# ---- soc_system_sysid_reader ----
File: src/rtl/soc_system_sysid_reader.sv
// rtl/soc_system_sysid_reader.sv - reads and checks the system ID and build timestamp over Avalon-MM
//
// Purpose: after reset (when AUTO_START=1) or on a start pulse, reads word 0
// (system ID) and then word 1 (build timestamp) from an Avalon-MM slave. It
// captures both words and reports whether they match EXPECTED_ID and
// EXPECTED_TS. An access that stalls for TIMEOUT waitrequest cycles ends the
// check with error=1.
//
// Ports:
//   clock, reset          system clock, asynchronous active-high reset
//   start                 single-cycle pulse that requests a new check
//   avm_address/avm_read  master address (0 = ID, 1 = timestamp) and read strobe
//   avm_waitrequest       slave stall
//   avm_readdata          slave read data
//   id_value              captured ID word
//   timestamp_value       captured timestamp word
//   busy, done            check in progress, check finished (held until next start)
//   id_ok, error          both words matched, access timed out (valid when done=1)
module soc_system_sysid_reader #(
  parameter logic [31:0] EXPECTED_ID  = 32'd4368,
  parameter logic [31:0] EXPECTED_TS  = 32'd1546432878,
  parameter int          READ_LATENCY = 0,
  parameter int          TIMEOUT      = 255,
  parameter int          AUTO_START   = 1
) (
  input  logic        clock,
  input  logic        reset,
  input  logic        start,
  output logic        avm_address,
  output logic        avm_read,
  input  logic        avm_waitrequest,
  input  logic [31:0] avm_readdata,
  output logic [31:0] id_value,
  output logic [31:0] timestamp_value,
  output logic        busy,
  output logic        done,
  output logic        id_ok,
  output logic        error
);

  typedef enum logic [1:0] {IDLE, REQ, LAT, DONE} state_t;

  localparam int          LAT_LAST_I   = (READ_LATENCY > 0) ? READ_LATENCY - 1 : 0;
  localparam logic [1:0]  LAT_LAST     = 2'(LAT_LAST_I);
  localparam logic [15:0] TIMEOUT_LAST = 16'(TIMEOUT - 1);

  state_t      state_q, state_d;
  logic        addr_q, addr_d;
  logic [15:0] wait_cnt_q, wait_cnt_d;
  logic [1:0]  lat_cnt_q, lat_cnt_d;
  logic [31:0] id_q, id_d;
  logic [31:0] ts_q, ts_d;
  logic        done_q, done_d;
  logic        id_ok_q, id_ok_d;
  logic        error_q, error_d;
  // Remembers that the automatic post-reset check has been launched.
  logic        auto_done_q, auto_done_d;
  logic        capture;

  always_comb begin
    state_d     = state_q;
    addr_d      = addr_q;
    wait_cnt_d  = wait_cnt_q;
    lat_cnt_d   = lat_cnt_q;
    id_d        = id_q;
    ts_d        = ts_q;
    done_d      = done_q;
    id_ok_d     = id_ok_q;
    error_d     = error_q;
    auto_done_d = auto_done_q;
    capture     = 1'b0;

    case (state_q)
      IDLE, DONE: begin
        if (start || (state_q == IDLE && AUTO_START != 0 && !auto_done_q)) begin
          state_d     = REQ;
          addr_d      = 1'b0;
          wait_cnt_d  = '0;
          done_d      = 1'b0;
          id_ok_d     = 1'b0;
          error_d     = 1'b0;
          auto_done_d = 1'b1;
        end
      end
      REQ: begin
        if (!avm_waitrequest) begin
          if (READ_LATENCY == 0) begin
            capture = 1'b1;
          end else begin
            state_d   = LAT;
            lat_cnt_d = '0;
          end
        end else begin
          wait_cnt_d = wait_cnt_q + 16'd1;
          // The edge that brings the counter to TIMEOUT ends the check.
          if (wait_cnt_q == TIMEOUT_LAST) begin
            state_d = DONE;
            done_d  = 1'b1;
            error_d = 1'b1;
            id_ok_d = 1'b0;
          end
        end
      end
      LAT: begin
        // lat_cnt_q counts edges already spent after acceptance; data is
        // taken on the READ_LATENCY-th edge.
        if (lat_cnt_q == LAT_LAST) begin
          capture = 1'b1;
        end else begin
          lat_cnt_d = lat_cnt_q + 2'd1;
        end
      end
      default: state_d = IDLE;
    endcase

    if (capture) begin
      if (!addr_q) begin
        // ID captured: go straight on to the timestamp access.
        id_d       = avm_readdata;
        addr_d     = 1'b1;
        state_d    = REQ;
        wait_cnt_d = '0;
      end else begin
        ts_d    = avm_readdata;
        state_d = DONE;
        done_d  = 1'b1;
        error_d = 1'b0;
        id_ok_d = (id_q == EXPECTED_ID) && (avm_readdata == EXPECTED_TS);
      end
    end
  end

  always_ff @(posedge clock or posedge reset) begin
    if (reset) begin
      state_q     <= IDLE;
      addr_q      <= 1'b0;
      wait_cnt_q  <= '0;
      lat_cnt_q   <= '0;
      id_q        <= '0;
      ts_q        <= '0;
      done_q      <= 1'b0;
      id_ok_q     <= 1'b0;
      error_q     <= 1'b0;
      auto_done_q <= 1'b0;
    end else begin
      state_q     <= state_d;
      addr_q      <= addr_d;
      wait_cnt_q  <= wait_cnt_d;
      lat_cnt_q   <= lat_cnt_d;
      id_q        <= id_d;
      ts_q        <= ts_d;
      done_q      <= done_d;
      id_ok_q     <= id_ok_d;
      error_q     <= error_d;
      auto_done_q <= auto_done_d;
    end
  end

  assign avm_address     = addr_q;
  assign avm_read        = (state_q == REQ);
  assign busy            = (state_q == REQ) || (state_q == LAT);
  assign done            = done_q;
  assign id_ok           = id_ok_q;
  assign error           = error_q;
  assign id_value        = id_q;
  assign timestamp_value = ts_q;

endmodule

File: config.mk
export PLATFORM = sky130hd
export DESIGN_NAME = soc_system_sysid_reader
export DESIGN_NICKNAME = d
export VERILOG_FILES = /design/src/rtl/soc_system_sysid_reader.sv
export SDC_FILE = /design/constraint.sdc
export NUM_CORES = 1
export LEC_CHECK = 0
export CAP_MARGIN = 20
export CORE_UTILIZATION = 25
export DETAILED_ROUTE_END_ITERATION = 10
export GPL_TIMING_DRIVEN = 0
export HOLD_SLACK_MARGIN = 0.02
export SKIP_CTS_REPAIR_TIMING = 1
export SLEW_MARGIN = 20
export SYNTH_ARGS = -nofsm -noshare
export SYNTH_HDL_FRONTEND = slang
export SYNTH_SLANG_ARGS = --single-unit
export TNS_END_PERCENT = 5
File: constraint.sdc
create_clock -name clock -period 3.3 [get_ports clock]
set_clock_uncertainty 0.1 [all_clocks]
set_input_delay 0.66 -clock clock [delete_from_list [all_inputs] [get_ports clock]]
set_output_delay 0.66 -clock clock [all_outputs]
set_load 0.01 [all_outputs]
# ---- frame_stream_source ----
**config.mk**
```make
export PLATFORM = sky130hd
export DESIGN_NAME = frame_stream_source
export DESIGN_NICKNAME = d
export VERILOG_FILES = /design/src/rtl/frame_stream_source.sv
export SDC_FILE = /design/constraint.sdc
export NUM_CORES = 1
export LEC_CHECK = 0
export CAP_MARGIN = 25
export CORE_UTILIZATION = 52
export CTS_CLUSTER_DIAMETER = 150
export DETAILED_ROUTE_END_ITERATION = 10
export PLACE_DENSITY = 0.84
export RECOVER_POWER = 100
export SYNTH_ARGS = -nofsm -noshare
export SYNTH_HDL_FRONTEND = slang
export SYNTH_SLANG_ARGS = --single-unit
export TNS_END_PERCENT = 20
```
**constraint.sdc**
```tcl
create_clock -name clk -period 3.4 [get_ports clk]
set_input_delay 0.85 -clock clk [delete_from_list [all_inputs] [get_ports clk]]
set_output_delay 0.85 -clock clk [all_outputs]
set_load 0.1 [all_outputs]
```
**src/rtl/frame_stream_source.sv**
```systemverilog
// frame_stream_source: Avalon-ST framed test-pattern source (SOP beat, lines of pixels with gaps, EOP beat)
// Ports: clk rising-edge clock; reset async active-low; en freezes progress when low;
//   start frame request (IDLE only); continuous auto-restart after FRAME_GAP;
//   pattern_sel/pattern_value pattern choice, latched at frame start;
//   source_valid/sop/eop/data output beats; busy high outside IDLE; frame_count completed frames.
module frame_stream_source #(
   parameter int DATA_WIDTH   = 16,
   parameter int FRAME_WIDTH  = 640,
   parameter int FRAME_HEIGHT = 10,
   parameter int LINE_GAP     = 16,
   parameter int FRAME_GAP    = 32
) (
   input  logic                  clk,
   input  logic                  reset,
   input  logic                  en,
   input  logic                  start,
   input  logic                  continuous,
   input  logic [1:0]            pattern_sel,
   input  logic [DATA_WIDTH-1:0] pattern_value,
   output logic                  source_valid,
   output logic                  source_sop,
   output logic                  source_eop,
   output logic [DATA_WIDTH-1:0] source_data,
   output logic                  busy,
   output logic [7:0]            frame_count
);
   typedef enum logic [2:0] {IDLE, SOP, LINE, GAP, EOP, FGAP} state_t;
   localparam logic [15:0] W_LAST  = 16'(FRAME_WIDTH - 1);
   localparam logic [15:0] H_LAST  = 16'(FRAME_HEIGHT - 1);
   localparam logic [15:0] LG_LAST = 16'(LINE_GAP - 1);
   localparam logic [15:0] FG_LAST = 16'(FRAME_GAP - 1);
   state_t state, ns;
   logic [15:0] pix, line, gap, np, nl, ng;
   logic [7:0] nfc;
   logic [1:0] sel_q;
   logic [DATA_WIDTH-1:0] val_q, pix_val;
   logic [31:0] ramp;
   logic line_last, latch;
   assign line_last = line == H_LAST;
   // counters always describe the beat currently on the outputs; en=0 simply skips the advance
   always_comb begin
      ns  = state;
      np  = pix;
      nl  = line;
      ng  = gap;
      nfc = frame_count;
      if (en)
         case (state)
            IDLE: if (start) ns = SOP;
            SOP: begin
               ns = LINE;
               np = '0;
               nl = '0;
            end
            LINE:
               if (pix != W_LAST) np = pix + 16'd1;
               else if (LINE_GAP > 0) begin
                  ns = GAP;
                  ng = '0;
               end else if (!line_last) begin
                  np = '0;
                  nl = line + 16'd1;
               end else begin
                  ns  = EOP;
                  nfc = frame_count + 8'd1;
               end
            GAP:
               if (gap != LG_LAST) ng = gap + 16'd1;
               else if (!line_last) begin
                  ns = LINE;
                  np = '0;
                  nl = line + 16'd1;
               end else begin
                  ns  = EOP;
                  nfc = frame_count + 8'd1;
               end
            EOP: begin
               ns = !continuous ? IDLE : (FRAME_GAP > 0) ? FGAP : SOP;
               ng = '0;
            end
            FGAP:
               if (gap != FG_LAST) ng = gap + 16'd1;
               else ns = SOP;
            default: ns = IDLE;
         endcase
   end
   // pattern is captured once on entry to SOP so mid-frame changes cannot leak into the frame
   assign latch   = en && ns == SOP && state != SOP;
   assign ramp    = {16'd0, frame_count, 8'd0} + {16'd0, np};
   assign pix_val = sel_q == 2'd0 ? DATA_WIDTH'(np) :
                    sel_q == 2'd1 ? DATA_WIDTH'(nl) :
                    sel_q == 2'd2 ? DATA_WIDTH'(ramp) : val_q;
   always_ff @(posedge clk or negedge reset) begin
      if (!reset) begin
         state        <= IDLE;
         pix          <= '0;
         line         <= '0;
         gap          <= '0;
         frame_count  <= '0;
         sel_q        <= '0;
         val_q        <= '0;
         source_valid <= 1'b0;
         source_sop   <= 1'b0;
         source_eop   <= 1'b0;
         source_data  <= '0;
         busy         <= 1'b0;
      end else begin
         state        <= ns;
         pix          <= np;
         line         <= nl;
         gap          <= ng;
         frame_count  <= nfc;
         sel_q        <= latch ? pattern_sel : sel_q;
         val_q        <= latch ? pattern_value : val_q;
         source_valid <= en && (ns == SOP || ns == LINE || ns == EOP);
         source_sop   <= en && ns == SOP;
         source_eop   <= en && ns == EOP;
         source_data  <= (en && ns == LINE) ? pix_val : '0;
         busy         <= ns != IDLE;
      end
   end
endmodule

```
# ---- ss_idft ----
File: src/rtl/ss_idft_pkg.sv
// Shared sizing helpers and types for the single-sample inverse DFT.
package ss_idft_pkg;

   localparam int DW_DEF = 16;
   localparam int N_DEF  = 8;

   function automatic int acc_width(input int dw, input int n);
      return dw + $clog2(n);
   endfunction

   function automatic int rnd_of(input int log2n);
      return 1 << (log2n - 1);
   endfunction

   localparam int LOG2N_DEF = $clog2(N_DEF);
   localparam int AW_DEF    = acc_width(DW_DEF, N_DEF);
   localparam int RND       = 1 << (LOG2N_DEF - 1);

   typedef logic signed [AW_DEF-1:0] acc_t;

endpackage

File: src/rtl/ss_idft_round.sv
// Divides the frame sum by N: round half up, then arithmetic shift right by LOG2N.
module ss_idft_round
   import ss_idft_pkg::*;
#(
   parameter int DW    = 16,
   parameter int LOG2N = 3
) (
   input  logic signed [DW+LOG2N-1:0] acc_i,
   output logic signed [DW-1:0]       sample_o
);

   localparam int AW = DW + LOG2N;
   localparam logic signed [AW-1:0] RND_C = AW'(rnd_of(LOG2N));

   logic signed [AW-1:0] biased;
   logic                 unused_frac;

   // The sum of N DW-bit values plus N/2 still fits AW bits, so no guard bit is needed.
   always_comb begin
      biased = acc_i + RND_C;
   end

   assign sample_o    = biased[AW-1:LOG2N];
   assign unused_frac = ^biased[LOG2N-1:0];

endmodule

File: src/rtl/ss_idft.sv
// Single-sample inverse DFT: accumulates the real parts of one streamed frame
// and emits their rounded mean as time sample x0, one clock after end of frame.
module ss_idft
   import ss_idft_pkg::*;
#(
   parameter int DW = 16,
   parameter int N  = 8
) (
   input  logic          clk_i,
   input  logic          srst_i,
   input  logic          sob_i,
   input  logic          eob_i,
   input  logic [DW-1:0] freq_re_i,
   input  logic [DW-1:0] freq_im_i,
   output logic [DW-1:0] sample_o,
   output logic          sample_en_o
);

   localparam int LOG2N = $clog2(N);
   localparam int AW    = acc_width(DW, N);

   logic signed [AW-1:0] acc_q, acc_d;
   logic signed [AW-1:0] bin_ext;
   logic                 in_frame_q, in_frame_d;
   logic [DW-1:0]        sample_q, sample_d;
   logic                 sample_en_q, sample_en_d;
   logic                 fire;
   logic signed [DW-1:0] rounded;
   logic                 unused_im;

   assign bin_ext   = {{LOG2N{freq_re_i[DW-1]}}, freq_re_i};
   assign unused_im = ^freq_im_i;

   // sob always restarts the sum, which also aborts any frame still open.
   always_comb begin
      acc_d      = acc_q;
      in_frame_d = in_frame_q;
      fire       = 1'b0;
      if (sob_i) begin
         acc_d      = bin_ext;
         in_frame_d = ~eob_i;
         fire       = eob_i;
      end else if (in_frame_q) begin
         acc_d = acc_q + bin_ext;
         if (eob_i) begin
            in_frame_d = 1'b0;
            fire       = 1'b1;
         end
      end
   end

   ss_idft_round #(
      .DW    (DW),
      .LOG2N (LOG2N)
   ) u_round (
      .acc_i    (acc_d),
      .sample_o (rounded)
   );

   always_comb begin
      sample_d    = fire ? rounded : sample_q;
      sample_en_d = fire;
   end

   always_ff @(posedge clk_i or negedge srst_i) begin
      if (!srst_i) begin
         acc_q       <= '0;
         in_frame_q  <= 1'b0;
         sample_q    <= '0;
         sample_en_q <= 1'b0;
      end else begin
         acc_q       <= acc_d;
         in_frame_q  <= in_frame_d;
         sample_q    <= sample_d;
         sample_en_q <= sample_en_d;
      end
   end

   assign sample_o    = sample_q;
   assign sample_en_o = sample_en_q;

endmodule

File: config.mk
export PLATFORM = sky130hd
export DESIGN_NAME = ss_idft
export DESIGN_NICKNAME = d
export VERILOG_FILES = /design/src/rtl/ss_idft_pkg.sv /design/src/rtl/ss_idft_round.sv /design/src/rtl/ss_idft.sv
export SDC_FILE = /design/constraint.sdc
export NUM_CORES = 1
export LEC_CHECK = 0
export ABC_AREA = 1
export CAP_MARGIN = 30
export CORE_MARGIN = 5
export CORE_UTILIZATION = 45
export DETAILED_ROUTE_END_ITERATION = 10
export HOLD_SLACK_MARGIN = 0.12
export PLACE_DENSITY = 0.69
export SYNTH_ARGS = -nofsm -noshare
export SYNTH_HDL_FRONTEND = slang
export SYNTH_SLANG_ARGS = --single-unit
File: constraint.sdc
create_clock -name clk_i -period 3 [get_ports clk_i]
set_clock_uncertainty 0.05 [all_clocks]
set_input_delay 0.3 -clock clk_i [delete_from_list [all_inputs] [get_ports clk_i]]
set_output_delay 0.3 -clock clk_i [all_outputs]
set_load 0.05 [all_outputs]
# ---- ternary_kernel_unpacker ----
===== config.mk =====
export PLATFORM = sky130hd
export DESIGN_NAME = ternary_kernel_unpacker
export DESIGN_NICKNAME = d
export VERILOG_FILES = /design/src/rtl/ternary_kernel_unpacker_pkg.sv /design/src/rtl/ternary_kernel_unpacker_decode.sv /design/src/rtl/ternary_kernel_unpacker.sv
export SDC_FILE = /design/constraint.sdc
export NUM_CORES = 1
export LEC_CHECK = 0
export ABC_AREA = 1
export CAP_MARGIN = 20
export CORE_ASPECT_RATIO = 1.25
export CORE_MARGIN = 2
export CORE_UTILIZATION = 49
export DETAILED_ROUTE_END_ITERATION = 12
export PLACE_DENSITY_LB_ADDON = 0.1
export SETUP_SLACK_MARGIN = 0.05
export SLEW_MARGIN = 30
export SYNTH_ARGS = -nofsm -noshare
export SYNTH_HDL_FRONTEND = slang
export SYNTH_SLANG_ARGS = --single-unit

===== constraint.sdc =====
create_clock -name clk -period 1.8 [get_ports clk]
set_input_delay 0.45 -clock clk [delete_from_list [all_inputs] [get_ports clk]]
set_output_delay 0.45 -clock clk [all_outputs]
set_load 0.05 [all_outputs]

===== src/rtl/ternary_kernel_unpacker_pkg.sv =====
// ============================================================================
// Module  : ternary_kernel_unpacker_pkg
// Brief   : Shared kernel width, ternary code constants and FSM state type
//           for the ternary kernel unpacker.
//           This file also carries the network_params definitions
//           (`KERNEL_WIDTH). Compile it first.
// Revision: 1.0 - initial release
// ============================================================================
`default_nettype none

`ifndef KERNEL_WIDTH
`define KERNEL_WIDTH 4
`endif

package ternary_kernel_unpacker_pkg;

  // 2-bit packed ternary codes as written by the offline packer
  localparam logic [1:0] TERN_ZERO = 2'b00;
  localparam logic [1:0] TERN_POS  = 2'b01;
  localparam logic [1:0] TERN_ILL  = 2'b10;
  localparam logic [1:0] TERN_NEG  = 2'b11;

  // Unpacker buffer state: nothing held, or a word being streamed out
  typedef enum logic [0:0] {
    ST_EMPTY = 1'b0,
    ST_HOLD  = 1'b1
  } state_t;

endpackage

`default_nettype wire


===== src/rtl/ternary_kernel_unpacker_decode.sv =====
// ============================================================================
// Module  : ternary_code_decode
// Brief   : Decodes one 2-bit ternary code into a sign-extended kernel value
//           and flags the reserved (illegal) code, which decodes to zero.
// Revision: 1.0 - initial release
// ============================================================================
`default_nettype none

module ternary_code_decode
  import ternary_kernel_unpacker_pkg::*;
(
  input  logic [1:0]                      i_code,
  output logic signed [`KERNEL_WIDTH-1:0] o_kernel,
  output logic                            o_illegal
);

  // Map the code onto 0 / +1 / -1; the reserved code yields 0 plus a flag
  always_comb begin
    o_kernel  = '0;
    o_illegal = 1'b0;
    case (i_code)
      TERN_POS: o_kernel  = {{(`KERNEL_WIDTH-1){1'b0}}, 1'b1};
      TERN_NEG: o_kernel  = '1;
      TERN_ILL: o_illegal = 1'b1;
      default:  o_kernel  = '0;
    endcase
  end

endmodule

`default_nettype wire


===== src/rtl/ternary_kernel_unpacker.sv =====
// ============================================================================
// Module  : ternary_kernel_unpacker
// Brief   : Buffers one packed word of 2-bit ternary codes and streams it out
//           as LANES signed kernels per beat, LSB code first, flagging the
//           last beat of every filter.
//           Optional feature macro: TERNARY_ERR_EN (sticky err_code output
//           for reserved codes seen in an accepted beat).
// Revision: 1.0 - initial release
// ============================================================================
`default_nettype none

module ternary_kernel_unpacker
  import ternary_kernel_unpacker_pkg::*;
#(
  parameter int WORD_WIDTH = 32,
  parameter int LANES      = 4,
  parameter int FILTER_LEN = 36
) (
  input  logic                            clk,
  input  logic                            rst_n,
  input  logic                            flush,
  input  logic                            in_valid,
  output logic                            in_ready,
  input  logic [WORD_WIDTH-1:0]           in_word,
  output logic                            out_valid,
  input  logic                            out_ready,
  output logic [LANES*`KERNEL_WIDTH-1:0]  out_kernel,
  output logic                            out_last
`ifdef TERNARY_ERR_EN
  ,
  output logic                            err_code
`endif
);

  localparam int c_kw        = `KERNEL_WIDTH;
  localparam int c_beat_bits = 2 * LANES;
  localparam int c_wb        = WORD_WIDTH / c_beat_bits;
  localparam int c_fb        = FILTER_LEN / LANES;
  localparam int c_bw        = (c_wb > 1) ? $clog2(c_wb) : 1;
  localparam int c_fw        = (c_fb > 1) ? $clog2(c_fb) : 1;
  localparam logic [c_bw-1:0] c_last_beat = c_bw'(c_wb - 1);
  localparam logic [c_fw-1:0] c_last_filt = c_fw'(c_fb - 1);

  state_t                 state_q, state_d;
  logic [WORD_WIDTH-1:0]  buf_q, buf_d;
  logic [c_bw-1:0]        beat_idx_q, beat_idx_d;
  logic [c_fw-1:0]        filt_cnt_q, filt_cnt_d;

  logic [c_wb-1:0][c_beat_bits-1:0] w_beats;
  logic [c_beat_bits-1:0]           w_beat;
  logic [LANES*c_kw-1:0]            w_kernel;
  logic [LANES-1:0]                 w_illegal;
  logic                             w_hold;
  logic                             w_last_beat;
  logic                             w_out_hs;
  logic                             w_in_hs;

  // View the held word as an array of beats and pick the current one
  assign w_beats = buf_q;
  assign w_beat  = w_beats[beat_idx_q];

  for (genvar g = 0; g < LANES; g++) begin : g_lane
    ternary_code_decode u_decode (
      .i_code    (w_beat[2*g +: 2]),
      .o_kernel  (w_kernel[g*c_kw +: c_kw]),
      .o_illegal (w_illegal[g])
    );
  end

  // Handshake qualifiers; flush blocks both sides for the cycle
  assign w_hold      = (state_q == ST_HOLD);
  assign w_last_beat = (beat_idx_q == c_last_beat);
  assign w_out_hs    = w_hold & out_ready & ~flush;
  assign in_ready    = ~flush & (~w_hold | (w_last_beat & out_ready));
  assign w_in_hs     = in_valid & in_ready;

  // Outputs come only from registered state, never from in_*
  assign out_valid  = w_hold;
  assign out_kernel = w_hold ? w_kernel : '0;
  assign out_last   = w_hold & (filt_cnt_q == c_last_filt);

`ifdef TERNARY_ERR_EN
  logic err_q, err_d;
  assign err_code = err_q;
`else
  logic w_unused_illegal;
  assign w_unused_illegal = |w_illegal;
`endif

  // Next-state: flush clears, else advance beats/filter count and load words
  always_comb begin
    state_d    = state_q;
    buf_d      = buf_q;
    beat_idx_d = beat_idx_q;
    filt_cnt_d = filt_cnt_q;
`ifdef TERNARY_ERR_EN
    err_d      = err_q;
`endif
    if (flush) begin
      state_d    = ST_EMPTY;
      beat_idx_d = '0;
      filt_cnt_d = '0;
`ifdef TERNARY_ERR_EN
      err_d      = 1'b0;
`endif
    end else begin
      if (w_out_hs) begin
        filt_cnt_d = (filt_cnt_q == c_last_filt) ? '0 : filt_cnt_q + 1'b1;
`ifdef TERNARY_ERR_EN
        err_d      = err_q | (|w_illegal);
`endif
        if (w_last_beat) begin
          state_d = ST_EMPTY;
        end else begin
          beat_idx_d = beat_idx_q + 1'b1;
        end
      end
      if (w_in_hs) begin
        state_d    = ST_HOLD;
        buf_d      = in_word;
        beat_idx_d = '0;
      end
    end
  end

  // State registers with asynchronous reset
  always_ff @(posedge clk or negedge rst_n) begin
    if (!rst_n) begin
      state_q    <= ST_EMPTY;
      buf_q      <= '0;
      beat_idx_q <= '0;
      filt_cnt_q <= '0;
`ifdef TERNARY_ERR_EN
      err_q      <= 1'b0;
`endif
    end else begin
      state_q    <= state_d;
      buf_q      <= buf_d;
      beat_idx_q <= beat_idx_d;
      filt_cnt_q <= filt_cnt_d;
`ifdef TERNARY_ERR_EN
      err_q      <= err_d;
`endif
    end
  end

endmodule

`default_nettype wire

# ---- next_pc_ras_unit ----
===== src/rtl/next_pc_ras_unit.sv =====
// Next-PC select with a circular return-address stack.
// Tracks return-prediction hit/miss status and saturating counters.
module next_pc_ras_unit #(
    parameter int PC_W      = 32,
    parameter int RAS_DEPTH = 4,
    parameter int CNT_W     = 16
) (
    input  logic             CLK,
    input  logic             nRST,
    input  logic             en,
    input  logic             flush,
    input  logic [1:0]       pcsrc,
    input  logic             branch_taken,
    input  logic             is_jal,
    input  logic             is_ret,
    input  logic [PC_W-1:0]  pc_plus4,
    input  logic [PC_W-1:0]  br_target,
    input  logic [PC_W-1:0]  j_target,
    input  logic [PC_W-1:0]  jr_target,
    output logic [PC_W-1:0]  next_pc,
    output logic [PC_W-1:0]  ras_top,
    output logic             ras_empty,
    output logic             ras_full,
    output logic             mispredict,
    output logic [CNT_W-1:0] hit_cnt,
    output logic [CNT_W-1:0] miss_cnt
);

    localparam int PW = $clog2(RAS_DEPTH);
    localparam int CW = PW + 1;
    localparam logic [PW-1:0] PONE = PW'(1);
    localparam logic [CW-1:0] CONE = CW'(1);
    localparam logic [CW-1:0] CMAX = CW'(RAS_DEPTH);
    localparam logic [CNT_W-1:0] SAT = '1;

    typedef enum logic [1:0] {
        NORM = 2'b00,
        BRAN = 2'b01,
        PCJR = 2'b10,
        PCJ  = 2'b11
    } pcsrc_t;

    logic [PC_W-1:0]  ras_q [RAS_DEPTH];
    logic [PW-1:0]    ptr_q, ptr_d;
    logic [CW-1:0]    cnt_q, cnt_d;
    logic             misp_q, misp_d;
    logic [CNT_W-1:0] hit_q, hit_d;
    logic [CNT_W-1:0] miss_q, miss_d;
    logic             wr_en;
    logic [PW-1:0]    wr_idx;
    logic             valid, push, pop, hit;

    always_comb begin
        next_pc = pc_plus4;
        unique case (pcsrc_t'(pcsrc))
            NORM:    next_pc = pc_plus4;
            BRAN:    next_pc = branch_taken ? br_target : pc_plus4;
            PCJR:    next_pc = jr_target;
            PCJ:     next_pc = j_target;
            default: next_pc = pc_plus4;
        endcase
    end

    assign ras_empty = (cnt_q == '0);
    assign ras_full  = (cnt_q == CMAX);
    assign ras_top   = ras_empty ? '0 : ras_q[ptr_q];

    assign valid = en & ~flush;
    assign push  = valid & is_jal;
    assign pop   = valid & is_ret & (pcsrc == PCJR);
    assign hit   = ~ras_empty & (ras_top == jr_target);

    always_comb begin
        ptr_d  = ptr_q;
        cnt_d  = cnt_q;
        wr_en  = 1'b0;
        wr_idx = ptr_q;
        misp_d = 1'b0;
        hit_d  = hit_q;
        miss_d = miss_q;
        // An empty stack has no top to replace, so push+pop falls back to a push
        if (push && (!pop || ras_empty)) begin
            ptr_d  = ptr_q + PONE;
            wr_en  = 1'b1;
            wr_idx = ptr_q + PONE;
            if (!ras_full) cnt_d = cnt_q + CONE;
        end else if (push && pop) begin
            wr_en = 1'b1;
        end else if (pop && !ras_empty) begin
            ptr_d = ptr_q - PONE;
            cnt_d = cnt_q - CONE;
        end
        if (pop) begin
            misp_d = ~hit;
            if (hit) begin
                if (hit_q != SAT) hit_d = hit_q + 1'b1;
            end else begin
                if (miss_q != SAT) miss_d = miss_q + 1'b1;
            end
        end
    end

    always_ff @(posedge CLK or negedge nRST) begin
        if (!nRST) begin
            for (int i = 0; i < RAS_DEPTH; i++) ras_q[i] <= '0;
            ptr_q  <= '0;
            cnt_q  <= '0;
            misp_q <= 1'b0;
            hit_q  <= '0;
            miss_q <= '0;
        end else begin
            if (wr_en) ras_q[wr_idx] <= pc_plus4;
            ptr_q  <= ptr_d;
            cnt_q  <= cnt_d;
            misp_q <= misp_d;
            hit_q  <= hit_d;
            miss_q <= miss_d;
        end
    end

    assign mispredict = misp_q;
    assign hit_cnt    = hit_q;
    assign miss_cnt   = miss_q;

endmodule


===== config.mk =====
export PLATFORM = sky130hd
export DESIGN_NAME = next_pc_ras_unit
export DESIGN_NICKNAME = d
export VERILOG_FILES = /design/src/rtl/next_pc_ras_unit.sv
export SDC_FILE = /design/constraint.sdc
export NUM_CORES = 1
export LEC_CHECK = 0
export CAP_MARGIN = 20
export CORE_MARGIN = 1.5
export CORE_UTILIZATION = 50
export DETAILED_ROUTE_END_ITERATION = 12
export GPL_TIMING_DRIVEN = 0
export PLACE_DENSITY = 0.81
export SYNTH_ARGS = -nofsm -noshare
export SYNTH_HDL_FRONTEND = slang
export SYNTH_SLANG_ARGS = --single-unit
export TNS_END_PERCENT = 50

===== constraint.sdc =====
create_clock -name CLK -period 3.7 [get_ports CLK]
set_input_delay 0.74 -clock CLK [delete_from_list [all_inputs] [get_ports CLK]]
set_output_delay 0.74 -clock CLK [all_outputs]
set_load 0.05 [all_outputs]

Figure 1. Pin placement (frame_stream_source).
Pins as bars across the die edge, other pins in grey.
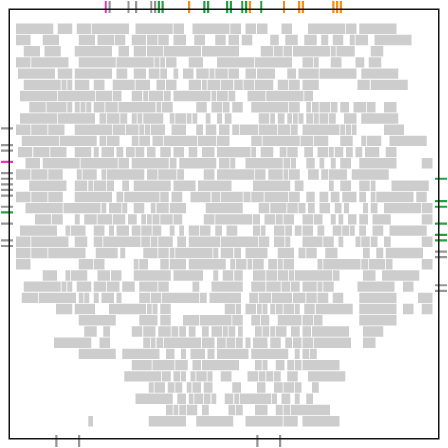
Key: frame_count = orange [pins 8, direction output, edge top]; source_data = green [pins 16, direction output, edge 9 top, 6 right, 1 left]; pattern_sel = magenta [pins 2, direction input, edge 1 left, 1 top]
All pins by edge: 23 top, 14 left, 10 right, 4 bottom.

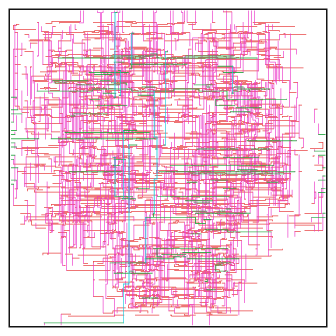
Figure 2: frame_stream_source, signal wires by layer.
Key: M4 = cyan [wire length 238 µm]; M3 = green [wire length 954 µm]; M2 = magenta [wire length 6990 µm]; M1 = red [wire length 6450 µm]

==> flow_summary_export.csv, frame_stream_source <==
group,metric,value,unit
critical_path,start_kind,"flop",
yosys,yosysMostFrequentCell,"dfrtp_1",
floorplan,row_count,36,
floorplan,chipArea,10800,µm²
clocking,clock_latency,0.40,ns
clocking,clockRootBuffer,"clkbuf_8",
final_layout,seq_area_frac,0.360,
run_status,status,"finished clean",
timing,setup_ws,0.0524,ns
global_routing,top_usage_layer,"met2",
final_layout,buffers,125,
yosys,yosysChipArea,5390,µm²
floorplan,initial_core_util,0.544,
critical_path,crit_fanout,4,
yosys,edf_count,0,
yosys,top_area_cell,"dfrtp_1",
final_layout,nets,696,
yosys,ys_cells,546,
yosys,synthArstFlopShare,1.00,
power_and_ir_drop,p_leak,3.05,nW
routing,top_layer_used,"met4",
power_and_ir_drop,seqPwrFrac,0.399,
critical_path,cpPeakStageDelay,0.40,ns
clocking,clkSlewWorstSetupHoldPaths,0.12,ns
routing,dr.pass1.iters,7,
global_routing,met3_usage,0.0554,
critical_path,r2r_cells,15,
final_layout,fin_util,0.680,
power_and_ir_drop,power_density,588,nW/µm²
final_layout,fillers,760,
routing,viasPerCell,6.08,
final_layout,final_cell_count_no_fill,798,
critical_path,path_class,"flop to flop",
clocking,post_cts_buffers,2,
clocking,holdBufCountCts,0,
timing,max_freq,299,MHz
global_routing,antenna_found_initial,0,
routing,ant_nets,0,
## frame_stream_source: cell usage in the layout (no fill, tap or decap), types with 6 or more instances in the layout
cell,instances
a31oi_1,8
xnor2_1,18
ha_1,9
nor2_1,45
nand2b_1,6
nand3_1,21
inv_1,17
and3_1,11
buf_4,101
nand2_1,51
nand4_1,13
clkbuf_8,9
clkdlybuf4s50_1,20
a21oi_1,18
o31ai_1,6
dfrtp_1,96
and2_1,14
mux2_2,19
nor3_1,14
xor2_1,9
o21ai_0,36
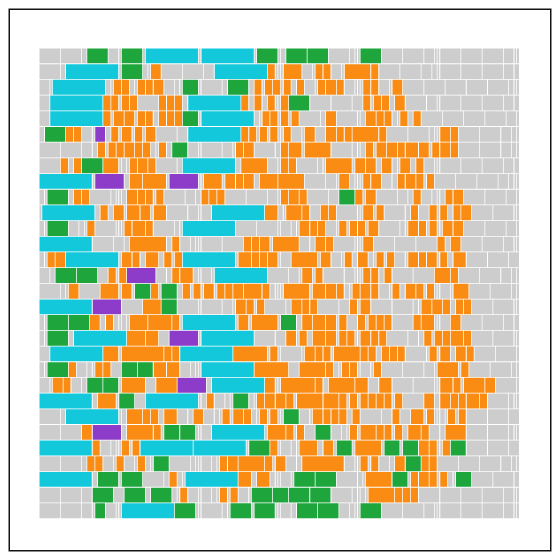
Figure 3: ss_idft, placement by cell class.
Fill, decap, tap and diode cells in grey.
Key: remaining buffers and delay cells = green [cells 64, share of their area 15%]; registers = cyan [cells 37, share of their area 24%]; clock drivers and dummy loads = purple [cells 8, share of their area 2.7%]; remaining logic cells = orange [cells 433, share of their area 58%]
Design Area, Final: 3910 µm²
floorplan row count: 30
final core occ: 0.576
core area: 6790 µm²
sequential cell area share: 0.237

==> flow_summary_export.csv, ss_idft <==
group,metric,value,unit
timing,slew_headroom,0.474,
yosys,mux_share,0,
power_and_ir_drop,power_density,505,nW/µm²
routing,wl_met1,3.90,mm
timing,min_period,2.76,ns
routing,wirelength,7.94,mm
yosys,simple_gate_area_frac,0.420,
yosys,yosysMostFrequentCell,"nand2_1",
run_status,status,"finished clean",
yosys,synth_cell_types,36,
critical_path,crit_fanout,3,
power_and_ir_drop,combPwrFrac,0.500,
yosys,post_synth_ao_oa_area_fraction,0.105,
yosys,synthArstFlopShare,1.00,
routing,drc,0,
yosys,netlist.area_leader.share,0.294,
routing,dr.pass1.iters,4,
hold_path,worstHoldPathCells,2,
-- ss_idft: registers in the layout (all words and copies together) (netlist names) --
name	cells
in_frame_q	1
sample_o	16
acc_q	19
sample_en_o	1
-- ss_idft: area by class of cell --
cell class | instances | area, µm²
clock buffers | 7 | 96.3
clock inverters | 1 | 5.00
fillers | 654 | 2880
inverters | 57 | 214
multi-input cells | 376 | 1980
flip-flops and latches | 37 | 926
well taps | 96 | 120
repair buffers | 64 | 568
-- ss_idft: what timing repair did --
action,CTS,global route
hold endpoints to repair,37,0
resized,0,4
setup endpoints to repair,0,2
hold buffers,1,0
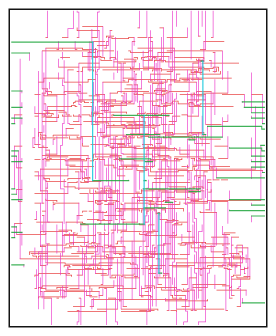
Figure 4: ternary_kernel_unpacker, signal wires by layer.
Key: M3 = green [wire length 246 µm]; M2 = magenta [wire length 2830 µm]; M4 = cyan [wire length 95.2 µm]; M1 = red [wire length 2250 µm]

==> flow_summary_export.csv, ternary_kernel_unpacker <==
group,metric,value,unit
routing,vias,2129,
run_status,status,"finished, violations left",
place,pre_cts_ws,-0.115,ns
routing,wl_met1,2.25,mm
yosys,syn-cell-area,2210,µm²
final_layout,layout.area.comb,1020,µm²
critical_path,cpPeakStageDelay,0.47,ns
timing,setup_tns,-3.39,ns
critical_path,crit_family,"flip-flops",
timing,setup_ws,-0.236,ns
timing,finalMaxSlewViolations,0,
yosys,synth_nets,349,
final_layout,fillers,315,
power_and_ir_drop,seqPwrFrac,0.409,
timing,rsz0062_at_grt,"true",
clocking,cts_made_buffers,5,
final_layout,seq_area_frac,0.295,
critical_path,crit_path_top_delay_cell,"dfrtp_2",
routing,viasPerCell,4.99,
yosys,top_area_cell,"dfrtp_1",
critical_path,critical_path_depth,7,
floorplan,die_w,64.1,µm
final_layout,layout-drive-gt1-share,0.257,
yosys,synth.logic.top_family,"simple AND/OR/NAND/NOR gates",
final_layout,insertedDiodeCount,0,
clocking,cts_tree,"done",
final_layout,buf_share,0.283,
critical_path,r2r-end,"buf_q[26]",
yosys,synth_warnings,0,
routing,drc,0,
power_and_ir_drop,p_int,1.83,mW
run_status,violations,"negative setup slack",
timing,finalSetupViolations,17,
global_routing,grt_overflow_total,0,
floorplan,core,4360,µm²
## ternary_kernel_unpacker: cell usage after synthesis, types with 2 or more instances
| library cell | count |
|---|---|
| nand3_1 | 52 |
| buf_6 | 7 |
| ha_1 | 3 |
| inv_1 | 48 |
| buf_2 | 3 |
| nand2_1 | 120 |
| clkbuf_1 | 3 |
| inv_2 | 2 |
| o21ai_0 | 4 |
| a21oi_1 | 2 |
| buf_4 | 10 |
| dfrtp_1 | 39 |
| nor2_1 | 10 |
## ternary_kernel_unpacker: registers in the layout, indices dropped and copies added, names as in the netlist
signal,count
buf_q,32
filt_cnt_q,4
beat_idx_q,2
out_valid,1
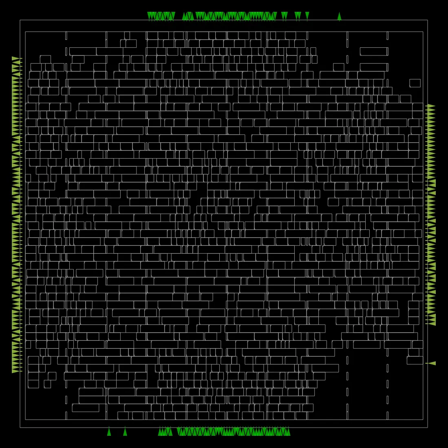
Figure 5: next_pc_ras_unit, placement view.
final core occ: 0.697
core area: 18200 µm²
sequential cell area share: 0.327

==> flow_summary_export.csv, next_pc_ras_unit <==
group,metric,value,unit
final_layout,top_register,"ras_q",
yosys,synthFlopType,"dfrtp_1",
power_and_ir_drop,seqPwrFrac,0.282,
routing,ant_nets,0,
yosys,synth_nets,943,
power_and_ir_drop,combPwrFrac,0.548,
routing,vias,8064,
yosys,netlist.area_leader.share,0.442,
timing,rsz0062_at_grt,"true",
final_layout,largest_class,"multi-input combinational cells",
yosys,post_synth_ao_oa_area_fraction,0.0757,
yosys,ys_cells,803,
power_and_ir_drop,p_int,5.93,mW
routing,dr.pass1.iters,7,
final_layout,largest_register_ff_count,128,
place,pre_cts_ws,-1.21,ns
global_routing,grt_max_degree,96,
final_layout,fillers,1364,
power_and_ir_drop,clock_power,1.79,mW
timing,finalSetupViolations,5,
yosys,synth_warnings,0,
yosys,synth_cell_types,51,
yosys,ys_top_cells_by_area,"dfrtp_1, mux2_2, mux4_2",
critical_path,path_class,"input pin to output pin",
run_status,status,"finished, violations left",
yosys,syn-cell-area,9390,µm²
timing,max_freq,269,MHz
power_and_ir_drop,netSwitchingPower,4.62,mW
routing,viasPerCell,6.17,
final_layout,final_cell_count_no_fill,1306,
timing,setup_ws,-0.0198,ns
run_status,violations,"negative setup slack",
==> next_pc_ras_unit: worst min-delay path by stage <==
stage	slack, ns	startpoint	to
5_1_grt	0.41	nRST	hit_cnt[8]
3_3_place_gp	0.47	cnt_q[2]	cnt_q[2]
2_1_floorplan	0.44	nRST	cnt_q[0]
4_1_cts	0.36	nRST	hit_cnt[8]
3_5_place_dp	0.48	miss_cnt[9]	miss_cnt[9]
6_report	0.35	nRST	hit_cnt[8]
==> next_pc_ras_unit: per-layer routing <==
metal  routed length (µm)  global-route usage
met4                 1350               0.159
met3                 2790              0.0821
met1                12700               0.410
met5                    0                   0
met2                14900               0.534
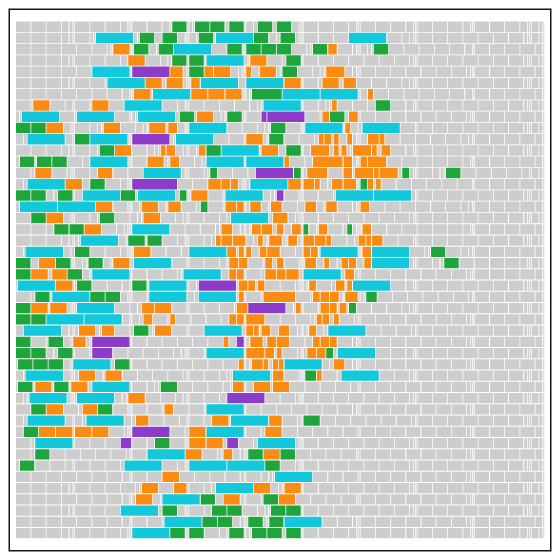
Figure 6: soc_system_sysid_reader, placement by cell class.
Fill, decap, tap and diode cells in grey.
Key: remaining logic cells = orange [cells 229, share of their area 33%]; clock drivers and dummy loads = purple [cells 16, share of their area 5.4%]; registers = cyan [cells 89, share of their area 41%]; remaining buffers and delay cells = green [cells 120, share of their area 21%]
sequential cell area share: 0.386
Design Area, Final: 5760 µm²
floorplan row count: 46
core area: 16000 µm²
final core occ: 0.360

==> flow_summary_export.csv, soc_system_sysid_reader <==
group,metric,value,unit
run_status,status,"finished clean",
clocking,cts_tree,"done",
global_routing,met1_usage,0.167,
critical_path,arrival,1.79,ns
final_layout,comb_cells,218,
critical_path,cpPeakStageDelay,0.58,ns
routing,vias,3145,
yosys,syn-cell-area,4130,µm²
critical_path,path_class,"flop to output pin",
place,dp_hpwl,8.17,mm
floorplan,die_w,131,µm
yosys,post_synth_ao_oa_area_fraction,0.0845,
routing,dr.pass1.iters,4,
timing,max_slew.worst_pin.slew,0.687,ns
routing,wl_met2,5.52,mm
yosys,adder_share,0.0212,
final_layout,layout.area.comb,1770,µm²
timing,fin_crit_sh,0.772,
clocking,clockBufferDepth,2,
yosys,edf_count,0,
power_and_ir_drop,pg_seq,1.84,mW
floorplan,fp.dieH,131,µm
routing,drc,0,
yosys,synth_warnings,0,
yosys,top_area_cell,"dfrtp_1",
hold_path,worstHoldPathCells,1,
yosys,yosysMostFrequentCell,"dfrtp_1",
critical_path,start_kind,"flop",
run,warnings,30,
final_layout,fillers,1621,
floorplan,chipArea,17000,µm²
power_and_ir_drop,power.total,5.06,mW
critical_path,required,2.54,ns
final_layout,lay_top_cells,"clkdlybuf4s50_1, dfrtp_1, mux2_2",
routing,drtIter0Drc,112,
## soc_system_sysid_reader: worst register-to-register path, stage by stage, from the launching register on
cell and delay, ns:
dfrtp_1 0.41, inv_1 0.08, ha_1 0.38, inv_1 0.14, a211oi_4 0.62, buf_6 0.27
mux2_2 0.35
## soc_system_sysid_reader: sequential cells by signal (all words and copies together), names as in the netlist
name,count
error,1
avm_address,1
state_q,2
auto_done_q,1
wait_cnt_q,16
id_ok,1
id_value,32
timestamp_value,32
done,1
lat_cnt_q,2

# ---- regfile_wr_arbiter ----
Figure 7. Pin placement (regfile_wr_arbiter).
Pins as bars across the die edge, other pins in grey.
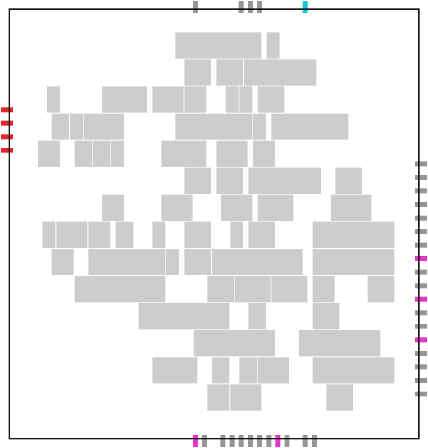

[src/rtl/regfile_wr_arbiter_pkg.sv]
// Shared constants for the register-file write-port arbiter: requester indices
// and the architecturally special register numbers.
package regfile_wr_arbiter_pkg;

  localparam int NUM_REQ = 4;

  localparam logic [1:0] REQ_ALU  = 2'd0;
  localparam logic [1:0] REQ_LOAD = 2'd1;
  localparam logic [1:0] REQ_MDU  = 2'd2;
  localparam logic [1:0] REQ_LINK = 2'd3;

  localparam logic [4:0] ZERO_REG = 5'd0;
  localparam logic [4:0] LINK_REG = 5'd31;

  function automatic logic [3:0] idx_onehot(input logic [1:0] idx);
    return 4'b0001 << idx;
  endfunction

endpackage

[src/rtl/regfile_wr_arbiter_mux4to1_5bit.sv]
// 4:1 multiplexer for 5-bit register numbers, selected by {s1,s0}.
module mux4to1_5bit
  import regfile_wr_arbiter_pkg::*;
(
  input  logic       s0,
  input  logic       s1,
  input  logic [4:0] i0,
  input  logic [4:0] i1,
  input  logic [4:0] i2,
  input  logic [4:0] i3,
  output logic [4:0] y
);

  always_comb begin
    case ({s1, s0})
      REQ_ALU:  y = i0;
      REQ_LOAD: y = i1;
      REQ_MDU:  y = i2;
      default:  y = i3;
    endcase
  end

endmodule

[src/rtl/regfile_wr_arbiter.sv]
// Picks one of four write-back requesters per cycle for the single register
// file write port; registers the winner's select and write strobe.
module regfile_wr_arbiter
  import regfile_wr_arbiter_pkg::*;
#(
  parameter int PRIORITY_MODE = 1,
  parameter int ZERO_FILTER   = 1
) (
  input  logic       clk,
  input  logic       reset,
  input  logic [3:0] req_valid,
  input  logic [4:0] req_addr0,
  input  logic [4:0] req_addr1,
  input  logic [4:0] req_addr2,
  input  logic [4:0] req_addr3,
  input  logic       wb_stall,
  output logic [3:0] req_ready,
  output logic       sel_s0,
  output logic       sel_s1,
  output logic       wr_en,
  output logic [4:0] wr_addr
);

  logic [1:0] ptr;
  logic [1:0] gnt_idx_p0;
  logic       vld_p0;
  logic       acc_p0;
  logic       drop_p0;
  logic [4:0] gnt_addr_p0;
  logic [1:0] sel_p1;
  logic       vld_p1;

  // Stage p0: search from ptr, wrapping 3 -> 0; ptr stays 0 in fixed mode
  always_comb begin
    logic [1:0] cand;
    cand       = ptr;
    gnt_idx_p0 = ptr;
    vld_p0     = 1'b0;
    for (int k = 0; k < NUM_REQ; k++) begin
      cand = ptr + 2'(k);
      if (!vld_p0 && req_valid[cand]) begin
        vld_p0     = 1'b1;
        gnt_idx_p0 = cand;
      end
    end
  end

  assign acc_p0    = vld_p0 & ~wb_stall & ~reset;
  assign req_ready = acc_p0 ? idx_onehot(gnt_idx_p0) : 4'b0000;

  always_comb begin
    case (gnt_idx_p0)
      REQ_ALU:  gnt_addr_p0 = req_addr0;
      REQ_LOAD: gnt_addr_p0 = req_addr1;
      REQ_MDU:  gnt_addr_p0 = req_addr2;
      default:  gnt_addr_p0 = req_addr3;
    endcase
  end

  // Writes to $zero are still accepted (and advance ptr), just not strobed
  assign drop_p0 = (ZERO_FILTER != 0) && (gnt_addr_p0 == ZERO_REG);

  // Stage p1: output register, frozen while the register file stalls
  always_ff @(posedge clk) begin
    if (reset) begin
      ptr    <= REQ_ALU;
      vld_p1 <= 1'b0;
      sel_p1 <= REQ_ALU;
    end else if (!wb_stall) begin
      vld_p1 <= acc_p0 & ~drop_p0;
      if (acc_p0) begin
        sel_p1 <= gnt_idx_p0;
        if (PRIORITY_MODE != 0) begin
          ptr <= gnt_idx_p0 + 2'd1;
        end
      end
    end
  end

  assign sel_s0 = sel_p1[0];
  assign sel_s1 = sel_p1[1];
  assign wr_en  = vld_p1;

  mux4to1_5bit u_addr_mux (
    .s0 (sel_s0),
    .s1 (sel_s1),
    .i0 (req_addr0),
    .i1 (req_addr1),
    .i2 (req_addr2),
    .i3 (req_addr3),
    .y  (wr_addr)
  );

endmodule

[config.mk]
export PLATFORM = sky130hd
export DESIGN_NAME = regfile_wr_arbiter
export DESIGN_NICKNAME = d
export VERILOG_FILES = /design/src/rtl/regfile_wr_arbiter_pkg.sv /design/src/rtl/regfile_wr_arbiter_mux4to1_5bit.sv /design/src/rtl/regfile_wr_arbiter.sv
export SDC_FILE = /design/constraint.sdc
export NUM_CORES = 1
export LEC_CHECK = 0
export CORE_AREA = 2 2 39 41
export CTS_CLUSTER_DIAMETER = 80
export DETAILED_ROUTE_END_ITERATION = 12
export DIE_AREA = 0 0 41 43
export DONT_BUFFER_PORTS = 1
export GPL_TIMING_DRIVEN = 0
export HOLD_SLACK_MARGIN = 0.05
export SLEW_MARGIN = 20
export SYNTH_ARGS = -nofsm -noshare
export SYNTH_HDL_FRONTEND = slang
export SYNTH_SLANG_ARGS = --single-unit
[constraint.sdc]
create_clock -name clk -period 1.7 [get_ports clk]
set_clock_uncertainty 0.2 [all_clocks]
set_input_delay 0.34 -clock clk [delete_from_list [all_inputs] [get_ports clk]]
set_output_delay 0.34 -clock clk [all_outputs]
set_load 0.005 [all_outputs]
# ---- pipelined_rca ----
`src/rtl/pipelined_rca.sv`:
```
// Pipelined ripple-carry adder: {Cout,S} = A + B + Cin, carry chain cut into STAGES registered slices.
// Latency STAGES cycles; stalls as a whole when out_valid & ~out_ready; define PIPE_RCA_OVF_EN for Ovf.
module pipelined_rca #(
  parameter int WIDTH  = 8,
  parameter int STAGES = 2
) (
  input  logic             clk,
  input  logic             rst,
  input  logic             in_valid,
  output logic             in_ready,
  input  logic [WIDTH-1:0] A,
  input  logic [WIDTH-1:0] B,
  input  logic             Cin,
  output logic             out_valid,
  input  logic             out_ready,
  output logic [WIDTH-1:0] S,
  output logic             Cout
`ifdef PIPE_RCA_OVF_EN
  ,
  output logic             Ovf
`endif
);

  localparam int CHUNK = (STAGES > 0) ? WIDTH / STAGES : 1;

  if (WIDTH < 1 || STAGES < 1 || STAGES > WIDTH ||
      ((STAGES > 0) ? (WIDTH % STAGES) : 1) != 0) begin : g_bad_params
    $error("pipelined_rca: STAGES must divide WIDTH with 1 <= STAGES <= WIDTH");
  end

  logic adv;

  assign adv      = out_ready | ~out_valid;
  assign in_ready = adv;

  for (genvar k = 0; k < STAGES; k++) begin : g_stage
    // Stage k sees only the operand bits not yet consumed, LSB-aligned.
    localparam int SRC = WIDTH - k * CHUNK;
    localparam int LO  = k * CHUNK;

    logic [SRC-1:0]      a_src;
    logic [SRC-1:0]      b_src;
    logic                c_src;
    logic                v_src;
    logic [CHUNK:0]      part;
    logic [LO+CHUNK-1:0] s_next;
    logic                v_q;
    logic                c_q;
    logic [LO+CHUNK-1:0] s_q;

    if (k == 0) begin : g_head
      assign a_src  = A;
      assign b_src  = B;
      assign c_src  = Cin;
      assign v_src  = in_valid;
      assign s_next = part[CHUNK-1:0];
    end else begin : g_body
      assign a_src  = g_stage[k-1].g_fwd.a_q;
      assign b_src  = g_stage[k-1].g_fwd.b_q;
      assign c_src  = g_stage[k-1].c_q;
      assign v_src  = g_stage[k-1].v_q;
      assign s_next = {part[CHUNK-1:0], g_stage[k-1].s_q};
    end

    assign part = {1'b0, a_src[CHUNK-1:0]} + {1'b0, b_src[CHUNK-1:0]} + {{CHUNK{1'b0}}, c_src};

    always_ff @(posedge clk) begin
      if (rst) begin
        v_q <= 1'b0;
        c_q <= 1'b0;
        s_q <= '0;
      end else if (adv) begin
        v_q <= v_src;
        c_q <= part[CHUNK];
        s_q <= s_next;
      end
    end

    if (k < STAGES - 1) begin : g_fwd
      localparam int REM = SRC - CHUNK;

      logic [REM-1:0] a_q;
      logic [REM-1:0] b_q;

      always_ff @(posedge clk) begin
        if (rst) begin
          a_q <= '0;
          b_q <= '0;
        end else if (adv) begin
          a_q <= a_src[SRC-1:CHUNK];
          b_q <= b_src[SRC-1:CHUNK];
        end
      end
    end
  end

  assign out_valid = g_stage[STAGES-1].v_q;
  assign S         = g_stage[STAGES-1].s_q;
  assign Cout      = g_stage[STAGES-1].c_q;

`ifdef PIPE_RCA_OVF_EN
  // Carry into the MSB is recovered from the MSB sum bit: a ^ b ^ s.
  logic ovf_q;
  logic msb_cin;

  assign msb_cin = g_stage[STAGES-1].a_src[CHUNK-1] ^ g_stage[STAGES-1].b_src[CHUNK-1] ^
                   g_stage[STAGES-1].part[CHUNK-1];

  always_ff @(posedge clk) begin
    if (rst) begin
      ovf_q <= 1'b0;
    end else if (adv) begin
      ovf_q <= msb_cin ^ g_stage[STAGES-1].part[CHUNK];
    end
  end

  assign Ovf = ovf_q;
`endif

endmodule

```
`config.mk`:
```
export PLATFORM = sky130hd
export DESIGN_NAME = pipelined_rca
export DESIGN_NICKNAME = d
export VERILOG_FILES = /design/src/rtl/pipelined_rca.sv
export SDC_FILE = /design/constraint.sdc
export NUM_CORES = 1
export LEC_CHECK = 0
export CELL_PAD_IN_SITES_DETAIL_PLACEMENT = 2
export CELL_PAD_IN_SITES_GLOBAL_PLACEMENT = 2
export CORE_MARGIN = 3
export CORE_UTILIZATION = 27
export DETAILED_ROUTE_END_ITERATION = 12
export PLACE_DENSITY_LB_ADDON = 0.1
export SETUP_SLACK_MARGIN = 0.4
export SYNTH_ARGS = -nofsm -noshare
export SYNTH_HDL_FRONTEND = slang
export SYNTH_SLANG_ARGS = --single-unit
```
`constraint.sdc`:
```
create_clock -name clk -period 1.65 [get_ports clk]
set_clock_uncertainty 0.05 [all_clocks]
set_input_delay 0.33 -clock clk [delete_from_list [all_inputs] [get_ports clk]]
set_output_delay 0.33 -clock clk [all_outputs]
set_load 0.02 [all_outputs]
```
# ---- mul_arbiter ----
==> src/rtl/mul_arb_pkg.sv <==
// rtl/mul_arb_pkg.sv - shared types and default widths for the shared multiplier arbiter
package mul_arb_pkg;

    localparam int NREQ          = 2;
    localparam int DEF_WIDTH     = 32;
    localparam int DEF_IMM_WIDTH = 24;

    typedef enum logic {
        IDLE = 1'b0,
        MUL  = 1'b1
    } state_t;

endpackage

==> src/rtl/shift_add_mul_core.sv <==
// rtl/shift_add_mul_core.sv - iterative shift-add multiplier, one multiplier bit per cycle
module shift_add_mul_core
    import mul_arb_pkg::*;
#(
    parameter int WIDTH     = DEF_WIDTH,
    parameter int IMM_WIDTH = DEF_IMM_WIDTH
) (
    input  logic                 clk,
    input  logic                 rst,
    input  logic                 start,
    input  logic [WIDTH-1:0]     a,
    input  logic [IMM_WIDTH-1:0] b,
    output logic                 done,
    output logic [WIDTH-1:0]     result
);

    logic [WIDTH-1:0]     mul_a;
    logic [WIDTH-1:0]     acc;
    logic [IMM_WIDTH-1:0] mul_b;
    logic [WIDTH-1:0]     partial;

    assign partial = mul_a & {WIDTH{mul_b[0]}};
    // Last step once the remaining multiplier is 0 or 1; result folds in that final partial.
    assign done    = (mul_b[IMM_WIDTH-1:1] == '0);
    assign result  = acc + partial;

    always_ff @(posedge clk) begin
        if (rst) begin
            mul_a <= '0;
            mul_b <= '0;
            acc   <= '0;
        end else if (start) begin
            mul_a <= a;
            mul_b <= b;
            acc   <= '0;
        end else if (!done) begin
            acc   <= result;
            mul_a <= mul_a << 1;
            mul_b <= mul_b >> 1;
        end
    end

endmodule

==> src/rtl/mul_arbiter.sv <==
// rtl/mul_arbiter.sv - round-robin arbiter sharing one shift-add multiplier between two requesters
module mul_arbiter
    import mul_arb_pkg::*;
#(
    parameter int WIDTH     = DEF_WIDTH,
    parameter int IMM_WIDTH = DEF_IMM_WIDTH
) (
    input  logic                      clk,
    input  logic                      rst,
    input  logic [NREQ-1:0]           req_valid,
    output logic [NREQ-1:0]           req_ready,
    input  logic [NREQ*WIDTH-1:0]     req_a,
    input  logic [NREQ*IMM_WIDTH-1:0] req_b,
    output logic                      rsp_valid,
    output logic                      rsp_id,
    output logic [WIDTH-1:0]          rsp_data,
    output logic                      busy
);

    state_t           state;
    state_t           state_next;
    logic             last_grant;
    logic             owner;
    logic             grant;
    logic             accept;
    logic             core_done;
    logic [WIDTH-1:0] core_result;

    shift_add_mul_core #(
        .WIDTH     (WIDTH),
        .IMM_WIDTH (IMM_WIDTH)
    ) u_core (
        .clk    (clk),
        .rst    (rst),
        .start  (accept),
        .a      (grant ? req_a[WIDTH +: WIDTH] : req_a[0 +: WIDTH]),
        .b      (grant ? req_b[IMM_WIDTH +: IMM_WIDTH] : req_b[0 +: IMM_WIDTH]),
        .done   (core_done),
        .result (core_result)
    );

    always_ff @(posedge clk) begin
        if (rst) begin
            state <= IDLE;
        end else begin
            state <= state_next;
        end
    end

    always_comb begin
        state_next = state;
        case (state)
            IDLE:    if (accept) state_next = MUL;
            MUL:     if (core_done) state_next = IDLE;
            default: state_next = IDLE;
        endcase
    end

    // Tie goes to whoever did not win last; reset keeps accept off so rst beats a request.
    always_comb begin
        grant     = (&req_valid) ? ~last_grant : req_valid[1];
        req_ready = '0;
        accept    = 1'b0;
        busy      = (state == MUL);
        if (state == IDLE && !rst && |req_valid) begin
            accept           = 1'b1;
            req_ready[grant] = 1'b1;
        end
    end

    always_ff @(posedge clk) begin
        if (rst) begin
            owner      <= 1'b0;
            last_grant <= 1'b1;
            rsp_valid  <= 1'b0;
            rsp_id     <= 1'b0;
            rsp_data   <= '0;
        end else begin
            rsp_valid <= 1'b0;
            if (accept) begin
                owner      <= grant;
                last_grant <= grant;
            end
            if (state == MUL && core_done) begin
                rsp_valid <= 1'b1;
                rsp_id    <= owner;
                rsp_data  <= core_result;
            end
        end
    end

endmodule

==> config.mk <==
export PLATFORM = sky130hd
export DESIGN_NAME = mul_arbiter
export DESIGN_NICKNAME = d
export VERILOG_FILES = /design/src/rtl/mul_arb_pkg.sv /design/src/rtl/shift_add_mul_core.sv /design/src/rtl/mul_arbiter.sv
export SDC_FILE = /design/constraint.sdc
export NUM_CORES = 1
export LEC_CHECK = 0
export CORE_MARGIN = 4
export CORE_UTILIZATION = 47
export DETAILED_ROUTE_END_ITERATION = 12
export PLACE_DENSITY_LB_ADDON = 0.3
export SLEW_MARGIN = 20
export SYNTH_ARGS = -nofsm -noshare
export SYNTH_HDL_FRONTEND = slang
export SYNTH_SLANG_ARGS = --single-unit
==> constraint.sdc <==
create_clock -name clk -period 2.7 [get_ports clk]
set_input_delay 0.54 -clock clk [delete_from_list [all_inputs] [get_ports clk]]
set_output_delay 0.54 -clock clk [all_outputs]
set_load 0.005 [all_outputs]
# ---- coin_tracker_flat ----
**src/rtl/coin_tracker_if.sv**
```systemverilog
// Player/frame inputs and coin status outputs of the coin tracker.
// The master side drives the player and frame controls.
interface coin_tracker_if;
    logic       frame_clk;
    logic       new_game;
    logic       level_done;
    logic [9:0] Player_X;
    logic [9:0] Player_Y;
    logic [2:0] CoinStatus;
    logic [1:0] Coin_Count;
    logic       Coin_Pickup;
    logic       Score_Valid;

    modport master (
        output frame_clk, new_game, level_done, Player_X, Player_Y,
        input  CoinStatus, Coin_Count, Coin_Pickup, Score_Valid
    );

    modport slave (
        input  frame_clk, new_game, level_done, Player_X, Player_Y,
        output CoinStatus, Coin_Count, Coin_Pickup, Score_Valid
    );
endinterface

```
**src/rtl/coin_tracker.sv**
```systemverilog
// Per-frame coin collision tracker with level freeze on completion.
// Define COIN_MAGNET_EN to grow every coin hitbox by Magnet_Margin per side.
module coin_tracker #(
    parameter logic [9:0] Coin1_X   = 10'd120,
    parameter logic [9:0] Coin1_Y   = 10'd300,
    parameter logic [9:0] Coin2_X   = 10'd320,
    parameter logic [9:0] Coin2_Y   = 10'd260,
    parameter logic [9:0] Coin3_X   = 10'd520,
    parameter logic [9:0] Coin3_Y   = 10'd300,
    parameter logic [9:0] Coin_Size = 10'd16,
    parameter logic [9:0] Player_W  = 10'd16,
`ifdef COIN_MAGNET_EN
    parameter logic [9:0] Player_H  = 10'd32,
    parameter logic [9:0] Magnet_Margin = 10'd8
`else
    parameter logic [9:0] Player_H  = 10'd32
`endif
) (
    input  logic           Clk,
    input  logic           Reset,
    coin_tracker_if.slave  bus
);

    localparam logic [1:0] IDLE     = 2'd0;
    localparam logic [1:0] PLAYING  = 2'd1;
    localparam logic [1:0] FINISHED = 2'd2;

    logic [1:0] state;
    logic       frame_d;
    logic       frame_rise;
    logic [2:0] status;
    logic [1:0] count;
    logic       pickup;
    logic [2:0] hit_mask;
    logic [1:0] hit_cnt;

    // 11-bit compares so boxes near 1023 never wrap
    function automatic logic touch(
        input logic [9:0] cx,
        input logic [9:0] cy,
        input logic [9:0] px,
        input logic [9:0] py
    );
        logic [10:0] bx;
        logic [10:0] by;
        logic [10:0] sz;
`ifdef COIN_MAGNET_EN
        bx = (cx >= Magnet_Margin) ? {1'b0, cx} - {1'b0, Magnet_Margin} : 11'd0;
        by = (cy >= Magnet_Margin) ? {1'b0, cy} - {1'b0, Magnet_Margin} : 11'd0;
        sz = {1'b0, Coin_Size} + {Magnet_Margin, 1'b0};
`else
        bx = {1'b0, cx};
        by = {1'b0, cy};
        sz = {1'b0, Coin_Size};
`endif
        return ({1'b0, px} < bx + sz)
            && (bx < {1'b0, px} + {1'b0, Player_W})
            && ({1'b0, py} < by + sz)
            && (by < {1'b0, py} + {1'b0, Player_H});
    endfunction

    assign frame_rise = bus.frame_clk & ~frame_d;

    always_comb begin
        hit_mask    = 3'b000;
        hit_mask[0] = touch(Coin1_X, Coin1_Y, bus.Player_X, bus.Player_Y);
        hit_mask[1] = touch(Coin2_X, Coin2_Y, bus.Player_X, bus.Player_Y);
        hit_mask[2] = touch(Coin3_X, Coin3_Y, bus.Player_X, bus.Player_Y);
        hit_mask    = hit_mask & status;
        hit_cnt     = {1'b0, hit_mask[0]} + {1'b0, hit_mask[1]}
                    + {1'b0, hit_mask[2]};
    end

    always_ff @(posedge Clk or negedge Reset) begin
        if (!Reset) begin
            state   <= IDLE;
            frame_d <= 1'b0;
            status  <= 3'b111;
            count   <= 2'd0;
            pickup  <= 1'b0;
        end else begin
            frame_d <= bus.frame_clk;
            pickup  <= 1'b0;
            if (bus.new_game) begin
                state  <= PLAYING;
                status <= 3'b111;
                count  <= 2'd0;
            end else begin
                unique case (state)
                    PLAYING: begin
                        if (bus.level_done) begin
                            state <= FINISHED;
                        end else if (frame_rise) begin
                            status <= status & ~hit_mask;
                            count  <= count + hit_cnt;
                            pickup <= |hit_mask;
                        end
                    end
                    FINISHED: state <= FINISHED;
                    default:  state <= IDLE;
                endcase
            end
        end
    end

    assign bus.CoinStatus  = status;
    assign bus.Coin_Count  = count;
    assign bus.Coin_Pickup = pickup;
    assign bus.Score_Valid = (state == FINISHED);

endmodule

```
**src/flat_wrapper.sv**
```systemverilog
// flat-port wrapper written by rule: the top's interface ports become plain ports
module coin_tracker_flat 
#(
    parameter logic [9:0] Coin1_X   = 10'd120,
    parameter logic [9:0] Coin1_Y   = 10'd300,
    parameter logic [9:0] Coin2_X   = 10'd320,
    parameter logic [9:0] Coin2_Y   = 10'd260,
    parameter logic [9:0] Coin3_X   = 10'd520,
    parameter logic [9:0] Coin3_Y   = 10'd300,
    parameter logic [9:0] Coin_Size = 10'd16,
    parameter logic [9:0] Player_W  = 10'd16,

    parameter logic [9:0] Player_H  = 10'd32

)
  (Clk, Reset, bus_frame_clk, bus_new_game, bus_level_done, bus_Player_X, bus_Player_Y, bus_CoinStatus, bus_Coin_Count, bus_Coin_Pickup, bus_Score_Valid);
  coin_tracker_if bus_i ();
  input  logic Clk;
  input  logic Reset;
  input wire logic [$bits(bus_i.frame_clk)-1:0] bus_frame_clk;
  input wire logic [$bits(bus_i.new_game)-1:0] bus_new_game;
  input wire logic [$bits(bus_i.level_done)-1:0] bus_level_done;
  input wire logic [$bits(bus_i.Player_X)-1:0] bus_Player_X;
  input wire logic [$bits(bus_i.Player_Y)-1:0] bus_Player_Y;
  output wire logic [$bits(bus_i.CoinStatus)-1:0] bus_CoinStatus;
  output wire logic [$bits(bus_i.Coin_Count)-1:0] bus_Coin_Count;
  output wire logic [$bits(bus_i.Coin_Pickup)-1:0] bus_Coin_Pickup;
  output wire logic [$bits(bus_i.Score_Valid)-1:0] bus_Score_Valid;
  assign bus_i.frame_clk = bus_frame_clk;
  assign bus_i.new_game = bus_new_game;
  assign bus_i.level_done = bus_level_done;
  assign bus_i.Player_X = bus_Player_X;
  assign bus_i.Player_Y = bus_Player_Y;
  assign bus_CoinStatus = bus_i.CoinStatus;
  assign bus_Coin_Count = bus_i.Coin_Count;
  assign bus_Coin_Pickup = bus_i.Coin_Pickup;
  assign bus_Score_Valid = bus_i.Score_Valid;
  coin_tracker #(.Coin1_X(Coin1_X), .Coin1_Y(Coin1_Y), .Coin2_X(Coin2_X), .Coin2_Y(Coin2_Y), .Coin3_X(Coin3_X), .Coin3_Y(Coin3_Y), .Coin_Size(Coin_Size), .Player_W(Player_W), .Player_H(Player_H)) u_core (.Clk(Clk), .Reset(Reset), .bus(bus_i));
endmodule
```
**config.mk**
```make
export PLATFORM = sky130hd
export DESIGN_NAME = coin_tracker_flat
export DESIGN_NICKNAME = d
export VERILOG_FILES = /design/src/rtl/coin_tracker_if.sv /design/src/rtl/coin_tracker.sv /design/src/flat_wrapper.sv
export SDC_FILE = /design/constraint.sdc
export NUM_CORES = 1
export LEC_CHECK = 0
export ABC_AREA = 1
export CAP_MARGIN = 10
export CORE_MARGIN = 2
export CORE_UTILIZATION = 49
export CTS_CLUSTER_DIAMETER = 80
export DETAILED_ROUTE_END_ITERATION = 7
export PLACE_DENSITY = 0.84
export SETUP_SLACK_MARGIN = 0.02
export SYNTH_ARGS = -nofsm -noshare
export SYNTH_HDL_FRONTEND = slang
export SYNTH_SLANG_ARGS = --single-unit
```
**constraint.sdc**
```tcl
create_clock -name Clk -period 4.42 [get_ports Clk]
set_input_delay 0.884 -clock Clk [delete_from_list [all_inputs] [get_ports Clk]]
set_output_delay 0.884 -clock Clk [all_outputs]
set_load 0.02 [all_outputs]
```
# ---- line_sequencer ----
`src/rtl/line_sequencer.sv`:
```
// Line sequencer: steps a frame of lines through ACTIVE/BLANK phases, gating the
// pixel counter and reporting line index, busy and a one-cycle end-of-frame pulse.
module line_sequencer #(
    parameter int NUM_LINES  = 1024,
    parameter int TEST_LINES = 4,
    parameter int HBLANK     = 2
) (
    input  logic        clk,
    input  logic        rst_n,
    input  logic        start,
    input  logic        stop,
    input  logic        test,
    input  logic        end_line,
    output logic        pix_enb,
    output logic [10:0] line_cnt,
    output logic        busy,
    output logic        frame_done
);

    localparam logic [1:0] S_IDLE   = 2'd0;
    localparam logic [1:0] S_ACTIVE = 2'd1;
    localparam logic [1:0] S_BLANK  = 2'd2;
    localparam logic [1:0] S_DONE   = 2'd3;

    localparam logic [10:0] NORM_LAST  = 11'(NUM_LINES - 1);
    localparam logic [10:0] TEST_LAST  = 11'(TEST_LINES - 1);
    localparam logic [3:0]  BLANK_LOAD = 4'(HBLANK - 1);

    logic [1:0]  state_r;
    logic [1:0]  state_s;
    logic [10:0] line_r;
    logic [10:0] line_s;
    logic [3:0]  blank_r;
    logic [3:0]  blank_s;
    logic        test_r;
    logic        test_s;
    logic [10:0] last_s;
    logic        pix_enb_r;
    logic        busy_r;
    logic        frame_done_r;

    // Last-line index for the mode latched at frame start
    always_comb begin
        if (test_r) begin
            last_s = TEST_LAST;
        end else begin
            last_s = NORM_LAST;
        end
    end

    // Next-state and datapath decode; stop beats everything except a pending DONE
    always_comb begin
        state_s = state_r;
        line_s  = line_r;
        blank_s = blank_r;
        test_s  = test_r;
        case (state_r)
            S_IDLE: begin
                if (start && !stop) begin
                    state_s = S_ACTIVE;
                    test_s  = test;
                    line_s  = 11'd0;
                end else begin
                    state_s = S_IDLE;
                end
            end
            S_ACTIVE: begin
                if (stop) begin
                    state_s = S_IDLE;
                    line_s  = 11'd0;
                    blank_s = 4'd0;
                end else if (end_line) begin
                    if (line_r == last_s) begin
                        state_s = S_DONE;
                    end else begin
                        state_s = S_BLANK;
                        blank_s = BLANK_LOAD;
                        line_s  = line_r + 11'd1;
                    end
                end else begin
                    state_s = S_ACTIVE;
                end
            end
            S_BLANK: begin
                if (stop) begin
                    state_s = S_IDLE;
                    line_s  = 11'd0;
                    blank_s = 4'd0;
                end else if (blank_r == 4'd0) begin
                    state_s = S_ACTIVE;
                end else begin
                    blank_s = blank_r - 4'd1;
                end
            end
            S_DONE: begin
                state_s = S_IDLE;
            end
            default: begin
                state_s = S_IDLE;
                line_s  = 11'd0;
                blank_s = 4'd0;
            end
        endcase
    end

    // State and registered outputs, all derived from the next state
    always_ff @(posedge clk or negedge rst_n) begin
        if (!rst_n) begin
            state_r      <= S_IDLE;
            line_r       <= 11'd0;
            blank_r      <= 4'd0;
            test_r       <= 1'b0;
            pix_enb_r    <= 1'b0;
            busy_r       <= 1'b0;
            frame_done_r <= 1'b0;
        end else begin
            state_r      <= state_s;
            line_r       <= line_s;
            blank_r      <= blank_s;
            test_r       <= test_s;
            pix_enb_r    <= (state_s == S_ACTIVE);
            busy_r       <= (state_s != S_IDLE);
            frame_done_r <= (state_s == S_DONE);
        end
    end

    assign pix_enb    = pix_enb_r;
    assign line_cnt   = line_r;
    assign busy       = busy_r;
    assign frame_done = frame_done_r;

endmodule
```
`config.mk`:
```
export PLATFORM = sky130hd
export DESIGN_NAME = line_sequencer
export DESIGN_NICKNAME = d
export VERILOG_FILES = /design/src/rtl/line_sequencer.sv
export SDC_FILE = /design/constraint.sdc
export NUM_CORES = 1
export LEC_CHECK = 0
export CAP_MARGIN = 20
export CORE_MARGIN = 5
export CORE_UTILIZATION = 45
export CTS_CLUSTER_DIAMETER = 120
export DETAILED_ROUTE_END_ITERATION = 10
export PLACE_DENSITY = 0.69
export RECOVER_POWER = 100
export SETUP_SLACK_MARGIN = 0.3
export SYNTH_ARGS = -nofsm -noshare
export SYNTH_HDL_FRONTEND = slang
export SYNTH_SLANG_ARGS = --single-unit
```
`constraint.sdc`:
```
create_clock -name clk -period 2.9 [get_ports clk]
set_clock_uncertainty 0.2 [all_clocks]
set_input_delay 0.58 -clock clk [delete_from_list [all_inputs] [get_ports clk]]
set_output_delay 0.58 -clock clk [all_outputs]
set_load 0.02 [all_outputs]
```

==> screenshots <==
Signal wires by layer.
shot_01.png
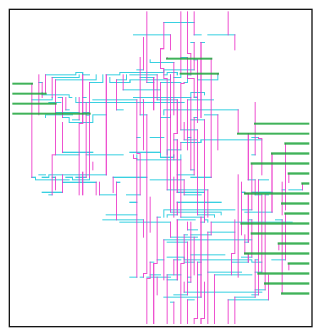
shot_02.png
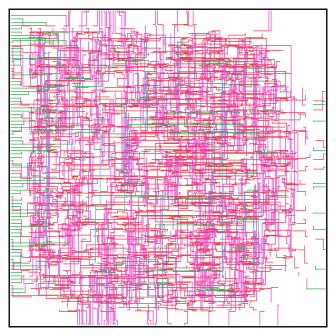
shot_03.png
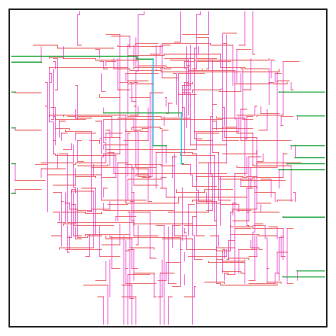
shot_04.png
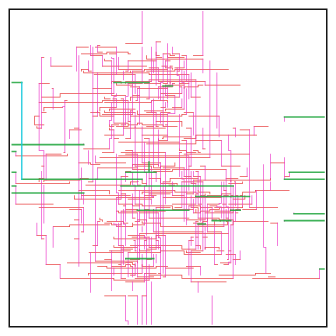
shot_05.png
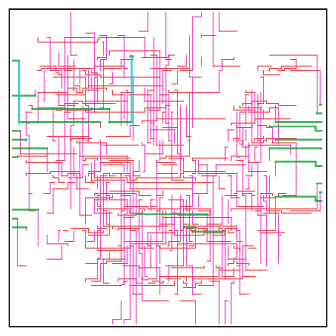
| picture | from |
|---|---|
| shot_05.png | coin_tracker_flat |
| shot_02.png | mul_arbiter |
| shot_04.png | line_sequencer |
| shot_01.png | regfile_wr_arbiter |
| shot_03.png | pipelined_rca |
The one with the least wire is shot_01.png.

Key to shot_05.png:
Key: M1 = red [wire length 987 µm]; M4 = cyan [wire length 19.7 µm]; M3 = green [wire length 115 µm]; M2 = magenta [wire length 1100 µm]

Figure 8. Routed clock nets over the placement (regfile_wr_arbiter).
Bar = 10 µm.
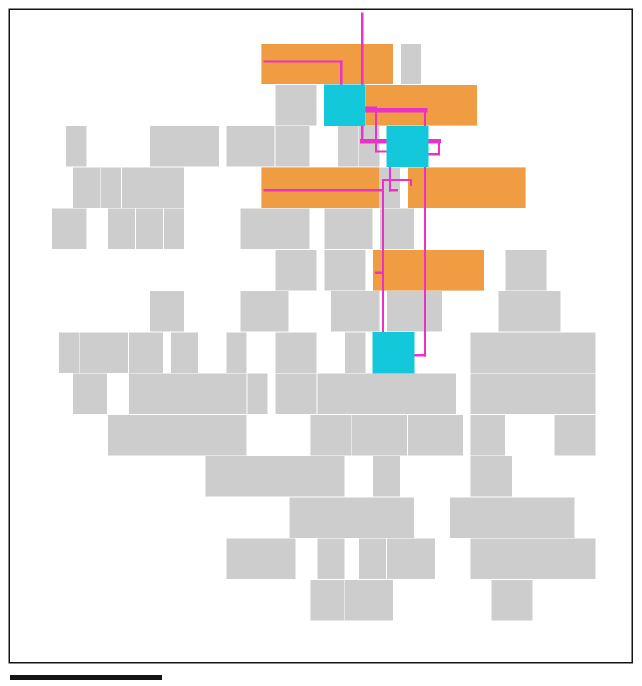
Key: clock-net drivers = cyan [count 3]; flip-flops = orange [count 5]; clock wires = magenta [length 79.1 µm]
There are 4 routed clock nets.

About Figure 7:
Key: req_valid = red [pins 4, direction input, edge left]; wr_en = cyan [pins 1, direction output, edge top]; req_addr2 = magenta [pins 5, direction input, edge 3 right, 2 bottom]
DIE WIDTH: 41 µm
Port-buffer cells: 0
Die Span Y: 43 µm

==> flow_summary_export.csv, regfile_wr_arbiter <==
group,metric,value,unit
run_status,status,"finished, violations left",
run_status,violations,"negative setup slack",
yosys,ys.flops,5,
global_routing,grt_pass1_vias,517,
yosys,adder_share,0.115,
critical_path,r2r_cells,8,
yosys,synth.logic.top_family,"simple AND/OR/NAND/NOR gates",
power_and_ir_drop,p_leak,0.250,nW
critical_path,crit_fanout,7,
yosys,syn_inst,57,
final_layout,flops,5,
clocking,htree_levels,1,
critical_path,r2r-start,"ptr[1]",
final_layout,nClkBuffers,4,
routing,wl_met1,470,µm
timing,max_slew.worst_pin.slew,0.514,ns
routing,drc,0,
timing,finalSetupViolations,10,
routing,wl_met2,772,µm
critical_path,start_kind,"flop",
timing,setup_ws,-0.334,ns
routing,top_layer_used,"met3",
routing,ant_nets,0,
critical_path,crit_chain,"or2_1 -> a21oi_2 -> o31ai_4 -> inv_2 -> ha_4 -> and2_4",
global_routing,grt_overflow_total,0,
run,drv_cap,0,
floorplan,chipArea,1760,µm²
clocking,clockBufferDepth,2,
final_layout,comb_share,0.676,
yosys,ys_cells,57,
## regfile_wr_arbiter: report_power, final
part	switching (mW)	leakage (nW)	internal (mW)	total, mW
Sequential	0.0177	0.0426	0.133	0.151
Clock	0.0472	0.0150	0.0887	0.136
Combinational	0.0886	0.192	0.115	0.204
Total	0.153	0.250	0.337	0.491
## regfile_wr_arbiter: flip-flops by register name, summed over array words and instances (netlist names)
| name | flops |
|---|---|
| ptr | 2 |
| sel_p1 | 2 |
| wr_en | 1 |
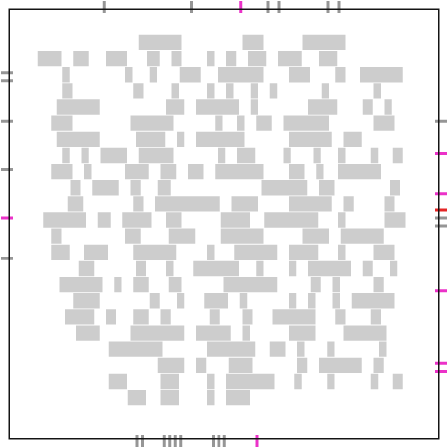
Figure 9: pipelined_rca, pin placement.
Pins as bars across the die edge, other pins in grey.
Key: Cout = red [pins 1, direction output, edge right]; S = magenta [pins 8, direction output, edge 5 right, 1 bottom, 1 top, 1 left]
All pins by edge: 10 bottom, 9 right, 7 top, 6 left.

==> flow_summary_export.csv, pipelined_rca <==
group,metric,value,unit
final_layout,fillers,456,
yosys,ys.flops,24,
timing,max_freq,658,MHz
timing,finalHoldViolations,0,
yosys,syn_inst,133,
floorplan,chipArea,5200,µm²
global_routing,grt_max_degree,27,
clocking,clock_latency,0.27,ns
critical_path,crit_top_cell,"fa_2",
run_status,status,"finished clean",
power_and_ir_drop,pg_seq,0.660,mW
power_and_ir_drop,netSwitchingPower,0.396,mW
hold_path,hold_class,"flop to flop",
critical_path,path_class,"flop to flop",
final_layout,seq_area_frac,0.282,
global_routing,antenna_found_initial,0,
yosys,adder_share,0.131,
yosys,synthFlopType,"dfxtp_1",
power_and_ir_drop,power.group.top,"registers",
clocking,holdBufCountCts,0,
yosys,netlist.area_leader.share,0.407,
yosys,seq_area_frac_synth,0.407,
clocking,htree_levels,1,
yosys,simple_gate_area_frac,0.196,
timing,finalMaxSlewViolations,0,
critical_path,arrival,1.67,ns
run,warnings,29,
yosys,top_area_cell,"dfxtp_1",
power_and_ir_drop,seqPwrFrac,0.433,
critical_path,crit_chain,"fa_2 -> inv_2 -> fa_2 -> a211oi_2",
critical_path,r2r-start,"g_stage[0].c_q",
routing,drc,0,
yosys,synthArstFlopShare,0,
critical_path,cp.buffers_inverters,1,
power_and_ir_drop,p_leak,0.755,nW
critical_path,start_kind,"flop",
final_layout,flops,24,
yosys,synth.logic.top_family,"simple AND/OR/NAND/NOR gates",
pipelined_rca: kinds of logic after synthesis:
group	count (synthesis)
flip-flops	24
XOR/XNOR	2
AND-OR/OR-AND	31
AND/OR/NAND/NOR	51
adder cells (fa/ha/maj)	10
buffers and inverters	15
pipelined_rca: flip-flops by register name, summed over array words and instances, names as in the netlist:
| register | count |
|---|---|
| g_stage.v_q | 1 |
| out_valid | 1 |
| S | 8 |
| g_stage.c_q | 1 |
| g_stage.g_fwd.a_q | 4 |
| Cout | 1 |
| g_stage.s_q | 4 |
| g_stage.g_fwd.b_q | 4 |
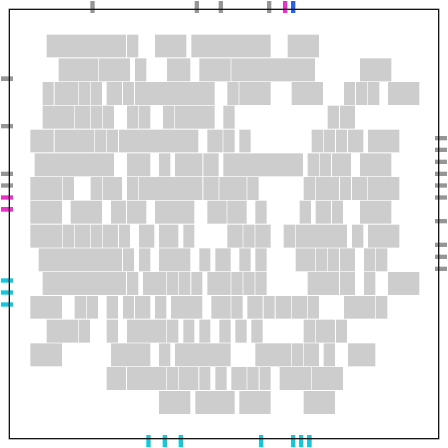
Figure 10: coin_tracker_flat, pin placement.
Pins as bars across the die edge, other pins in grey.
Key: bus_Coin_Pickup = blue [pins 1, direction output, edge top]; bus_Player_X = cyan [pins 10, direction input, edge 7 bottom, 3 left]; bus_CoinStatus = magenta [pins 3, direction output, edge 2 left, 1 top]

==> flow_summary_export.csv, coin_tracker_flat <==
group,metric,value,unit
yosys,adder_share,0.121,
final_layout,comb_cells,114,
yosys,mux_share,0,
yosys,ys_top_cells_by_area,"dfrtp_1, nand2_1, ha_1",
place,dp_cells,207,
routing,drc,0,
yosys,ys_cells,152,
critical_path,cp.buffers_inverters,3,
timing,max_freq,294,MHz
final_layout,insertedDiodeCount,0,
global_routing,grt_pass1_wl,3.96,mm
critical_path,path_class,"input pin to flop",
final_layout,layout.area.comb,636,µm²
global_routing,grt_max_degree,11,
final_layout,largest_register_ff_count,3,
hold_path,worstHoldPathCells,2,
timing,min_period,3.40,ns
global_routing,met1_usage,0.244,
critical_path,critical_path_depth,15,
final_layout,nClkBuffers,4,
final_layout,buffers,31,
critical_path,critPathLaunch,"bus_Player_X[4]",
final_layout,flops,9,
floorplan,well_tap_count,27,
run_status,status,"finished clean",
clocking,htree_levels,1,
routing,viasPerCell,5.01,
critical_path,crit_path_top_delay_cell,"clkdlybuf4s50_1",
yosys,synthFlopType,"dfrtp_1",
critical_path,crit_family,"adder cells",
yosys,synth_nets,186,
clocking,clkSlewWorstSetupHoldPaths,0.06,ns
place,placed_area,1310,µm²
## coin_tracker_flat: where the power goes
part / internal (mW) / switching (mW) / total (mW)
Sequential: 0.0854 / 0.00200 / 0.0874
Clock: 0.0348 / 0.0290 / 0.0638
Combinational: 0.0373 / 0.0412 / 0.0785
## coin_tracker_flat: metrics by stage
step            util  total power, mW  hold WS [ns]  worst slack [ns]
2_1_floorplan      -            0.132         0.507              1.65
3_3_place_gp   0.673            0.164         0.478             0.924
3_5_place_dp   0.673            0.167         0.485             0.772
4_1_cts        0.686            0.231         0.494              1.05
5_1_grt        0.686            0.245         0.522             0.869
6_report       0.686            0.230         0.488              1.02
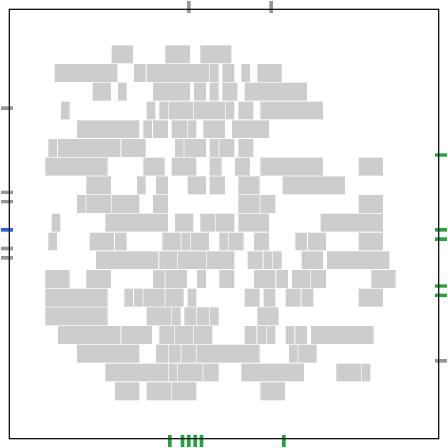
Figure 11: line_sequencer, pin placement.
Pins as bars across the die edge, other pins in grey.
Key: line_cnt = green [pins 11, direction output, edge 6 bottom, 5 right]; end_line = blue [pins 1, direction input, edge left]

==> flow_summary_export.csv, line_sequencer <==
group,metric,value,unit
critical_path,r2r_setup_slack,0.36,ns
run_status,status,"finished clean",
global_routing,grt_max_degree,22,
floorplan,well_tap_count,31,
global_routing,met3_usage,0.0324,
power_and_ir_drop,ir_drop,0.279,mV
routing,vias,1046,
place,pre_cts_ws,0.388,ns
yosys,ys_cells,126,
routing,wl_per_cell,15.4,µm
clocking,clock_latency,0.30,ns
yosys,netlist.area_leader.share,0.429,
critical_path,path_class,"flop to flop",
clocking,clkSlewWorstSetupHoldPaths,0.12,ns
clocking,post_cts_buffers,0,
yosys,top_area_cell,"dfrtp_1",
final_layout,layout-drive-gt1-share,0.0884,
timing,fin_crit_sh,0.876,
critical_path,critPathLaunch,"line_cnt[0]",
yosys,synth_warnings,0,
yosys,mux_share,0.0418,
yosys,post_synth_ao_oa_area_fraction,0.211,
global_routing,top_usage_layer,"met2",
critical_path,critical_path_depth,6,
global_routing,grt_overflow_total,0,
final_layout,flop_area,526,µm²
[line_sequencer: registers in the layout, summed over array words and instances (netlist names)]
signal	cells
line_cnt	11
blank_r	4
state_r	2
busy	1
frame_done	1
pix_enb	1
test_r	1
[line_sequencer: synth_stat cells (all sizes together) (2+ instances only)]
master	instances
o21ai	7
buf	3
nand3	4
a21oi	2
nand2	9
a31oi	3
and2	3
o31ai	6
o22ai	2
dfrtp	21
ha	3
inv	12
clkbuf	2
a31o	2
nand4	5
nor3	4
mux2	3
nor2	10
nor4	3
xnor2	2
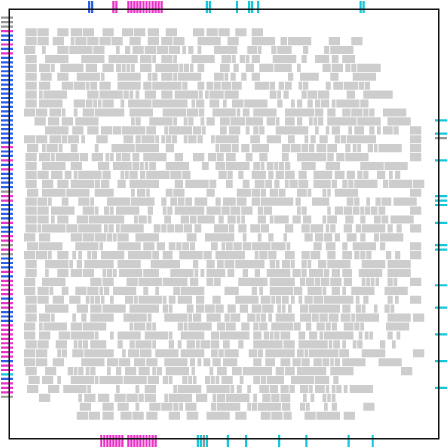
Figure 12: mul_arbiter, pin placement.
Pins as bars across the die edge, other pins in grey.
Key: req_a = magenta [pins 64, direction input, edge 32 left, 18 bottom, 14 top]; req_b = blue [pins 48, direction input, edge 46 left, 2 top]; rsp_data = cyan [pins 32, direction output, edge 14 right, 9 bottom, 8 top, 1 left]
DIE WIDTH: 131 µm
Die Span Y: 131 µm
Port-buffer cells: 152

==> flow_summary_export.csv, mul_arbiter <==
group,metric,value,unit
critical_path,crit_path_top_delay_cell,"or3_4",
floorplan,core,14600,µm²
yosys,synthArstFlopShare,0,
critical_path,r2r_setup_slack,0.01,ns
yosys,netlist.area_leader.share,0.355,
global_routing,grt_pass1_vias,7092,
critical_path,required,2.97,ns
global_routing,grt_pass1_wl,36.1,mm
clocking,clockRootBuffer,"clkbuf_16",
yosys,synth.logic.top_family,"AND-OR/OR-AND gates",
place,dp_hpwl,17.0,mm
yosys,post_synth_ao_oa_area_fraction,0.275,
final_layout,layout.area.comb,4600,µm²
yosys,edf_count,0,
yosys,common_cells,"dfxtp_1, nor2_1, a21oi_1, nand2_1, a222oi_1",
routing,wl_per_cell,18.3,µm
run_status,status,"finished clean",
routing,wirelength,23.3,mm
clocking,cts_made_buffers,17,
global_routing,global_route.usage.met2,0.420,
timing,finalMaxSlewViolations,0,
final_layout,insertedDiodeCount,0,
final_layout,largest_class,"multi-input combinational cells",
timing,slew_headroom,0.530,
hold_path,hold_start,"rsp_data[11]",
global_routing,antenna_found_initial,0,
place,dp_cells,1240,
critical_path,crit_family,"simple AND/OR/NAND/NOR gates",
yosys,yosysMostFrequentCell,"dfxtp_1",
floorplan,chipArea,17000,µm²
final_layout,buf_share,0.222,
power_and_ir_drop,ir_drop,0.432,mV
routing,viasPerCell,5.97,
==> mul_arbiter: where the power goes <==
| part | internal [mW] | switching (mW) |
|---|---|---|
| clock | 1.44 | 0.872 |
| combinational | 0.558 | 0.715 |
| sequential | 1.98 | 0.116 |
==> mul_arbiter: sequential cells by signal (all words and copies together) (netlist names) <==
| signal | count |
|---|---|
| owner | 1 |
| u_core.mul_b | 24 |
| rsp_valid | 1 |
| u_core.acc | 32 |
| busy | 1 |
| rsp_id | 1 |
| u_core.mul_a | 32 |
| last_grant | 1 |
| rsp_data | 32 |

# ---- cg_iteration_sequencer ----
Figure 13. Placement view (cg_iteration_sequencer).
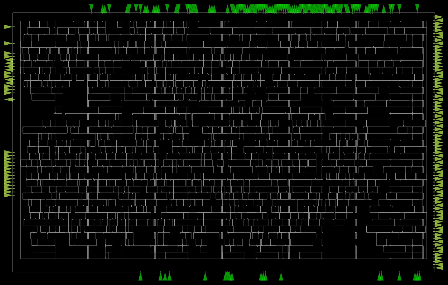

[src/rtl/cg_pkg.sv]
// ============================================================================
// Module  : cg_pkg
// Purpose : Shared types and constants for the conjugate-gradient iteration
//           sequencer. Holds the sequencer state encoding, the default
//           datapath widths and the default convergence threshold on r.r.
//           Also provides a ceiling-division helper that sizes the
//           word-fetch bursts.
// Ports   : none (package)
// Rev     : 1.0  initial release
// ============================================================================
`default_nettype none

package cg_pkg;

  localparam int unsigned c_no_of_units   = 8;
  localparam int unsigned c_element_width = 32;
  localparam int unsigned c_iter_width    = 16;
  localparam logic [31:0] c_tolerance     = 32'h283424DC;

  // Encoding is visible on the debug "state" port, so the values are fixed.
  typedef enum logic [3:0] {
    ST_IDLE   = 4'd0,
    ST_RR     = 4'd1,
    ST_MXV    = 4'd2,
    ST_ALPHA  = 4'd3,
    ST_UPDATE = 4'd4,
    ST_RNEW   = 4'd5,
    ST_CHECK  = 4'd6,
    ST_BETA   = 4'd7,
    ST_PUPD   = 4'd8,
    ST_DONE   = 4'd9
  } cg_state_e;

  // ceil(num/den) without forming num+den-1, so totals near 2^32 cannot wrap.
  function automatic logic [31:0] ceil_div(input logic [31:0] num,
                                           input logic [31:0] den);
    ceil_div = (num / den) + (((num % den) != 32'd0) ? 32'd1 : 32'd0);
  endfunction

endpackage : cg_pkg

`default_nettype wire

[src/rtl/read_pulse_gen.sv]
// ============================================================================
// Module  : read_pulse_gen
// Purpose : Emits `count` single-cycle pulses, one cycle high then one cycle
//           low, starting the cycle after enable rises. done rises once all
//           pulses have been emitted. Dropping enable clears everything, so
//           each enable window starts a fresh burst.
// Ports   : clk, reset (async, active-high)
//           enable  in  1   burst window
//           count   in  32  number of pulses in the burst
//           pulse   out 1   registered pulse
//           done    out 1   burst complete (level, while enable stays high)
// Rev     : 1.0  initial release
// ============================================================================
`default_nettype none

module read_pulse_gen (
  input  logic        clk,
  input  logic        reset,
  input  logic        enable,
  input  logic [31:0] count,
  output logic        pulse,
  output logic        done
);

  logic [31:0] cnt_q, cnt_d;
  logic        pulse_q, pulse_d;
  logic        done_q, done_d;

  always_comb begin
    cnt_d   = cnt_q;
    pulse_d = 1'b0;
    done_d  = done_q;
    if (!enable) begin
      cnt_d  = '0;
      done_d = 1'b0;
    end else if (!pulse_q) begin
      // A high cycle is always followed by a forced low cycle.
      if (cnt_q < count) begin
        pulse_d = 1'b1;
        cnt_d   = cnt_q + 32'd1;
      end else begin
        done_d = 1'b1;
      end
    end
  end

  always_ff @(posedge clk or posedge reset) begin
    if (reset) begin
      cnt_q   <= '0;
      pulse_q <= 1'b0;
      done_q  <= 1'b0;
    end else begin
      cnt_q   <= cnt_d;
      pulse_q <= pulse_d;
      done_q  <= done_d;
    end
  end

  assign pulse = pulse_q;
  assign done  = done_q;

endmodule : read_pulse_gen

`default_nettype wire

[src/rtl/cg_iteration_sequencer.sv]
// ============================================================================
// Module  : cg_iteration_sequencer
// Purpose : Control FSM for one conjugate-gradient solve. Walks the stages
//           rsold -> A*p -> alpha -> x/r update -> rsnew -> convergence check
//           -> beta -> p update, handshaking with the datapath stages through
//           start/hold outputs and finish pulses, until r.r falls to
//           TOLERANCE or max_iter iterations are reached.
// Ports   : clk, reset (async, active-high), go (start pulse)
//           total (vector length), max_iter (iteration limit)
//           *_finish            stage-done pulses in
//           vxv1/vxv3_result    rsold / rsnew dot products in
//           reset_vxv1/mxv      stage holds out (high = held)
//           outsider_read(2)    rKold fetch pulses out
//           start_mul_add/vxv3  level enables; start_div2/mul_add3_start pulses
//           rold, rnew          latched dot products
//           iter_count, busy, finish_all, converged, state (debug)
// Rev     : 1.0  initial release
// ============================================================================
`default_nettype none

module cg_iteration_sequencer
  import cg_pkg::*;
#(
  parameter int          no_of_units   = c_no_of_units,
  parameter int          element_width = c_element_width,
  parameter int          iter_width    = c_iter_width,
  parameter logic [31:0] TOLERANCE     = c_tolerance
) (
  input  logic                     clk,
  input  logic                     reset,
  input  logic                     go,
  input  logic [31:0]              total,
  input  logic [iter_width-1:0]    max_iter,
  input  logic                     vxv1_finish,
  input  logic                     mxv_finish,
  input  logic                     div1_finish,
  input  logic                     mul_add1_finish,
  input  logic                     mul_add2_finish,
  input  logic                     vxv3_finish,
  input  logic                     div2_finish,
  input  logic                     mul_add3_finish,
  input  logic [element_width-1:0] vxv1_result,
  input  logic [element_width-1:0] vxv3_result,
  output logic                     reset_vxv1,
  output logic                     reset_mxv,
  output logic                     outsider_read,
  output logic                     outsider_read2,
  output logic                     start_mul_add,
  output logic                     start_vxv3,
  output logic                     start_div2,
  output logic                     mul_add3_start,
  output logic [element_width-1:0] rold,
  output logic [element_width-1:0] rnew,
  output logic [iter_width-1:0]    iter_count,
  output logic                     busy,
  output logic                     finish_all,
  output logic                     converged,
  output logic [3:0]               state
);

  localparam logic [element_width-1:0] c_tol      = element_width'(TOLERANCE);
  localparam logic [iter_width-1:0]    c_iter_one = iter_width'(1);

  cg_state_e                state_q;
  logic                     reset_vxv1_q, reset_mxv_q;
  logic                     start_mul_add_q, start_vxv3_q;
  logic                     start_div2_q, mul_add3_start_q;
  logic [element_width-1:0] rold_q, rnew_q;
  logic [iter_width-1:0]    iter_count_q;
  logic                     busy_q, finish_all_q, converged_q;
  logic                     ma1_seen_q, ma2_seen_q;

  logic [31:0] n_reads;
  logic        short_vec;
  logic        ma1_any, ma2_any;
  logic        limit_hit;
  logic        rd1_done, rd2_done;
  logic        done_unused;

  assign n_reads   = ceil_div(total, 32'(no_of_units));
  assign short_vec = (total < 32'(no_of_units));
  // Sticky flags OR'd with the live pulses so a same-cycle pair completes.
  assign ma1_any   = ma1_seen_q | mul_add1_finish;
  assign ma2_any   = ma2_seen_q | mul_add2_finish;
  // Extra bit keeps the +1 from wrapping at a saturated count.
  assign limit_hit = (({1'b0, iter_count_q} + {{iter_width{1'b0}}, 1'b1})
                      >= {1'b0, max_iter});
  assign done_unused = rd1_done ^ rd2_done;

  read_pulse_gen u_rd1_gen (
    .clk    (clk),
    .reset  (reset),
    .enable (state_q == ST_RR),
    .count  (n_reads),
    .pulse  (outsider_read),
    .done   (rd1_done)
  );

  read_pulse_gen u_rd2_gen (
    .clk    (clk),
    .reset  (reset),
    .enable (state_q == ST_RNEW),
    .count  (n_reads),
    .pulse  (outsider_read2),
    .done   (rd2_done)
  );

  always_ff @(posedge clk or posedge reset) begin
    if (reset) begin
      state_q          <= ST_IDLE;
      reset_vxv1_q     <= 1'b1;
      reset_mxv_q      <= 1'b1;
      start_mul_add_q  <= 1'b0;
      start_vxv3_q     <= 1'b0;
      start_div2_q     <= 1'b0;
      mul_add3_start_q <= 1'b0;
      rold_q           <= '0;
      rnew_q           <= '0;
      iter_count_q     <= '0;
      busy_q           <= 1'b0;
      finish_all_q     <= 1'b0;
      converged_q      <= 1'b0;
      ma1_seen_q       <= 1'b0;
      ma2_seen_q       <= 1'b0;
    end else begin
      start_div2_q     <= 1'b0;
      mul_add3_start_q <= 1'b0;
      unique case (state_q)
        ST_IDLE, ST_DONE: begin
          if (go) begin
            iter_count_q <= '0;
            converged_q  <= 1'b0;
            if (short_vec) begin
              state_q      <= ST_DONE;
              finish_all_q <= 1'b1;
              busy_q       <= 1'b0;
            end else begin
              state_q      <= ST_RR;
              finish_all_q <= 1'b0;
              busy_q       <= 1'b1;
              reset_vxv1_q <= 1'b0;
            end
          end
        end
        ST_RR: begin
          if (vxv1_finish) begin
            rold_q       <= vxv1_result;
            reset_vxv1_q <= 1'b1;
            reset_mxv_q  <= 1'b0;
            state_q      <= ST_MXV;
          end
        end
        ST_MXV: begin
          if (mxv_finish) begin
            reset_mxv_q <= 1'b1;
            state_q     <= ST_ALPHA;
          end
        end
        ST_ALPHA: begin
          if (div1_finish) begin
            start_mul_add_q <= 1'b1;
            ma1_seen_q      <= 1'b0;
            ma2_seen_q      <= 1'b0;
            state_q         <= ST_UPDATE;
          end
        end
        ST_UPDATE: begin
          if (ma1_any && ma2_any) begin
            start_mul_add_q <= 1'b0;
            ma1_seen_q      <= 1'b0;
            ma2_seen_q      <= 1'b0;
            start_vxv3_q    <= 1'b1;
            state_q         <= ST_RNEW;
          end else begin
            ma1_seen_q <= ma1_any;
            ma2_seen_q <= ma2_any;
          end
        end
        ST_RNEW: begin
          if (vxv3_finish) begin
            rnew_q       <= vxv3_result;
            start_vxv3_q <= 1'b0;
            state_q      <= ST_CHECK;
          end
        end
        ST_CHECK: begin
          if (rnew_q <= c_tol) begin
            converged_q  <= 1'b1;
            finish_all_q <= 1'b1;
            busy_q       <= 1'b0;
            state_q      <= ST_DONE;
          end else if (limit_hit) begin
            converged_q  <= 1'b0;
            finish_all_q <= 1'b1;
            busy_q       <= 1'b0;
            state_q      <= ST_DONE;
          end else begin
            start_div2_q <= 1'b1;
            state_q      <= ST_BETA;
          end
        end
        ST_BETA: begin
          if (div2_finish) begin
            mul_add3_start_q <= 1'b1;
            state_q          <= ST_PUPD;
          end
        end
        ST_PUPD: begin
          // Both holds are already high here, so the datapath sees at least
          // this cycle of hold before the next RR pass releases vXv1.
          if (mul_add3_finish) begin
            if (iter_count_q != '1) begin
              iter_count_q <= iter_count_q + c_iter_one;
            end
            reset_vxv1_q <= 1'b0;
            state_q      <= ST_RR;
          end
        end
        default: begin
          state_q <= ST_IDLE;
        end
      endcase
    end
  end

  assign reset_vxv1     = reset_vxv1_q;
  assign reset_mxv      = reset_mxv_q;
  assign start_mul_add  = start_mul_add_q;
  assign start_vxv3     = start_vxv3_q;
  assign start_div2     = start_div2_q;
  assign mul_add3_start = mul_add3_start_q;
  assign rold           = rold_q;
  assign rnew           = rnew_q;
  assign iter_count     = iter_count_q;
  assign busy           = busy_q;
  assign finish_all     = finish_all_q;
  assign converged      = converged_q;
  assign state          = state_q;

endmodule : cg_iteration_sequencer

`default_nettype wire
[config.mk]
export PLATFORM = sky130hd
export DESIGN_NAME = cg_iteration_sequencer
export DESIGN_NICKNAME = d
export VERILOG_FILES = /design/src/rtl/cg_pkg.sv /design/src/rtl/read_pulse_gen.sv /design/src/rtl/cg_iteration_sequencer.sv
export SDC_FILE = /design/constraint.sdc
export NUM_CORES = 1
export LEC_CHECK = 0
export CAP_MARGIN = 20
export CORE_ASPECT_RATIO = 0.6
export CORE_MARGIN = 3
export CORE_UTILIZATION = 58
export DETAILED_ROUTE_END_ITERATION = 12
export DONT_BUFFER_PORTS = 1
export PLACE_DENSITY = 0.79
export SKIP_LAST_GASP = 1
export SYNTH_ARGS = -nofsm -noshare
export SYNTH_HDL_FRONTEND = slang
export SYNTH_SLANG_ARGS = --single-unit
[constraint.sdc]
create_clock -name clk -period 5 [get_ports clk]
set_clock_uncertainty 0.05 [all_clocks]
set_input_delay 0.5 -clock clk [delete_from_list [all_inputs] [get_ports clk]]
set_output_delay 0.5 -clock clk [all_outputs]
set_load 0.01 [all_outputs]
# ---- hwpe_stream_tcdm_load_unit ----
**config.mk**
```make
export PLATFORM = sky130hd
export DESIGN_NAME = hwpe_stream_tcdm_load_unit
export DESIGN_NICKNAME = d
export VERILOG_FILES = /design/src/rtl/hwpe_stream_tcdm_load_unit.sv
export SDC_FILE = /design/constraint.sdc
export NUM_CORES = 1
export LEC_CHECK = 0
export CAP_MARGIN = 25
export CORE_MARGIN = 2
export CORE_UTILIZATION = 43
export CTS_CLUSTER_DIAMETER = 60
export DETAILED_ROUTE_END_ITERATION = 7
export PLACE_DENSITY = 0.77
export SETUP_SLACK_MARGIN = 0.05
export SLEW_MARGIN = 20
export SYNTH_ARGS = -nofsm -noshare
export SYNTH_HDL_FRONTEND = slang
export SYNTH_SLANG_ARGS = --single-unit
```
**constraint.sdc**
```tcl
create_clock -name clk_i -period 4.4 [get_ports clk_i]
set_clock_uncertainty 0.15 [all_clocks]
set_input_delay 0.88 -clock clk_i [delete_from_list [all_inputs] [get_ports clk_i]]
set_output_delay 0.88 -clock clk_i [all_outputs]
set_load 0.01 [all_outputs]
```
**src/rtl/hwpe_stream_tcdm_load_unit.sv**
```systemverilog
// hwpe_stream_tcdm_load_unit: credit-limited TCDM read issuer with a registered response FIFO.
// Addresses become TCDM reads, and in-order responses are streamed out.
module hwpe_stream_tcdm_load_unit #(
   parameter int DATA_WIDTH = 32,
   parameter int FIFO_DEPTH = 4
) (
   input  logic                               clk_i,
   input  logic                               rst_i,
   input  logic                               clear_i,
   input  logic                               enable_i,
   input  logic                               addr_valid_i,
   output logic                               addr_ready_o,
   input  logic [31:0]                        addr_data_i,
   output logic                               tcdm_req_o,
   input  logic                               tcdm_gnt_i,
   output logic [31:0]                        tcdm_add_o,
   output logic                               tcdm_wen_o,
   output logic [DATA_WIDTH/8-1:0]            tcdm_be_o,
   output logic [DATA_WIDTH-1:0]              tcdm_data_o,
   input  logic                               tcdm_r_valid_i,
   input  logic [DATA_WIDTH-1:0]              tcdm_r_data_i,
   output logic                               stream_valid_o,
   input  logic                               stream_ready_i,
   output logic [DATA_WIDTH-1:0]              stream_data_o,
   output logic [DATA_WIDTH/8-1:0]            stream_strb_o,
   output logic                               busy_o,
   output logic [$clog2(FIFO_DEPTH+1)-1:0]    outstanding_o
);
   localparam int AW = $clog2(FIFO_DEPTH);
   localparam int CW = $clog2(FIFO_DEPTH+1);
   logic [CW-1:0]         r_inflight, r_discard, r_count;
   logic [AW-1:0]         r_wptr, r_rptr;
   logic [DATA_WIDTH-1:0] r_mem [FIFO_DEPTH];
   logic [CW:0]           w_used;
   logic                  w_gnt, w_cnt, w_disc, w_push, w_pop;
   // credits cover both words in flight and words already buffered, so the FIFO can never overflow
   assign w_used         = {1'b0, r_inflight} + {1'b0, r_count};
   assign tcdm_req_o     = ~rst_i & addr_valid_i & enable_i & ~clear_i & (w_used < (CW+1)'(FIFO_DEPTH));
   assign w_gnt          = tcdm_req_o & tcdm_gnt_i;
   assign addr_ready_o   = w_gnt;
   assign tcdm_add_o     = addr_data_i;
   assign tcdm_wen_o     = 1'b1;
   assign tcdm_be_o      = '1;
   assign tcdm_data_o    = '0;
   assign w_disc         = tcdm_r_valid_i & (r_discard != '0);
   assign w_cnt          = tcdm_r_valid_i & (r_discard == '0) & (r_inflight != '0);
   assign w_push         = w_cnt & ~clear_i;
   assign stream_valid_o = r_count != '0;
   assign w_pop          = stream_valid_o & stream_ready_i & ~clear_i;
   assign stream_data_o  = r_mem[r_rptr];
   assign stream_strb_o  = '1;
   assign outstanding_o  = r_inflight;
   assign busy_o         = (r_inflight != '0) | (r_discard != '0) | (r_count != '0);
   always_ff @(posedge clk_i or posedge rst_i) begin
      if (rst_i) begin
         r_inflight <= '0;
         r_discard  <= '0;
         r_count    <= '0;
         r_wptr     <= '0;
         r_rptr     <= '0;
      end else if (clear_i) begin
         r_inflight <= '0;
         r_discard  <= r_inflight - CW'(w_cnt);
         r_count    <= '0;
         r_wptr     <= '0;
         r_rptr     <= '0;
      end else begin
         r_inflight <= r_inflight + CW'(w_gnt) - CW'(w_cnt);
         r_discard  <= r_discard - CW'(w_disc);
         r_count    <= r_count + CW'(w_push) - CW'(w_pop);
         r_wptr     <= r_wptr + AW'(w_push);
         r_rptr     <= r_rptr + AW'(w_pop);
      end
   end
   always_ff @(posedge clk_i) begin
      if (w_push) r_mem[r_wptr] <= tcdm_r_data_i;
   end
endmodule

```
Figure 14. Signal wires by layer (hwpe_stream_tcdm_load_unit).
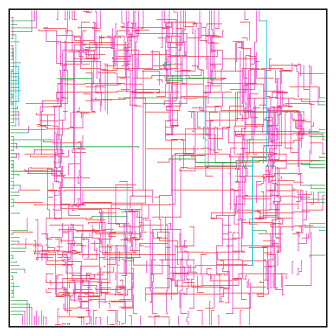
Key: M3 = green [wire length 720 µm]; M4 = cyan [wire length 283 µm]; M1 = red [wire length 3980 µm]; M2 = magenta [wire length 5370 µm]

==> flow_summary_export.csv, hwpe_stream_tcdm_load_unit <==
group,metric,value,unit
run_status,status,"finished clean",
final_layout,lay_top_cells,"edfxtp_1, clkdlybuf4s50_1, conb_1",
clocking,clockRootBuffer,"clkbuf_16",
final_layout,flops,141,
yosys,yosysChipArea,6080,µm²
power_and_ir_drop,seqPwrFrac,0.438,
clocking,cts_tree,"done",
critical_path,critical_path_depth,5,
final_layout,largest_class,"sequential cells",
yosys,syn-cell-area,6080,µm²
global_routing,top_usage_layer,"met2",
clocking,clock-sinks,141,
clocking,clockBufferDepth,2,
global_routing,met1_usage,0.175,
power_and_ir_drop,power.total,3.63,mW
clocking,htree_levels,4,
power_and_ir_drop,combPwrFrac,0.179,
floorplan,fp.dieH,123,µm
run,drv_cap,0,
routing,drtIter0Drc,121,
clocking,clkSlewWorstSetupHoldPaths,0.05,ns
global_routing,grt_overflow_total,0,
final_layout,clock_tree_area_fraction,0.0796,
yosys,xor_share,0.0115,
critical_path,cp.buffers_inverters,2,
routing,vias,2827,
place,port_buffers,78,
routing,wirelength,10.3,mm
power_and_ir_drop,netSwitchingPower,0.849,mW
yosys,simple_gate_area_frac,0.0325,
routing,wl_met1,3.98,mm
critical_path,crit_family,"buffers and inverters",
critical_path,crit_fanout,2,
hold_path,hold_class,"flop to flop",
final_layout,layout.area.comb,1390,µm²
clocking,cts_made_buffers,17,
final_layout,buffers,88,
final_layout,inverters,11,
final_layout,comb_share,0.191,
power_and_ir_drop,ir_drop,0.270,mV
hwpe_stream_tcdm_load_unit: state kept, by name, summed over array words and instances (netlist names):
register and count:
r_discard 3, r_mem 128, r_count 3, r_wptr 2, r_rptr 2, outstanding_o 3
hwpe_stream_tcdm_load_unit: synth_stat cells (all sizes together) (3+ instances only):
cell type  instances  area, µm²
nand3              3       15.0
dfrtp             13        325
inv               11       41.3
mux4              32        728
xnor2              6       52.6
nor3               4       31.3
edfxtp           128       3840
nor2               8       30.0
ha                12        150
nor2b              5       31.3
nor4               3       18.8
buf               82        644
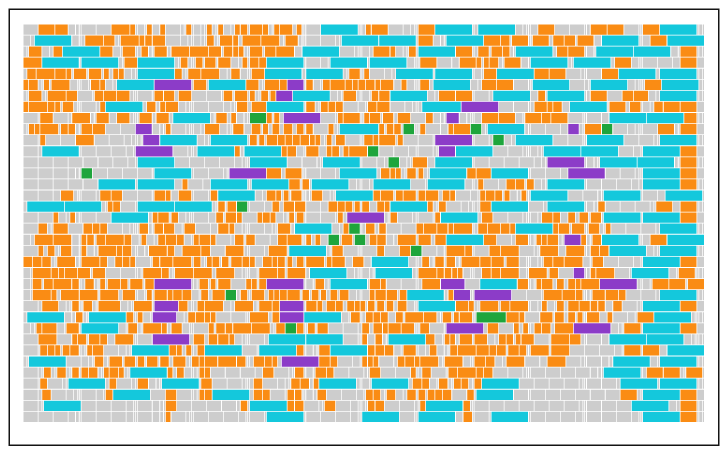
Figure 15: cg_iteration_sequencer, placement by cell class.
Fill, decap, tap and diode cells in grey.
Key: remaining logic cells = orange [cells 808, share of their area 54%]; registers = cyan [cells 161, share of their area 39%]; clock drivers and dummy loads = purple [cells 32, share of their area 5.8%]; remaining buffers and delay cells = green [cells 16, share of their area 1.3%]
core area: 16400 µm²
floorplan row count: 36
Design Area, Final: 10700 µm²
final core occ: 0.653
sequential cell area share: 0.377

## Picture notes: Figure 13
Non-Filler Instances: 1245
Flops: 161
Filler Cell Count: 1332
# Taps: 228

==> flow_summary_export.csv, cg_iteration_sequencer <==
group,metric,value,unit
run_status,status,"finished clean",
clocking,htree_levels,4,
floorplan,initial_core_util,0.599,
clocking,post_cts_resized,0,
yosys,synthArstFlopShare,1.00,
yosys,ys_top_cells_by_area,"dfrtp_1, ha_1, mux2_2",
critical_path,required,5.31,ns
clocking,post_cts_buffers,0,
final_layout,nets,1206,
timing,slew_headroom,0.382,
routing,wirelength,25.3,mm
critical_path,cp-end-kind,"flop",
yosys,ys_cells,1006,
timing,min_period,4.27,ns
critical_path,crit_top_cell,"ha_1",
timing,max_slew.worst_pin.slew,0.927,ns
clocking,clkSlewWorstSetupHoldPaths,0.08,ns
critical_path,arrival,4.58,ns
final_layout,clock_tree_area_fraction,0.0569,
place,port_buffers,0,
final_layout,syn_to_final_growth,8.99,%
final_layout,comb_share,0.514,
[cg_iteration_sequencer: report_power, final]
group	internal, mW	switching (mW)	total (mW)
combinational	0.524	0.618	1.14
clock	0.682	0.645	1.33
sequential	1.64	0.509	2.15
[cg_iteration_sequencer: final timing paths]
path	from	end	cells past startpoint
worst max-delay path	total[1]	u_rd1_gen.cnt_q[14]	19
worst min-delay path	reset	rold[17]	1
worst max register to register	iter_count[0]	finish_all	12
worst min register to register	ma2_seen_q	ma2_seen_q	1
max in group asynchronous	reset	reset_vxv1	2
min in group clk	vxv1_finish	reset_mxv	1

# ---- fifo_memoria_param_flat ----
Figure 16. Pin placement (fifo_memoria_param_flat).
Pins as bars across the die edge, other pins in grey.
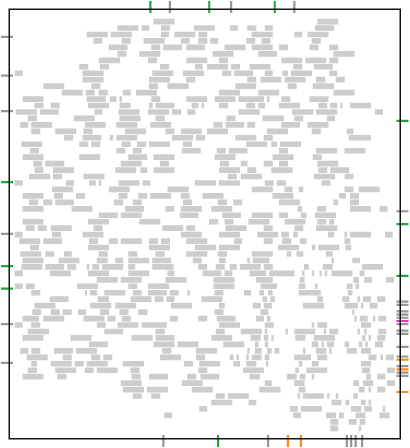
Figure 17. Routed clock nets over the placement (fifo_memoria_param_flat).
Bar = 50 µm.
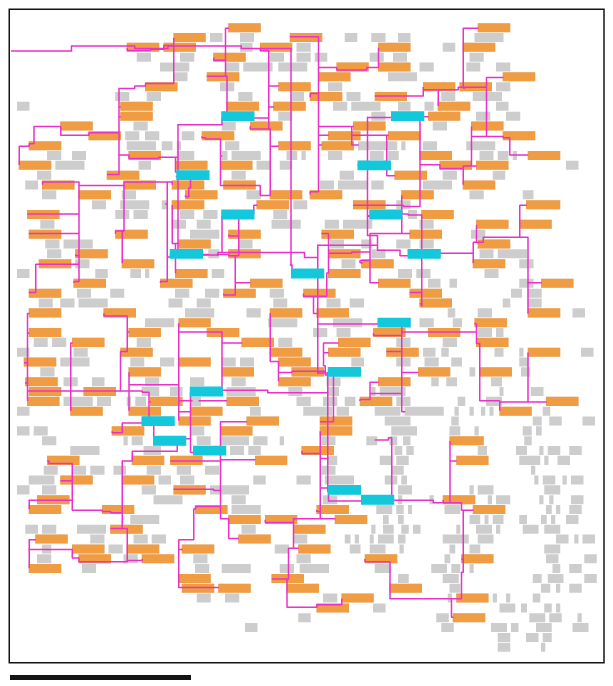
Figure 18. Placement view (fifo_memoria_param_flat).
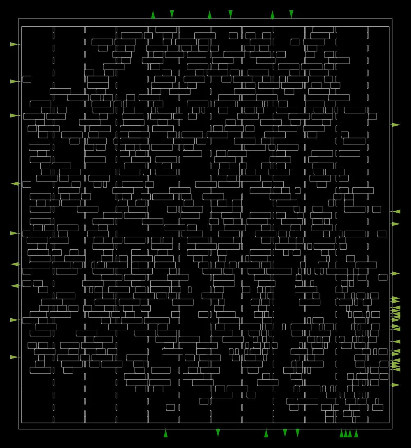
==> src/rtl/fifo_memoria_param_if.sv <==
// Push/pop handshake, thresholds and status bus of the parametrised FIFO.
// master = producer/consumer side, slave = the FIFO itself.
interface fifo_memoria_param_if #(
   parameter int DATA_W = 10,
   parameter int ADDR_W = 4
);
   logic              push;
   logic              pop;
   logic [DATA_W-1:0] data_in;
   logic [ADDR_W:0]   afull_thr;
   logic [ADDR_W:0]   aempty_thr;
   logic [DATA_W-1:0] data_out;
   logic              valid_out;
   logic              full;
   logic              empty;
   logic              almost_full;
   logic              almost_empty;
   logic              error;
   logic [ADDR_W:0]   count;

   modport master (
      output push, pop, data_in, afull_thr, aempty_thr,
      input  data_out, valid_out, full, empty, almost_full, almost_empty, error, count
   );

   modport slave (
      input  push, pop, data_in, afull_thr, aempty_thr,
      output data_out, valid_out, full, empty, almost_full, almost_empty, error, count
   );
endinterface

==> src/rtl/fifo_memoria_param.sv <==
// Synchronous FIFO of 2**ADDR_W words with registered read data, valid strobe,
// programmable almost-full/almost-empty thresholds and a sticky over/underflow flag.
module fifo_memoria_param #(
   parameter int DATA_W = 10,
   parameter int ADDR_W = 4
) (
   input  logic               clk,
   input  logic               reset_L,
   fifo_memoria_param_if.slave bus
);
   localparam int DEPTH = 2 ** ADDR_W;
   localparam logic [ADDR_W:0] DEPTH_C = (ADDR_W + 1)'(DEPTH);

   typedef logic [ADDR_W-1:0] ptr_t;
   typedef logic [ADDR_W:0]   cnt_t;

   ptr_t                        wr_ptr_q, wr_ptr_d;
   ptr_t                        rd_ptr_q, rd_ptr_d;
   cnt_t                        count_q, count_d;
   logic [DEPTH-1:0][DATA_W-1:0] mem_q;
   logic [DATA_W-1:0]           data_q, data_d;
   logic                        valid_q, valid_d;
   logic                        error_q, error_d;

   logic full, empty, wr_acc, rd_acc, ovf, unf;

   assign full  = (count_q == DEPTH_C);
   assign empty = (count_q == '0);

   // A push on a full FIFO still lands if a pop frees the slot in the same cycle;
   // a pop on an empty FIFO never reads the word being pushed.
   assign wr_acc = bus.push & (~full | bus.pop);
   assign rd_acc = bus.pop & ~empty;
   assign ovf    = bus.push & full & ~bus.pop;
   assign unf    = bus.pop & empty;

   always_comb begin
      wr_ptr_d = wr_ptr_q;
      rd_ptr_d = rd_ptr_q;
      data_d   = data_q;
      valid_d  = rd_acc;
      count_d  = count_q + cnt_t'(wr_acc) - cnt_t'(rd_acc);
      error_d  = error_q | ovf | unf;
      if (wr_acc) wr_ptr_d = wr_ptr_q + ptr_t'(1);
      if (rd_acc) begin
         rd_ptr_d = rd_ptr_q + ptr_t'(1);
         data_d   = mem_q[rd_ptr_q];
      end
   end

   always_ff @(posedge clk or posedge reset_L) begin
      if (reset_L) begin
         wr_ptr_q <= '0;
         rd_ptr_q <= '0;
         count_q  <= '0;
         data_q   <= '0;
         valid_q  <= 1'b0;
         error_q  <= 1'b0;
      end else begin
         wr_ptr_q <= wr_ptr_d;
         rd_ptr_q <= rd_ptr_d;
         count_q  <= count_d;
         data_q   <= data_d;
         valid_q  <= valid_d;
         error_q  <= error_d;
      end
   end

   // Storage is cleared on reset so stale words can never resurface after a restart.
   always_ff @(posedge clk or posedge reset_L) begin
      if (reset_L)     mem_q <= '0;
      else if (wr_acc) mem_q[wr_ptr_q] <= bus.data_in;
   end

   assign bus.data_out     = data_q;
   assign bus.valid_out    = valid_q;
   assign bus.count        = count_q;
   assign bus.full         = full;
   assign bus.empty        = empty;
   assign bus.error        = error_q;
   assign bus.almost_full  = (count_q >= bus.afull_thr);
   assign bus.almost_empty = (count_q <= bus.aempty_thr);
endmodule

==> src/flat_wrapper.sv <==
// flat-port wrapper written by rule: the top's interface ports become plain ports
module fifo_memoria_param_flat 
#(
   parameter int DATA_W = 10,
   parameter int ADDR_W = 4
)
  (clk, reset_L, bus_push, bus_pop, bus_data_in, bus_afull_thr, bus_aempty_thr, bus_data_out, bus_valid_out, bus_full, bus_empty, bus_almost_full, bus_almost_empty, bus_error, bus_count);
  fifo_memoria_param_if #(.DATA_W(DATA_W), .ADDR_W(ADDR_W)) bus_i ();
  input  logic clk;
  input  logic reset_L;
  input wire logic [$bits(bus_i.push)-1:0] bus_push;
  input wire logic [$bits(bus_i.pop)-1:0] bus_pop;
  input wire logic [$bits(bus_i.data_in)-1:0] bus_data_in;
  input wire logic [$bits(bus_i.afull_thr)-1:0] bus_afull_thr;
  input wire logic [$bits(bus_i.aempty_thr)-1:0] bus_aempty_thr;
  output wire logic [$bits(bus_i.data_out)-1:0] bus_data_out;
  output wire logic [$bits(bus_i.valid_out)-1:0] bus_valid_out;
  output wire logic [$bits(bus_i.full)-1:0] bus_full;
  output wire logic [$bits(bus_i.empty)-1:0] bus_empty;
  output wire logic [$bits(bus_i.almost_full)-1:0] bus_almost_full;
  output wire logic [$bits(bus_i.almost_empty)-1:0] bus_almost_empty;
  output wire logic [$bits(bus_i.error)-1:0] bus_error;
  output wire logic [$bits(bus_i.count)-1:0] bus_count;
  assign bus_i.push = bus_push;
  assign bus_i.pop = bus_pop;
  assign bus_i.data_in = bus_data_in;
  assign bus_i.afull_thr = bus_afull_thr;
  assign bus_i.aempty_thr = bus_aempty_thr;
  assign bus_data_out = bus_i.data_out;
  assign bus_valid_out = bus_i.valid_out;
  assign bus_full = bus_i.full;
  assign bus_empty = bus_i.empty;
  assign bus_almost_full = bus_i.almost_full;
  assign bus_almost_empty = bus_i.almost_empty;
  assign bus_error = bus_i.error;
  assign bus_count = bus_i.count;
  fifo_memoria_param #(.DATA_W(DATA_W), .ADDR_W(ADDR_W)) u_core (.clk(clk), .reset_L(reset_L), .bus(bus_i));
endmodule
==> config.mk <==
export PLATFORM = sky130hd
export DESIGN_NAME = fifo_memoria_param_flat
export DESIGN_NICKNAME = d
export VERILOG_FILES = /design/src/rtl/fifo_memoria_param_if.sv /design/src/rtl/fifo_memoria_param.sv /design/src/flat_wrapper.sv
export SDC_FILE = /design/constraint.sdc
export NUM_CORES = 1
export LEC_CHECK = 0
export CELL_PAD_IN_SITES_DETAIL_PLACEMENT = 1
export CELL_PAD_IN_SITES_GLOBAL_PLACEMENT = 2
export CORE_ASPECT_RATIO = 1.1
export CORE_UTILIZATION = 30
export DETAILED_ROUTE_END_ITERATION = 6
export PLACE_DENSITY_LB_ADDON = 0.1
export SETUP_SLACK_MARGIN = 0.2
export SLEW_MARGIN = 20
export SYNTH_ARGS = -nofsm -noshare
export SYNTH_HDL_FRONTEND = slang
export SYNTH_SLANG_ARGS = --single-unit
==> constraint.sdc <==
create_clock -name clk -period 5.5 [get_ports clk]
set_input_delay 0.55 -clock clk [delete_from_list [all_inputs] [get_ports clk]]
set_output_delay 0.55 -clock clk [all_outputs]
set_load 0.05 [all_outputs]
==> flow_summary_export.csv <==
group,metric,value,unit
run_status,status,"finished clean",
yosys,ys.flops,185,
routing,viasPerCell,4.98,
yosys,yosysChipArea,8670,µm²
critical_path,r2r_setup_slack,2.22,ns
routing,drc,0,
power_and_ir_drop,netSwitchingPower,2.17,mW
timing,setup_tns,0,ns
global_routing,grt_max_degree,155,
floorplan,io_pins,45,
final_layout,syn_to_final_growth,16.8,%
clocking,post_cts_buffers,0,
timing,slew_headroom,0.410,
routing,dr.pass1.iters,4,
timing,max_slew.worst_pin.slew,0.885,ns
yosys,common_cells,"dfrtp_1, mux2_2, mux4_2, ha_1, inv_1",
power_and_ir_drop,p_int,4.11,mW
hold_path,min_delay_worst_endpoint,"u_core.bus.error",
final_layout,lay_top_cells,"dfrtp_1, mux2_2, clkdlybuf4s50_1",
run,drv_cap,0,
timing,setup_ws,2.06,ns
critical_path,crit_fanout,2,
yosys,seq_area_frac_synth,0.534,
global_routing,global_route.usage.met2,0.270,
final_layout,layout.area.comb,3840,µm²
yosys,ys_top_cells_by_area,"dfrtp_1, mux2_2, mux4_2",
timing,fin_worst_skew,0.0132,ns
critical_path,crit_path_end,"bus_almost_empty",
final_layout,fin_util,0.360,
critical_path,crit_family,"buffers and inverters",
yosys,top_area_cell,"dfrtp_1",
power_and_ir_drop,seqPwrFrac,0.385,
global_routing,antenna_found_initial,0,
critical_path,r2r_cells,14,
About Figure 16:
Key: bus_push = magenta [pins 1, direction input, edge right]; bus_data_out = green [pins 10, direction output, edge 3 right, 3 left, 3 top, 1 bottom]; bus_count = orange [pins 5, direction output, edge 3 right, 2 bottom]

About Figure 17:
Key: clock-net drivers = cyan [count 17]; flip-flops = orange [count 185]; clock wires = magenta [length 2510 µm]
Position of the flops: widely spread.

About Figure 18:
core area: 28100 µm²
floorplan row count: 64
Flops: 185
sequential cell area share: 0.457
Filler Cell Count: 2868

## kinds of logic after synthesis
logic type,Yosys count,share of synthesized area
simple gates,61,0.0456
fa+ha+maj,22,0.0326
flops,185,0.534
mux,218,0.328
compound gates,30,0.0261
buf+inv,50,0.0235
xor+xnor,10,0.0101
## cell type report
type / instances / share of cell area
clock buffers: 20 / 0.0461
clock inverters: 12 / 0.0157
inverters: 22 / 0.00852
multi-input cells: 341 / 0.379
flip-flops and latches: 185 / 0.457
well taps: 363 / 0.0448
repair buffers: 49 / 0.0484


==> gallery <==
Pin placement.
Pins as bars across the die edge, other pins in grey.
panel A
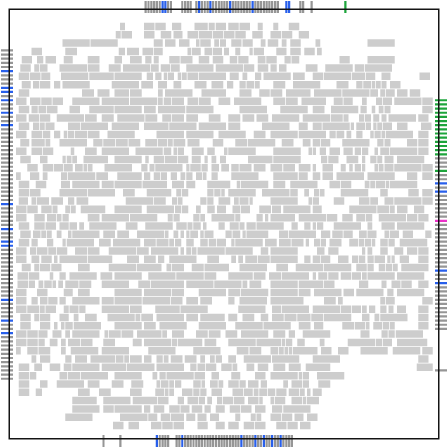
panel B
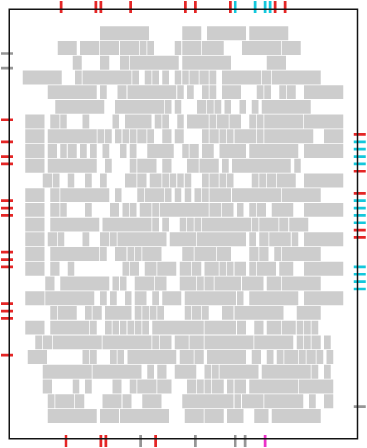
panel C
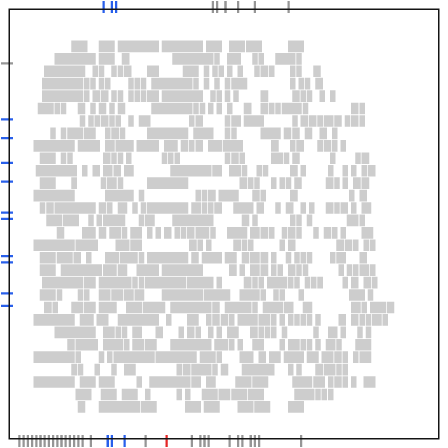
panel D
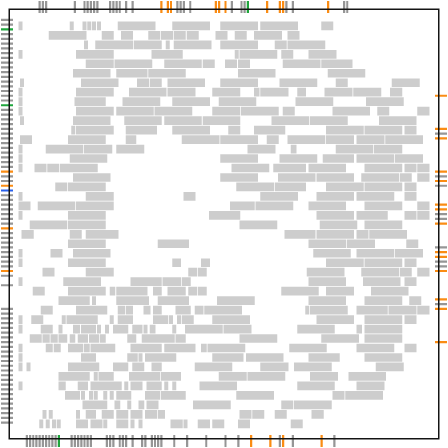
panel E
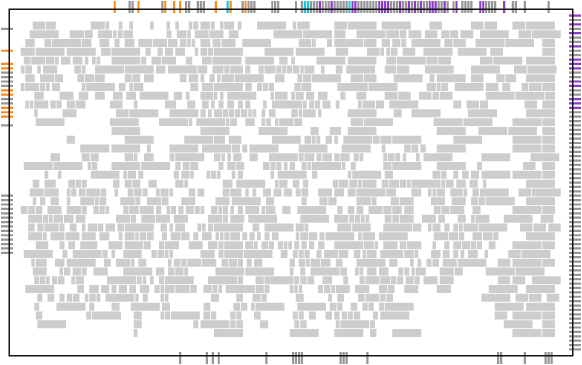
panel F
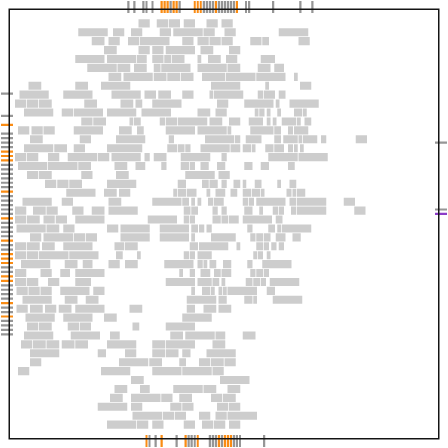
Panel A is next_pc_ras_unit.
Panel F is soc_system_sysid_reader.
Panel E is cg_iteration_sequencer.
Panel C is ss_idft.
Panel B is ternary_kernel_unpacker.
Panel D is hwpe_stream_tcdm_load_unit.


==> gallery <==
Routed clock nets over the placement.
Plate I
Bar = 50 µm.
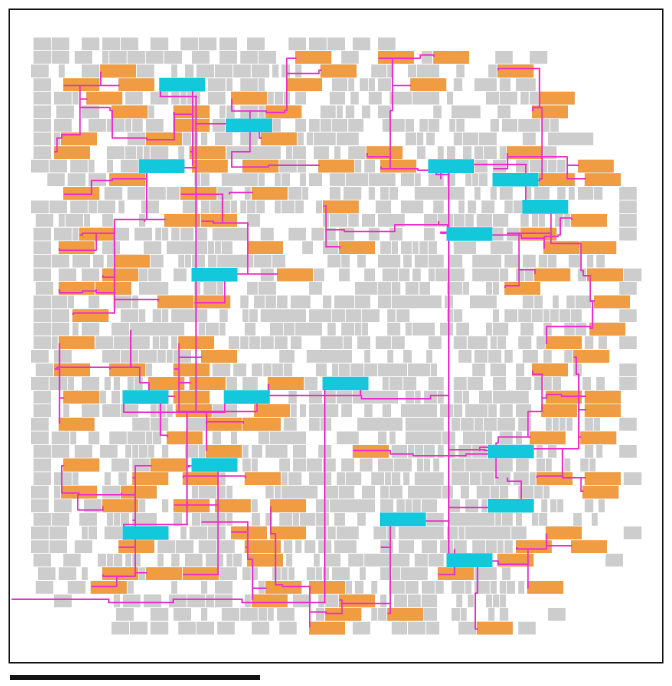
Plate II
Bar = 20 µm.
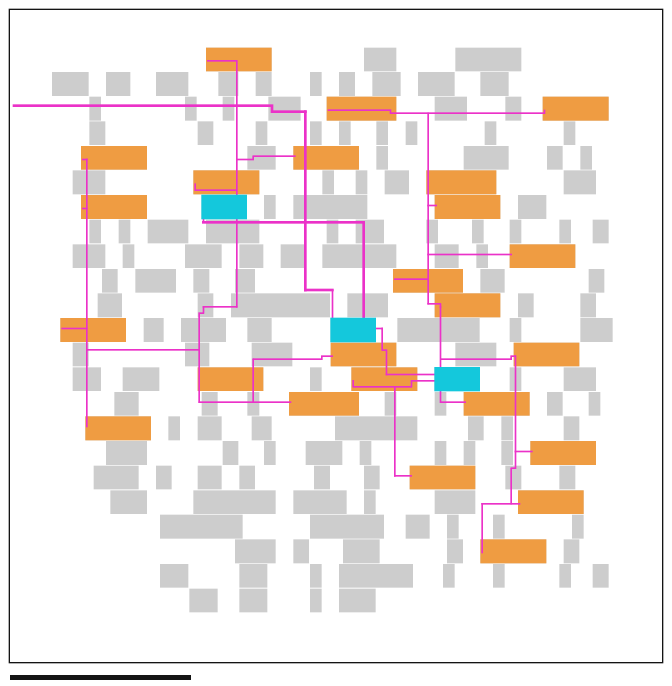
Plate III
Bar = 20 µm.
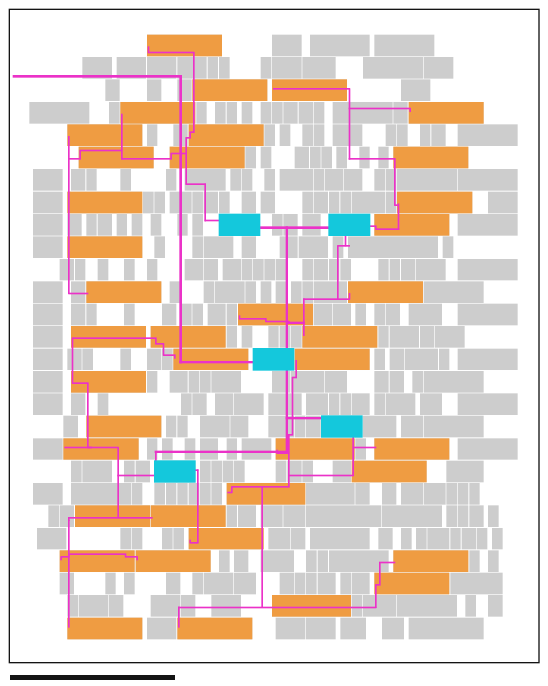
Plate IV
Bar = 20 µm.
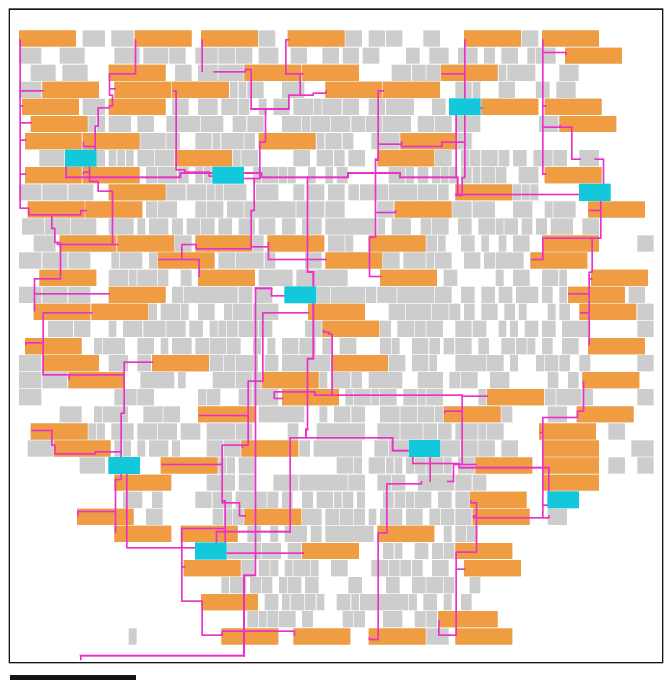
Plate V
Bar = 50 µm.
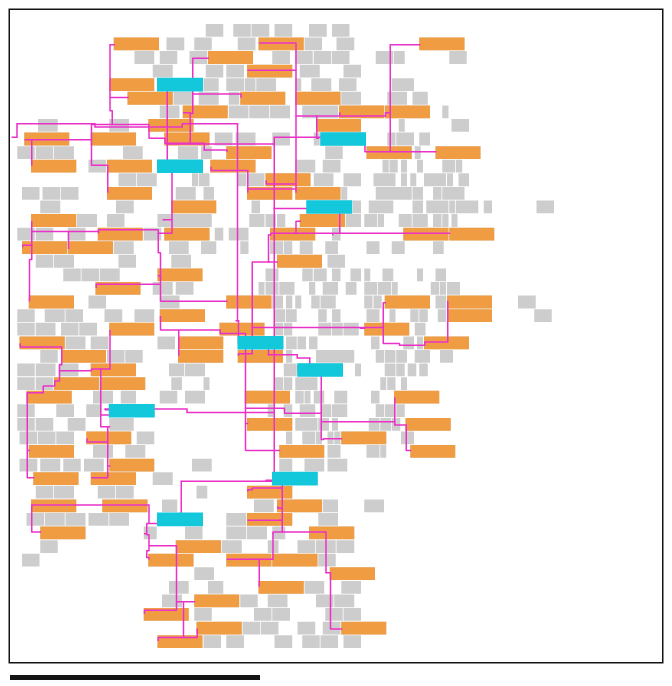
Plate VI
Bar = 50 µm.
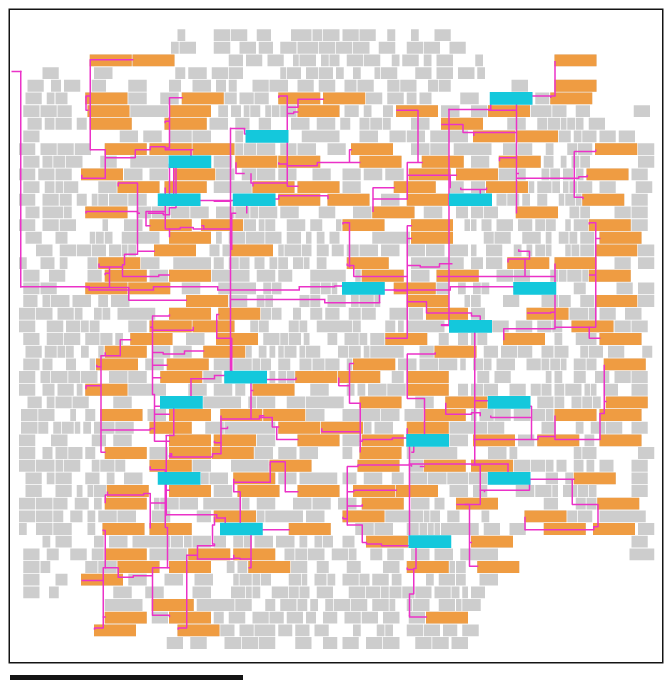
- pipelined_rca = Plate II
- mul_arbiter = Plate I
- ternary_kernel_unpacker = Plate III
- next_pc_ras_unit = Plate VI
- frame_stream_source = Plate IV
- soc_system_sysid_reader = Plate V
The one with the fewest sequential cells is Plate II.
The one with the most sequential cells is Plate VI.

Power is estimated from default activity; no workload was simulated.
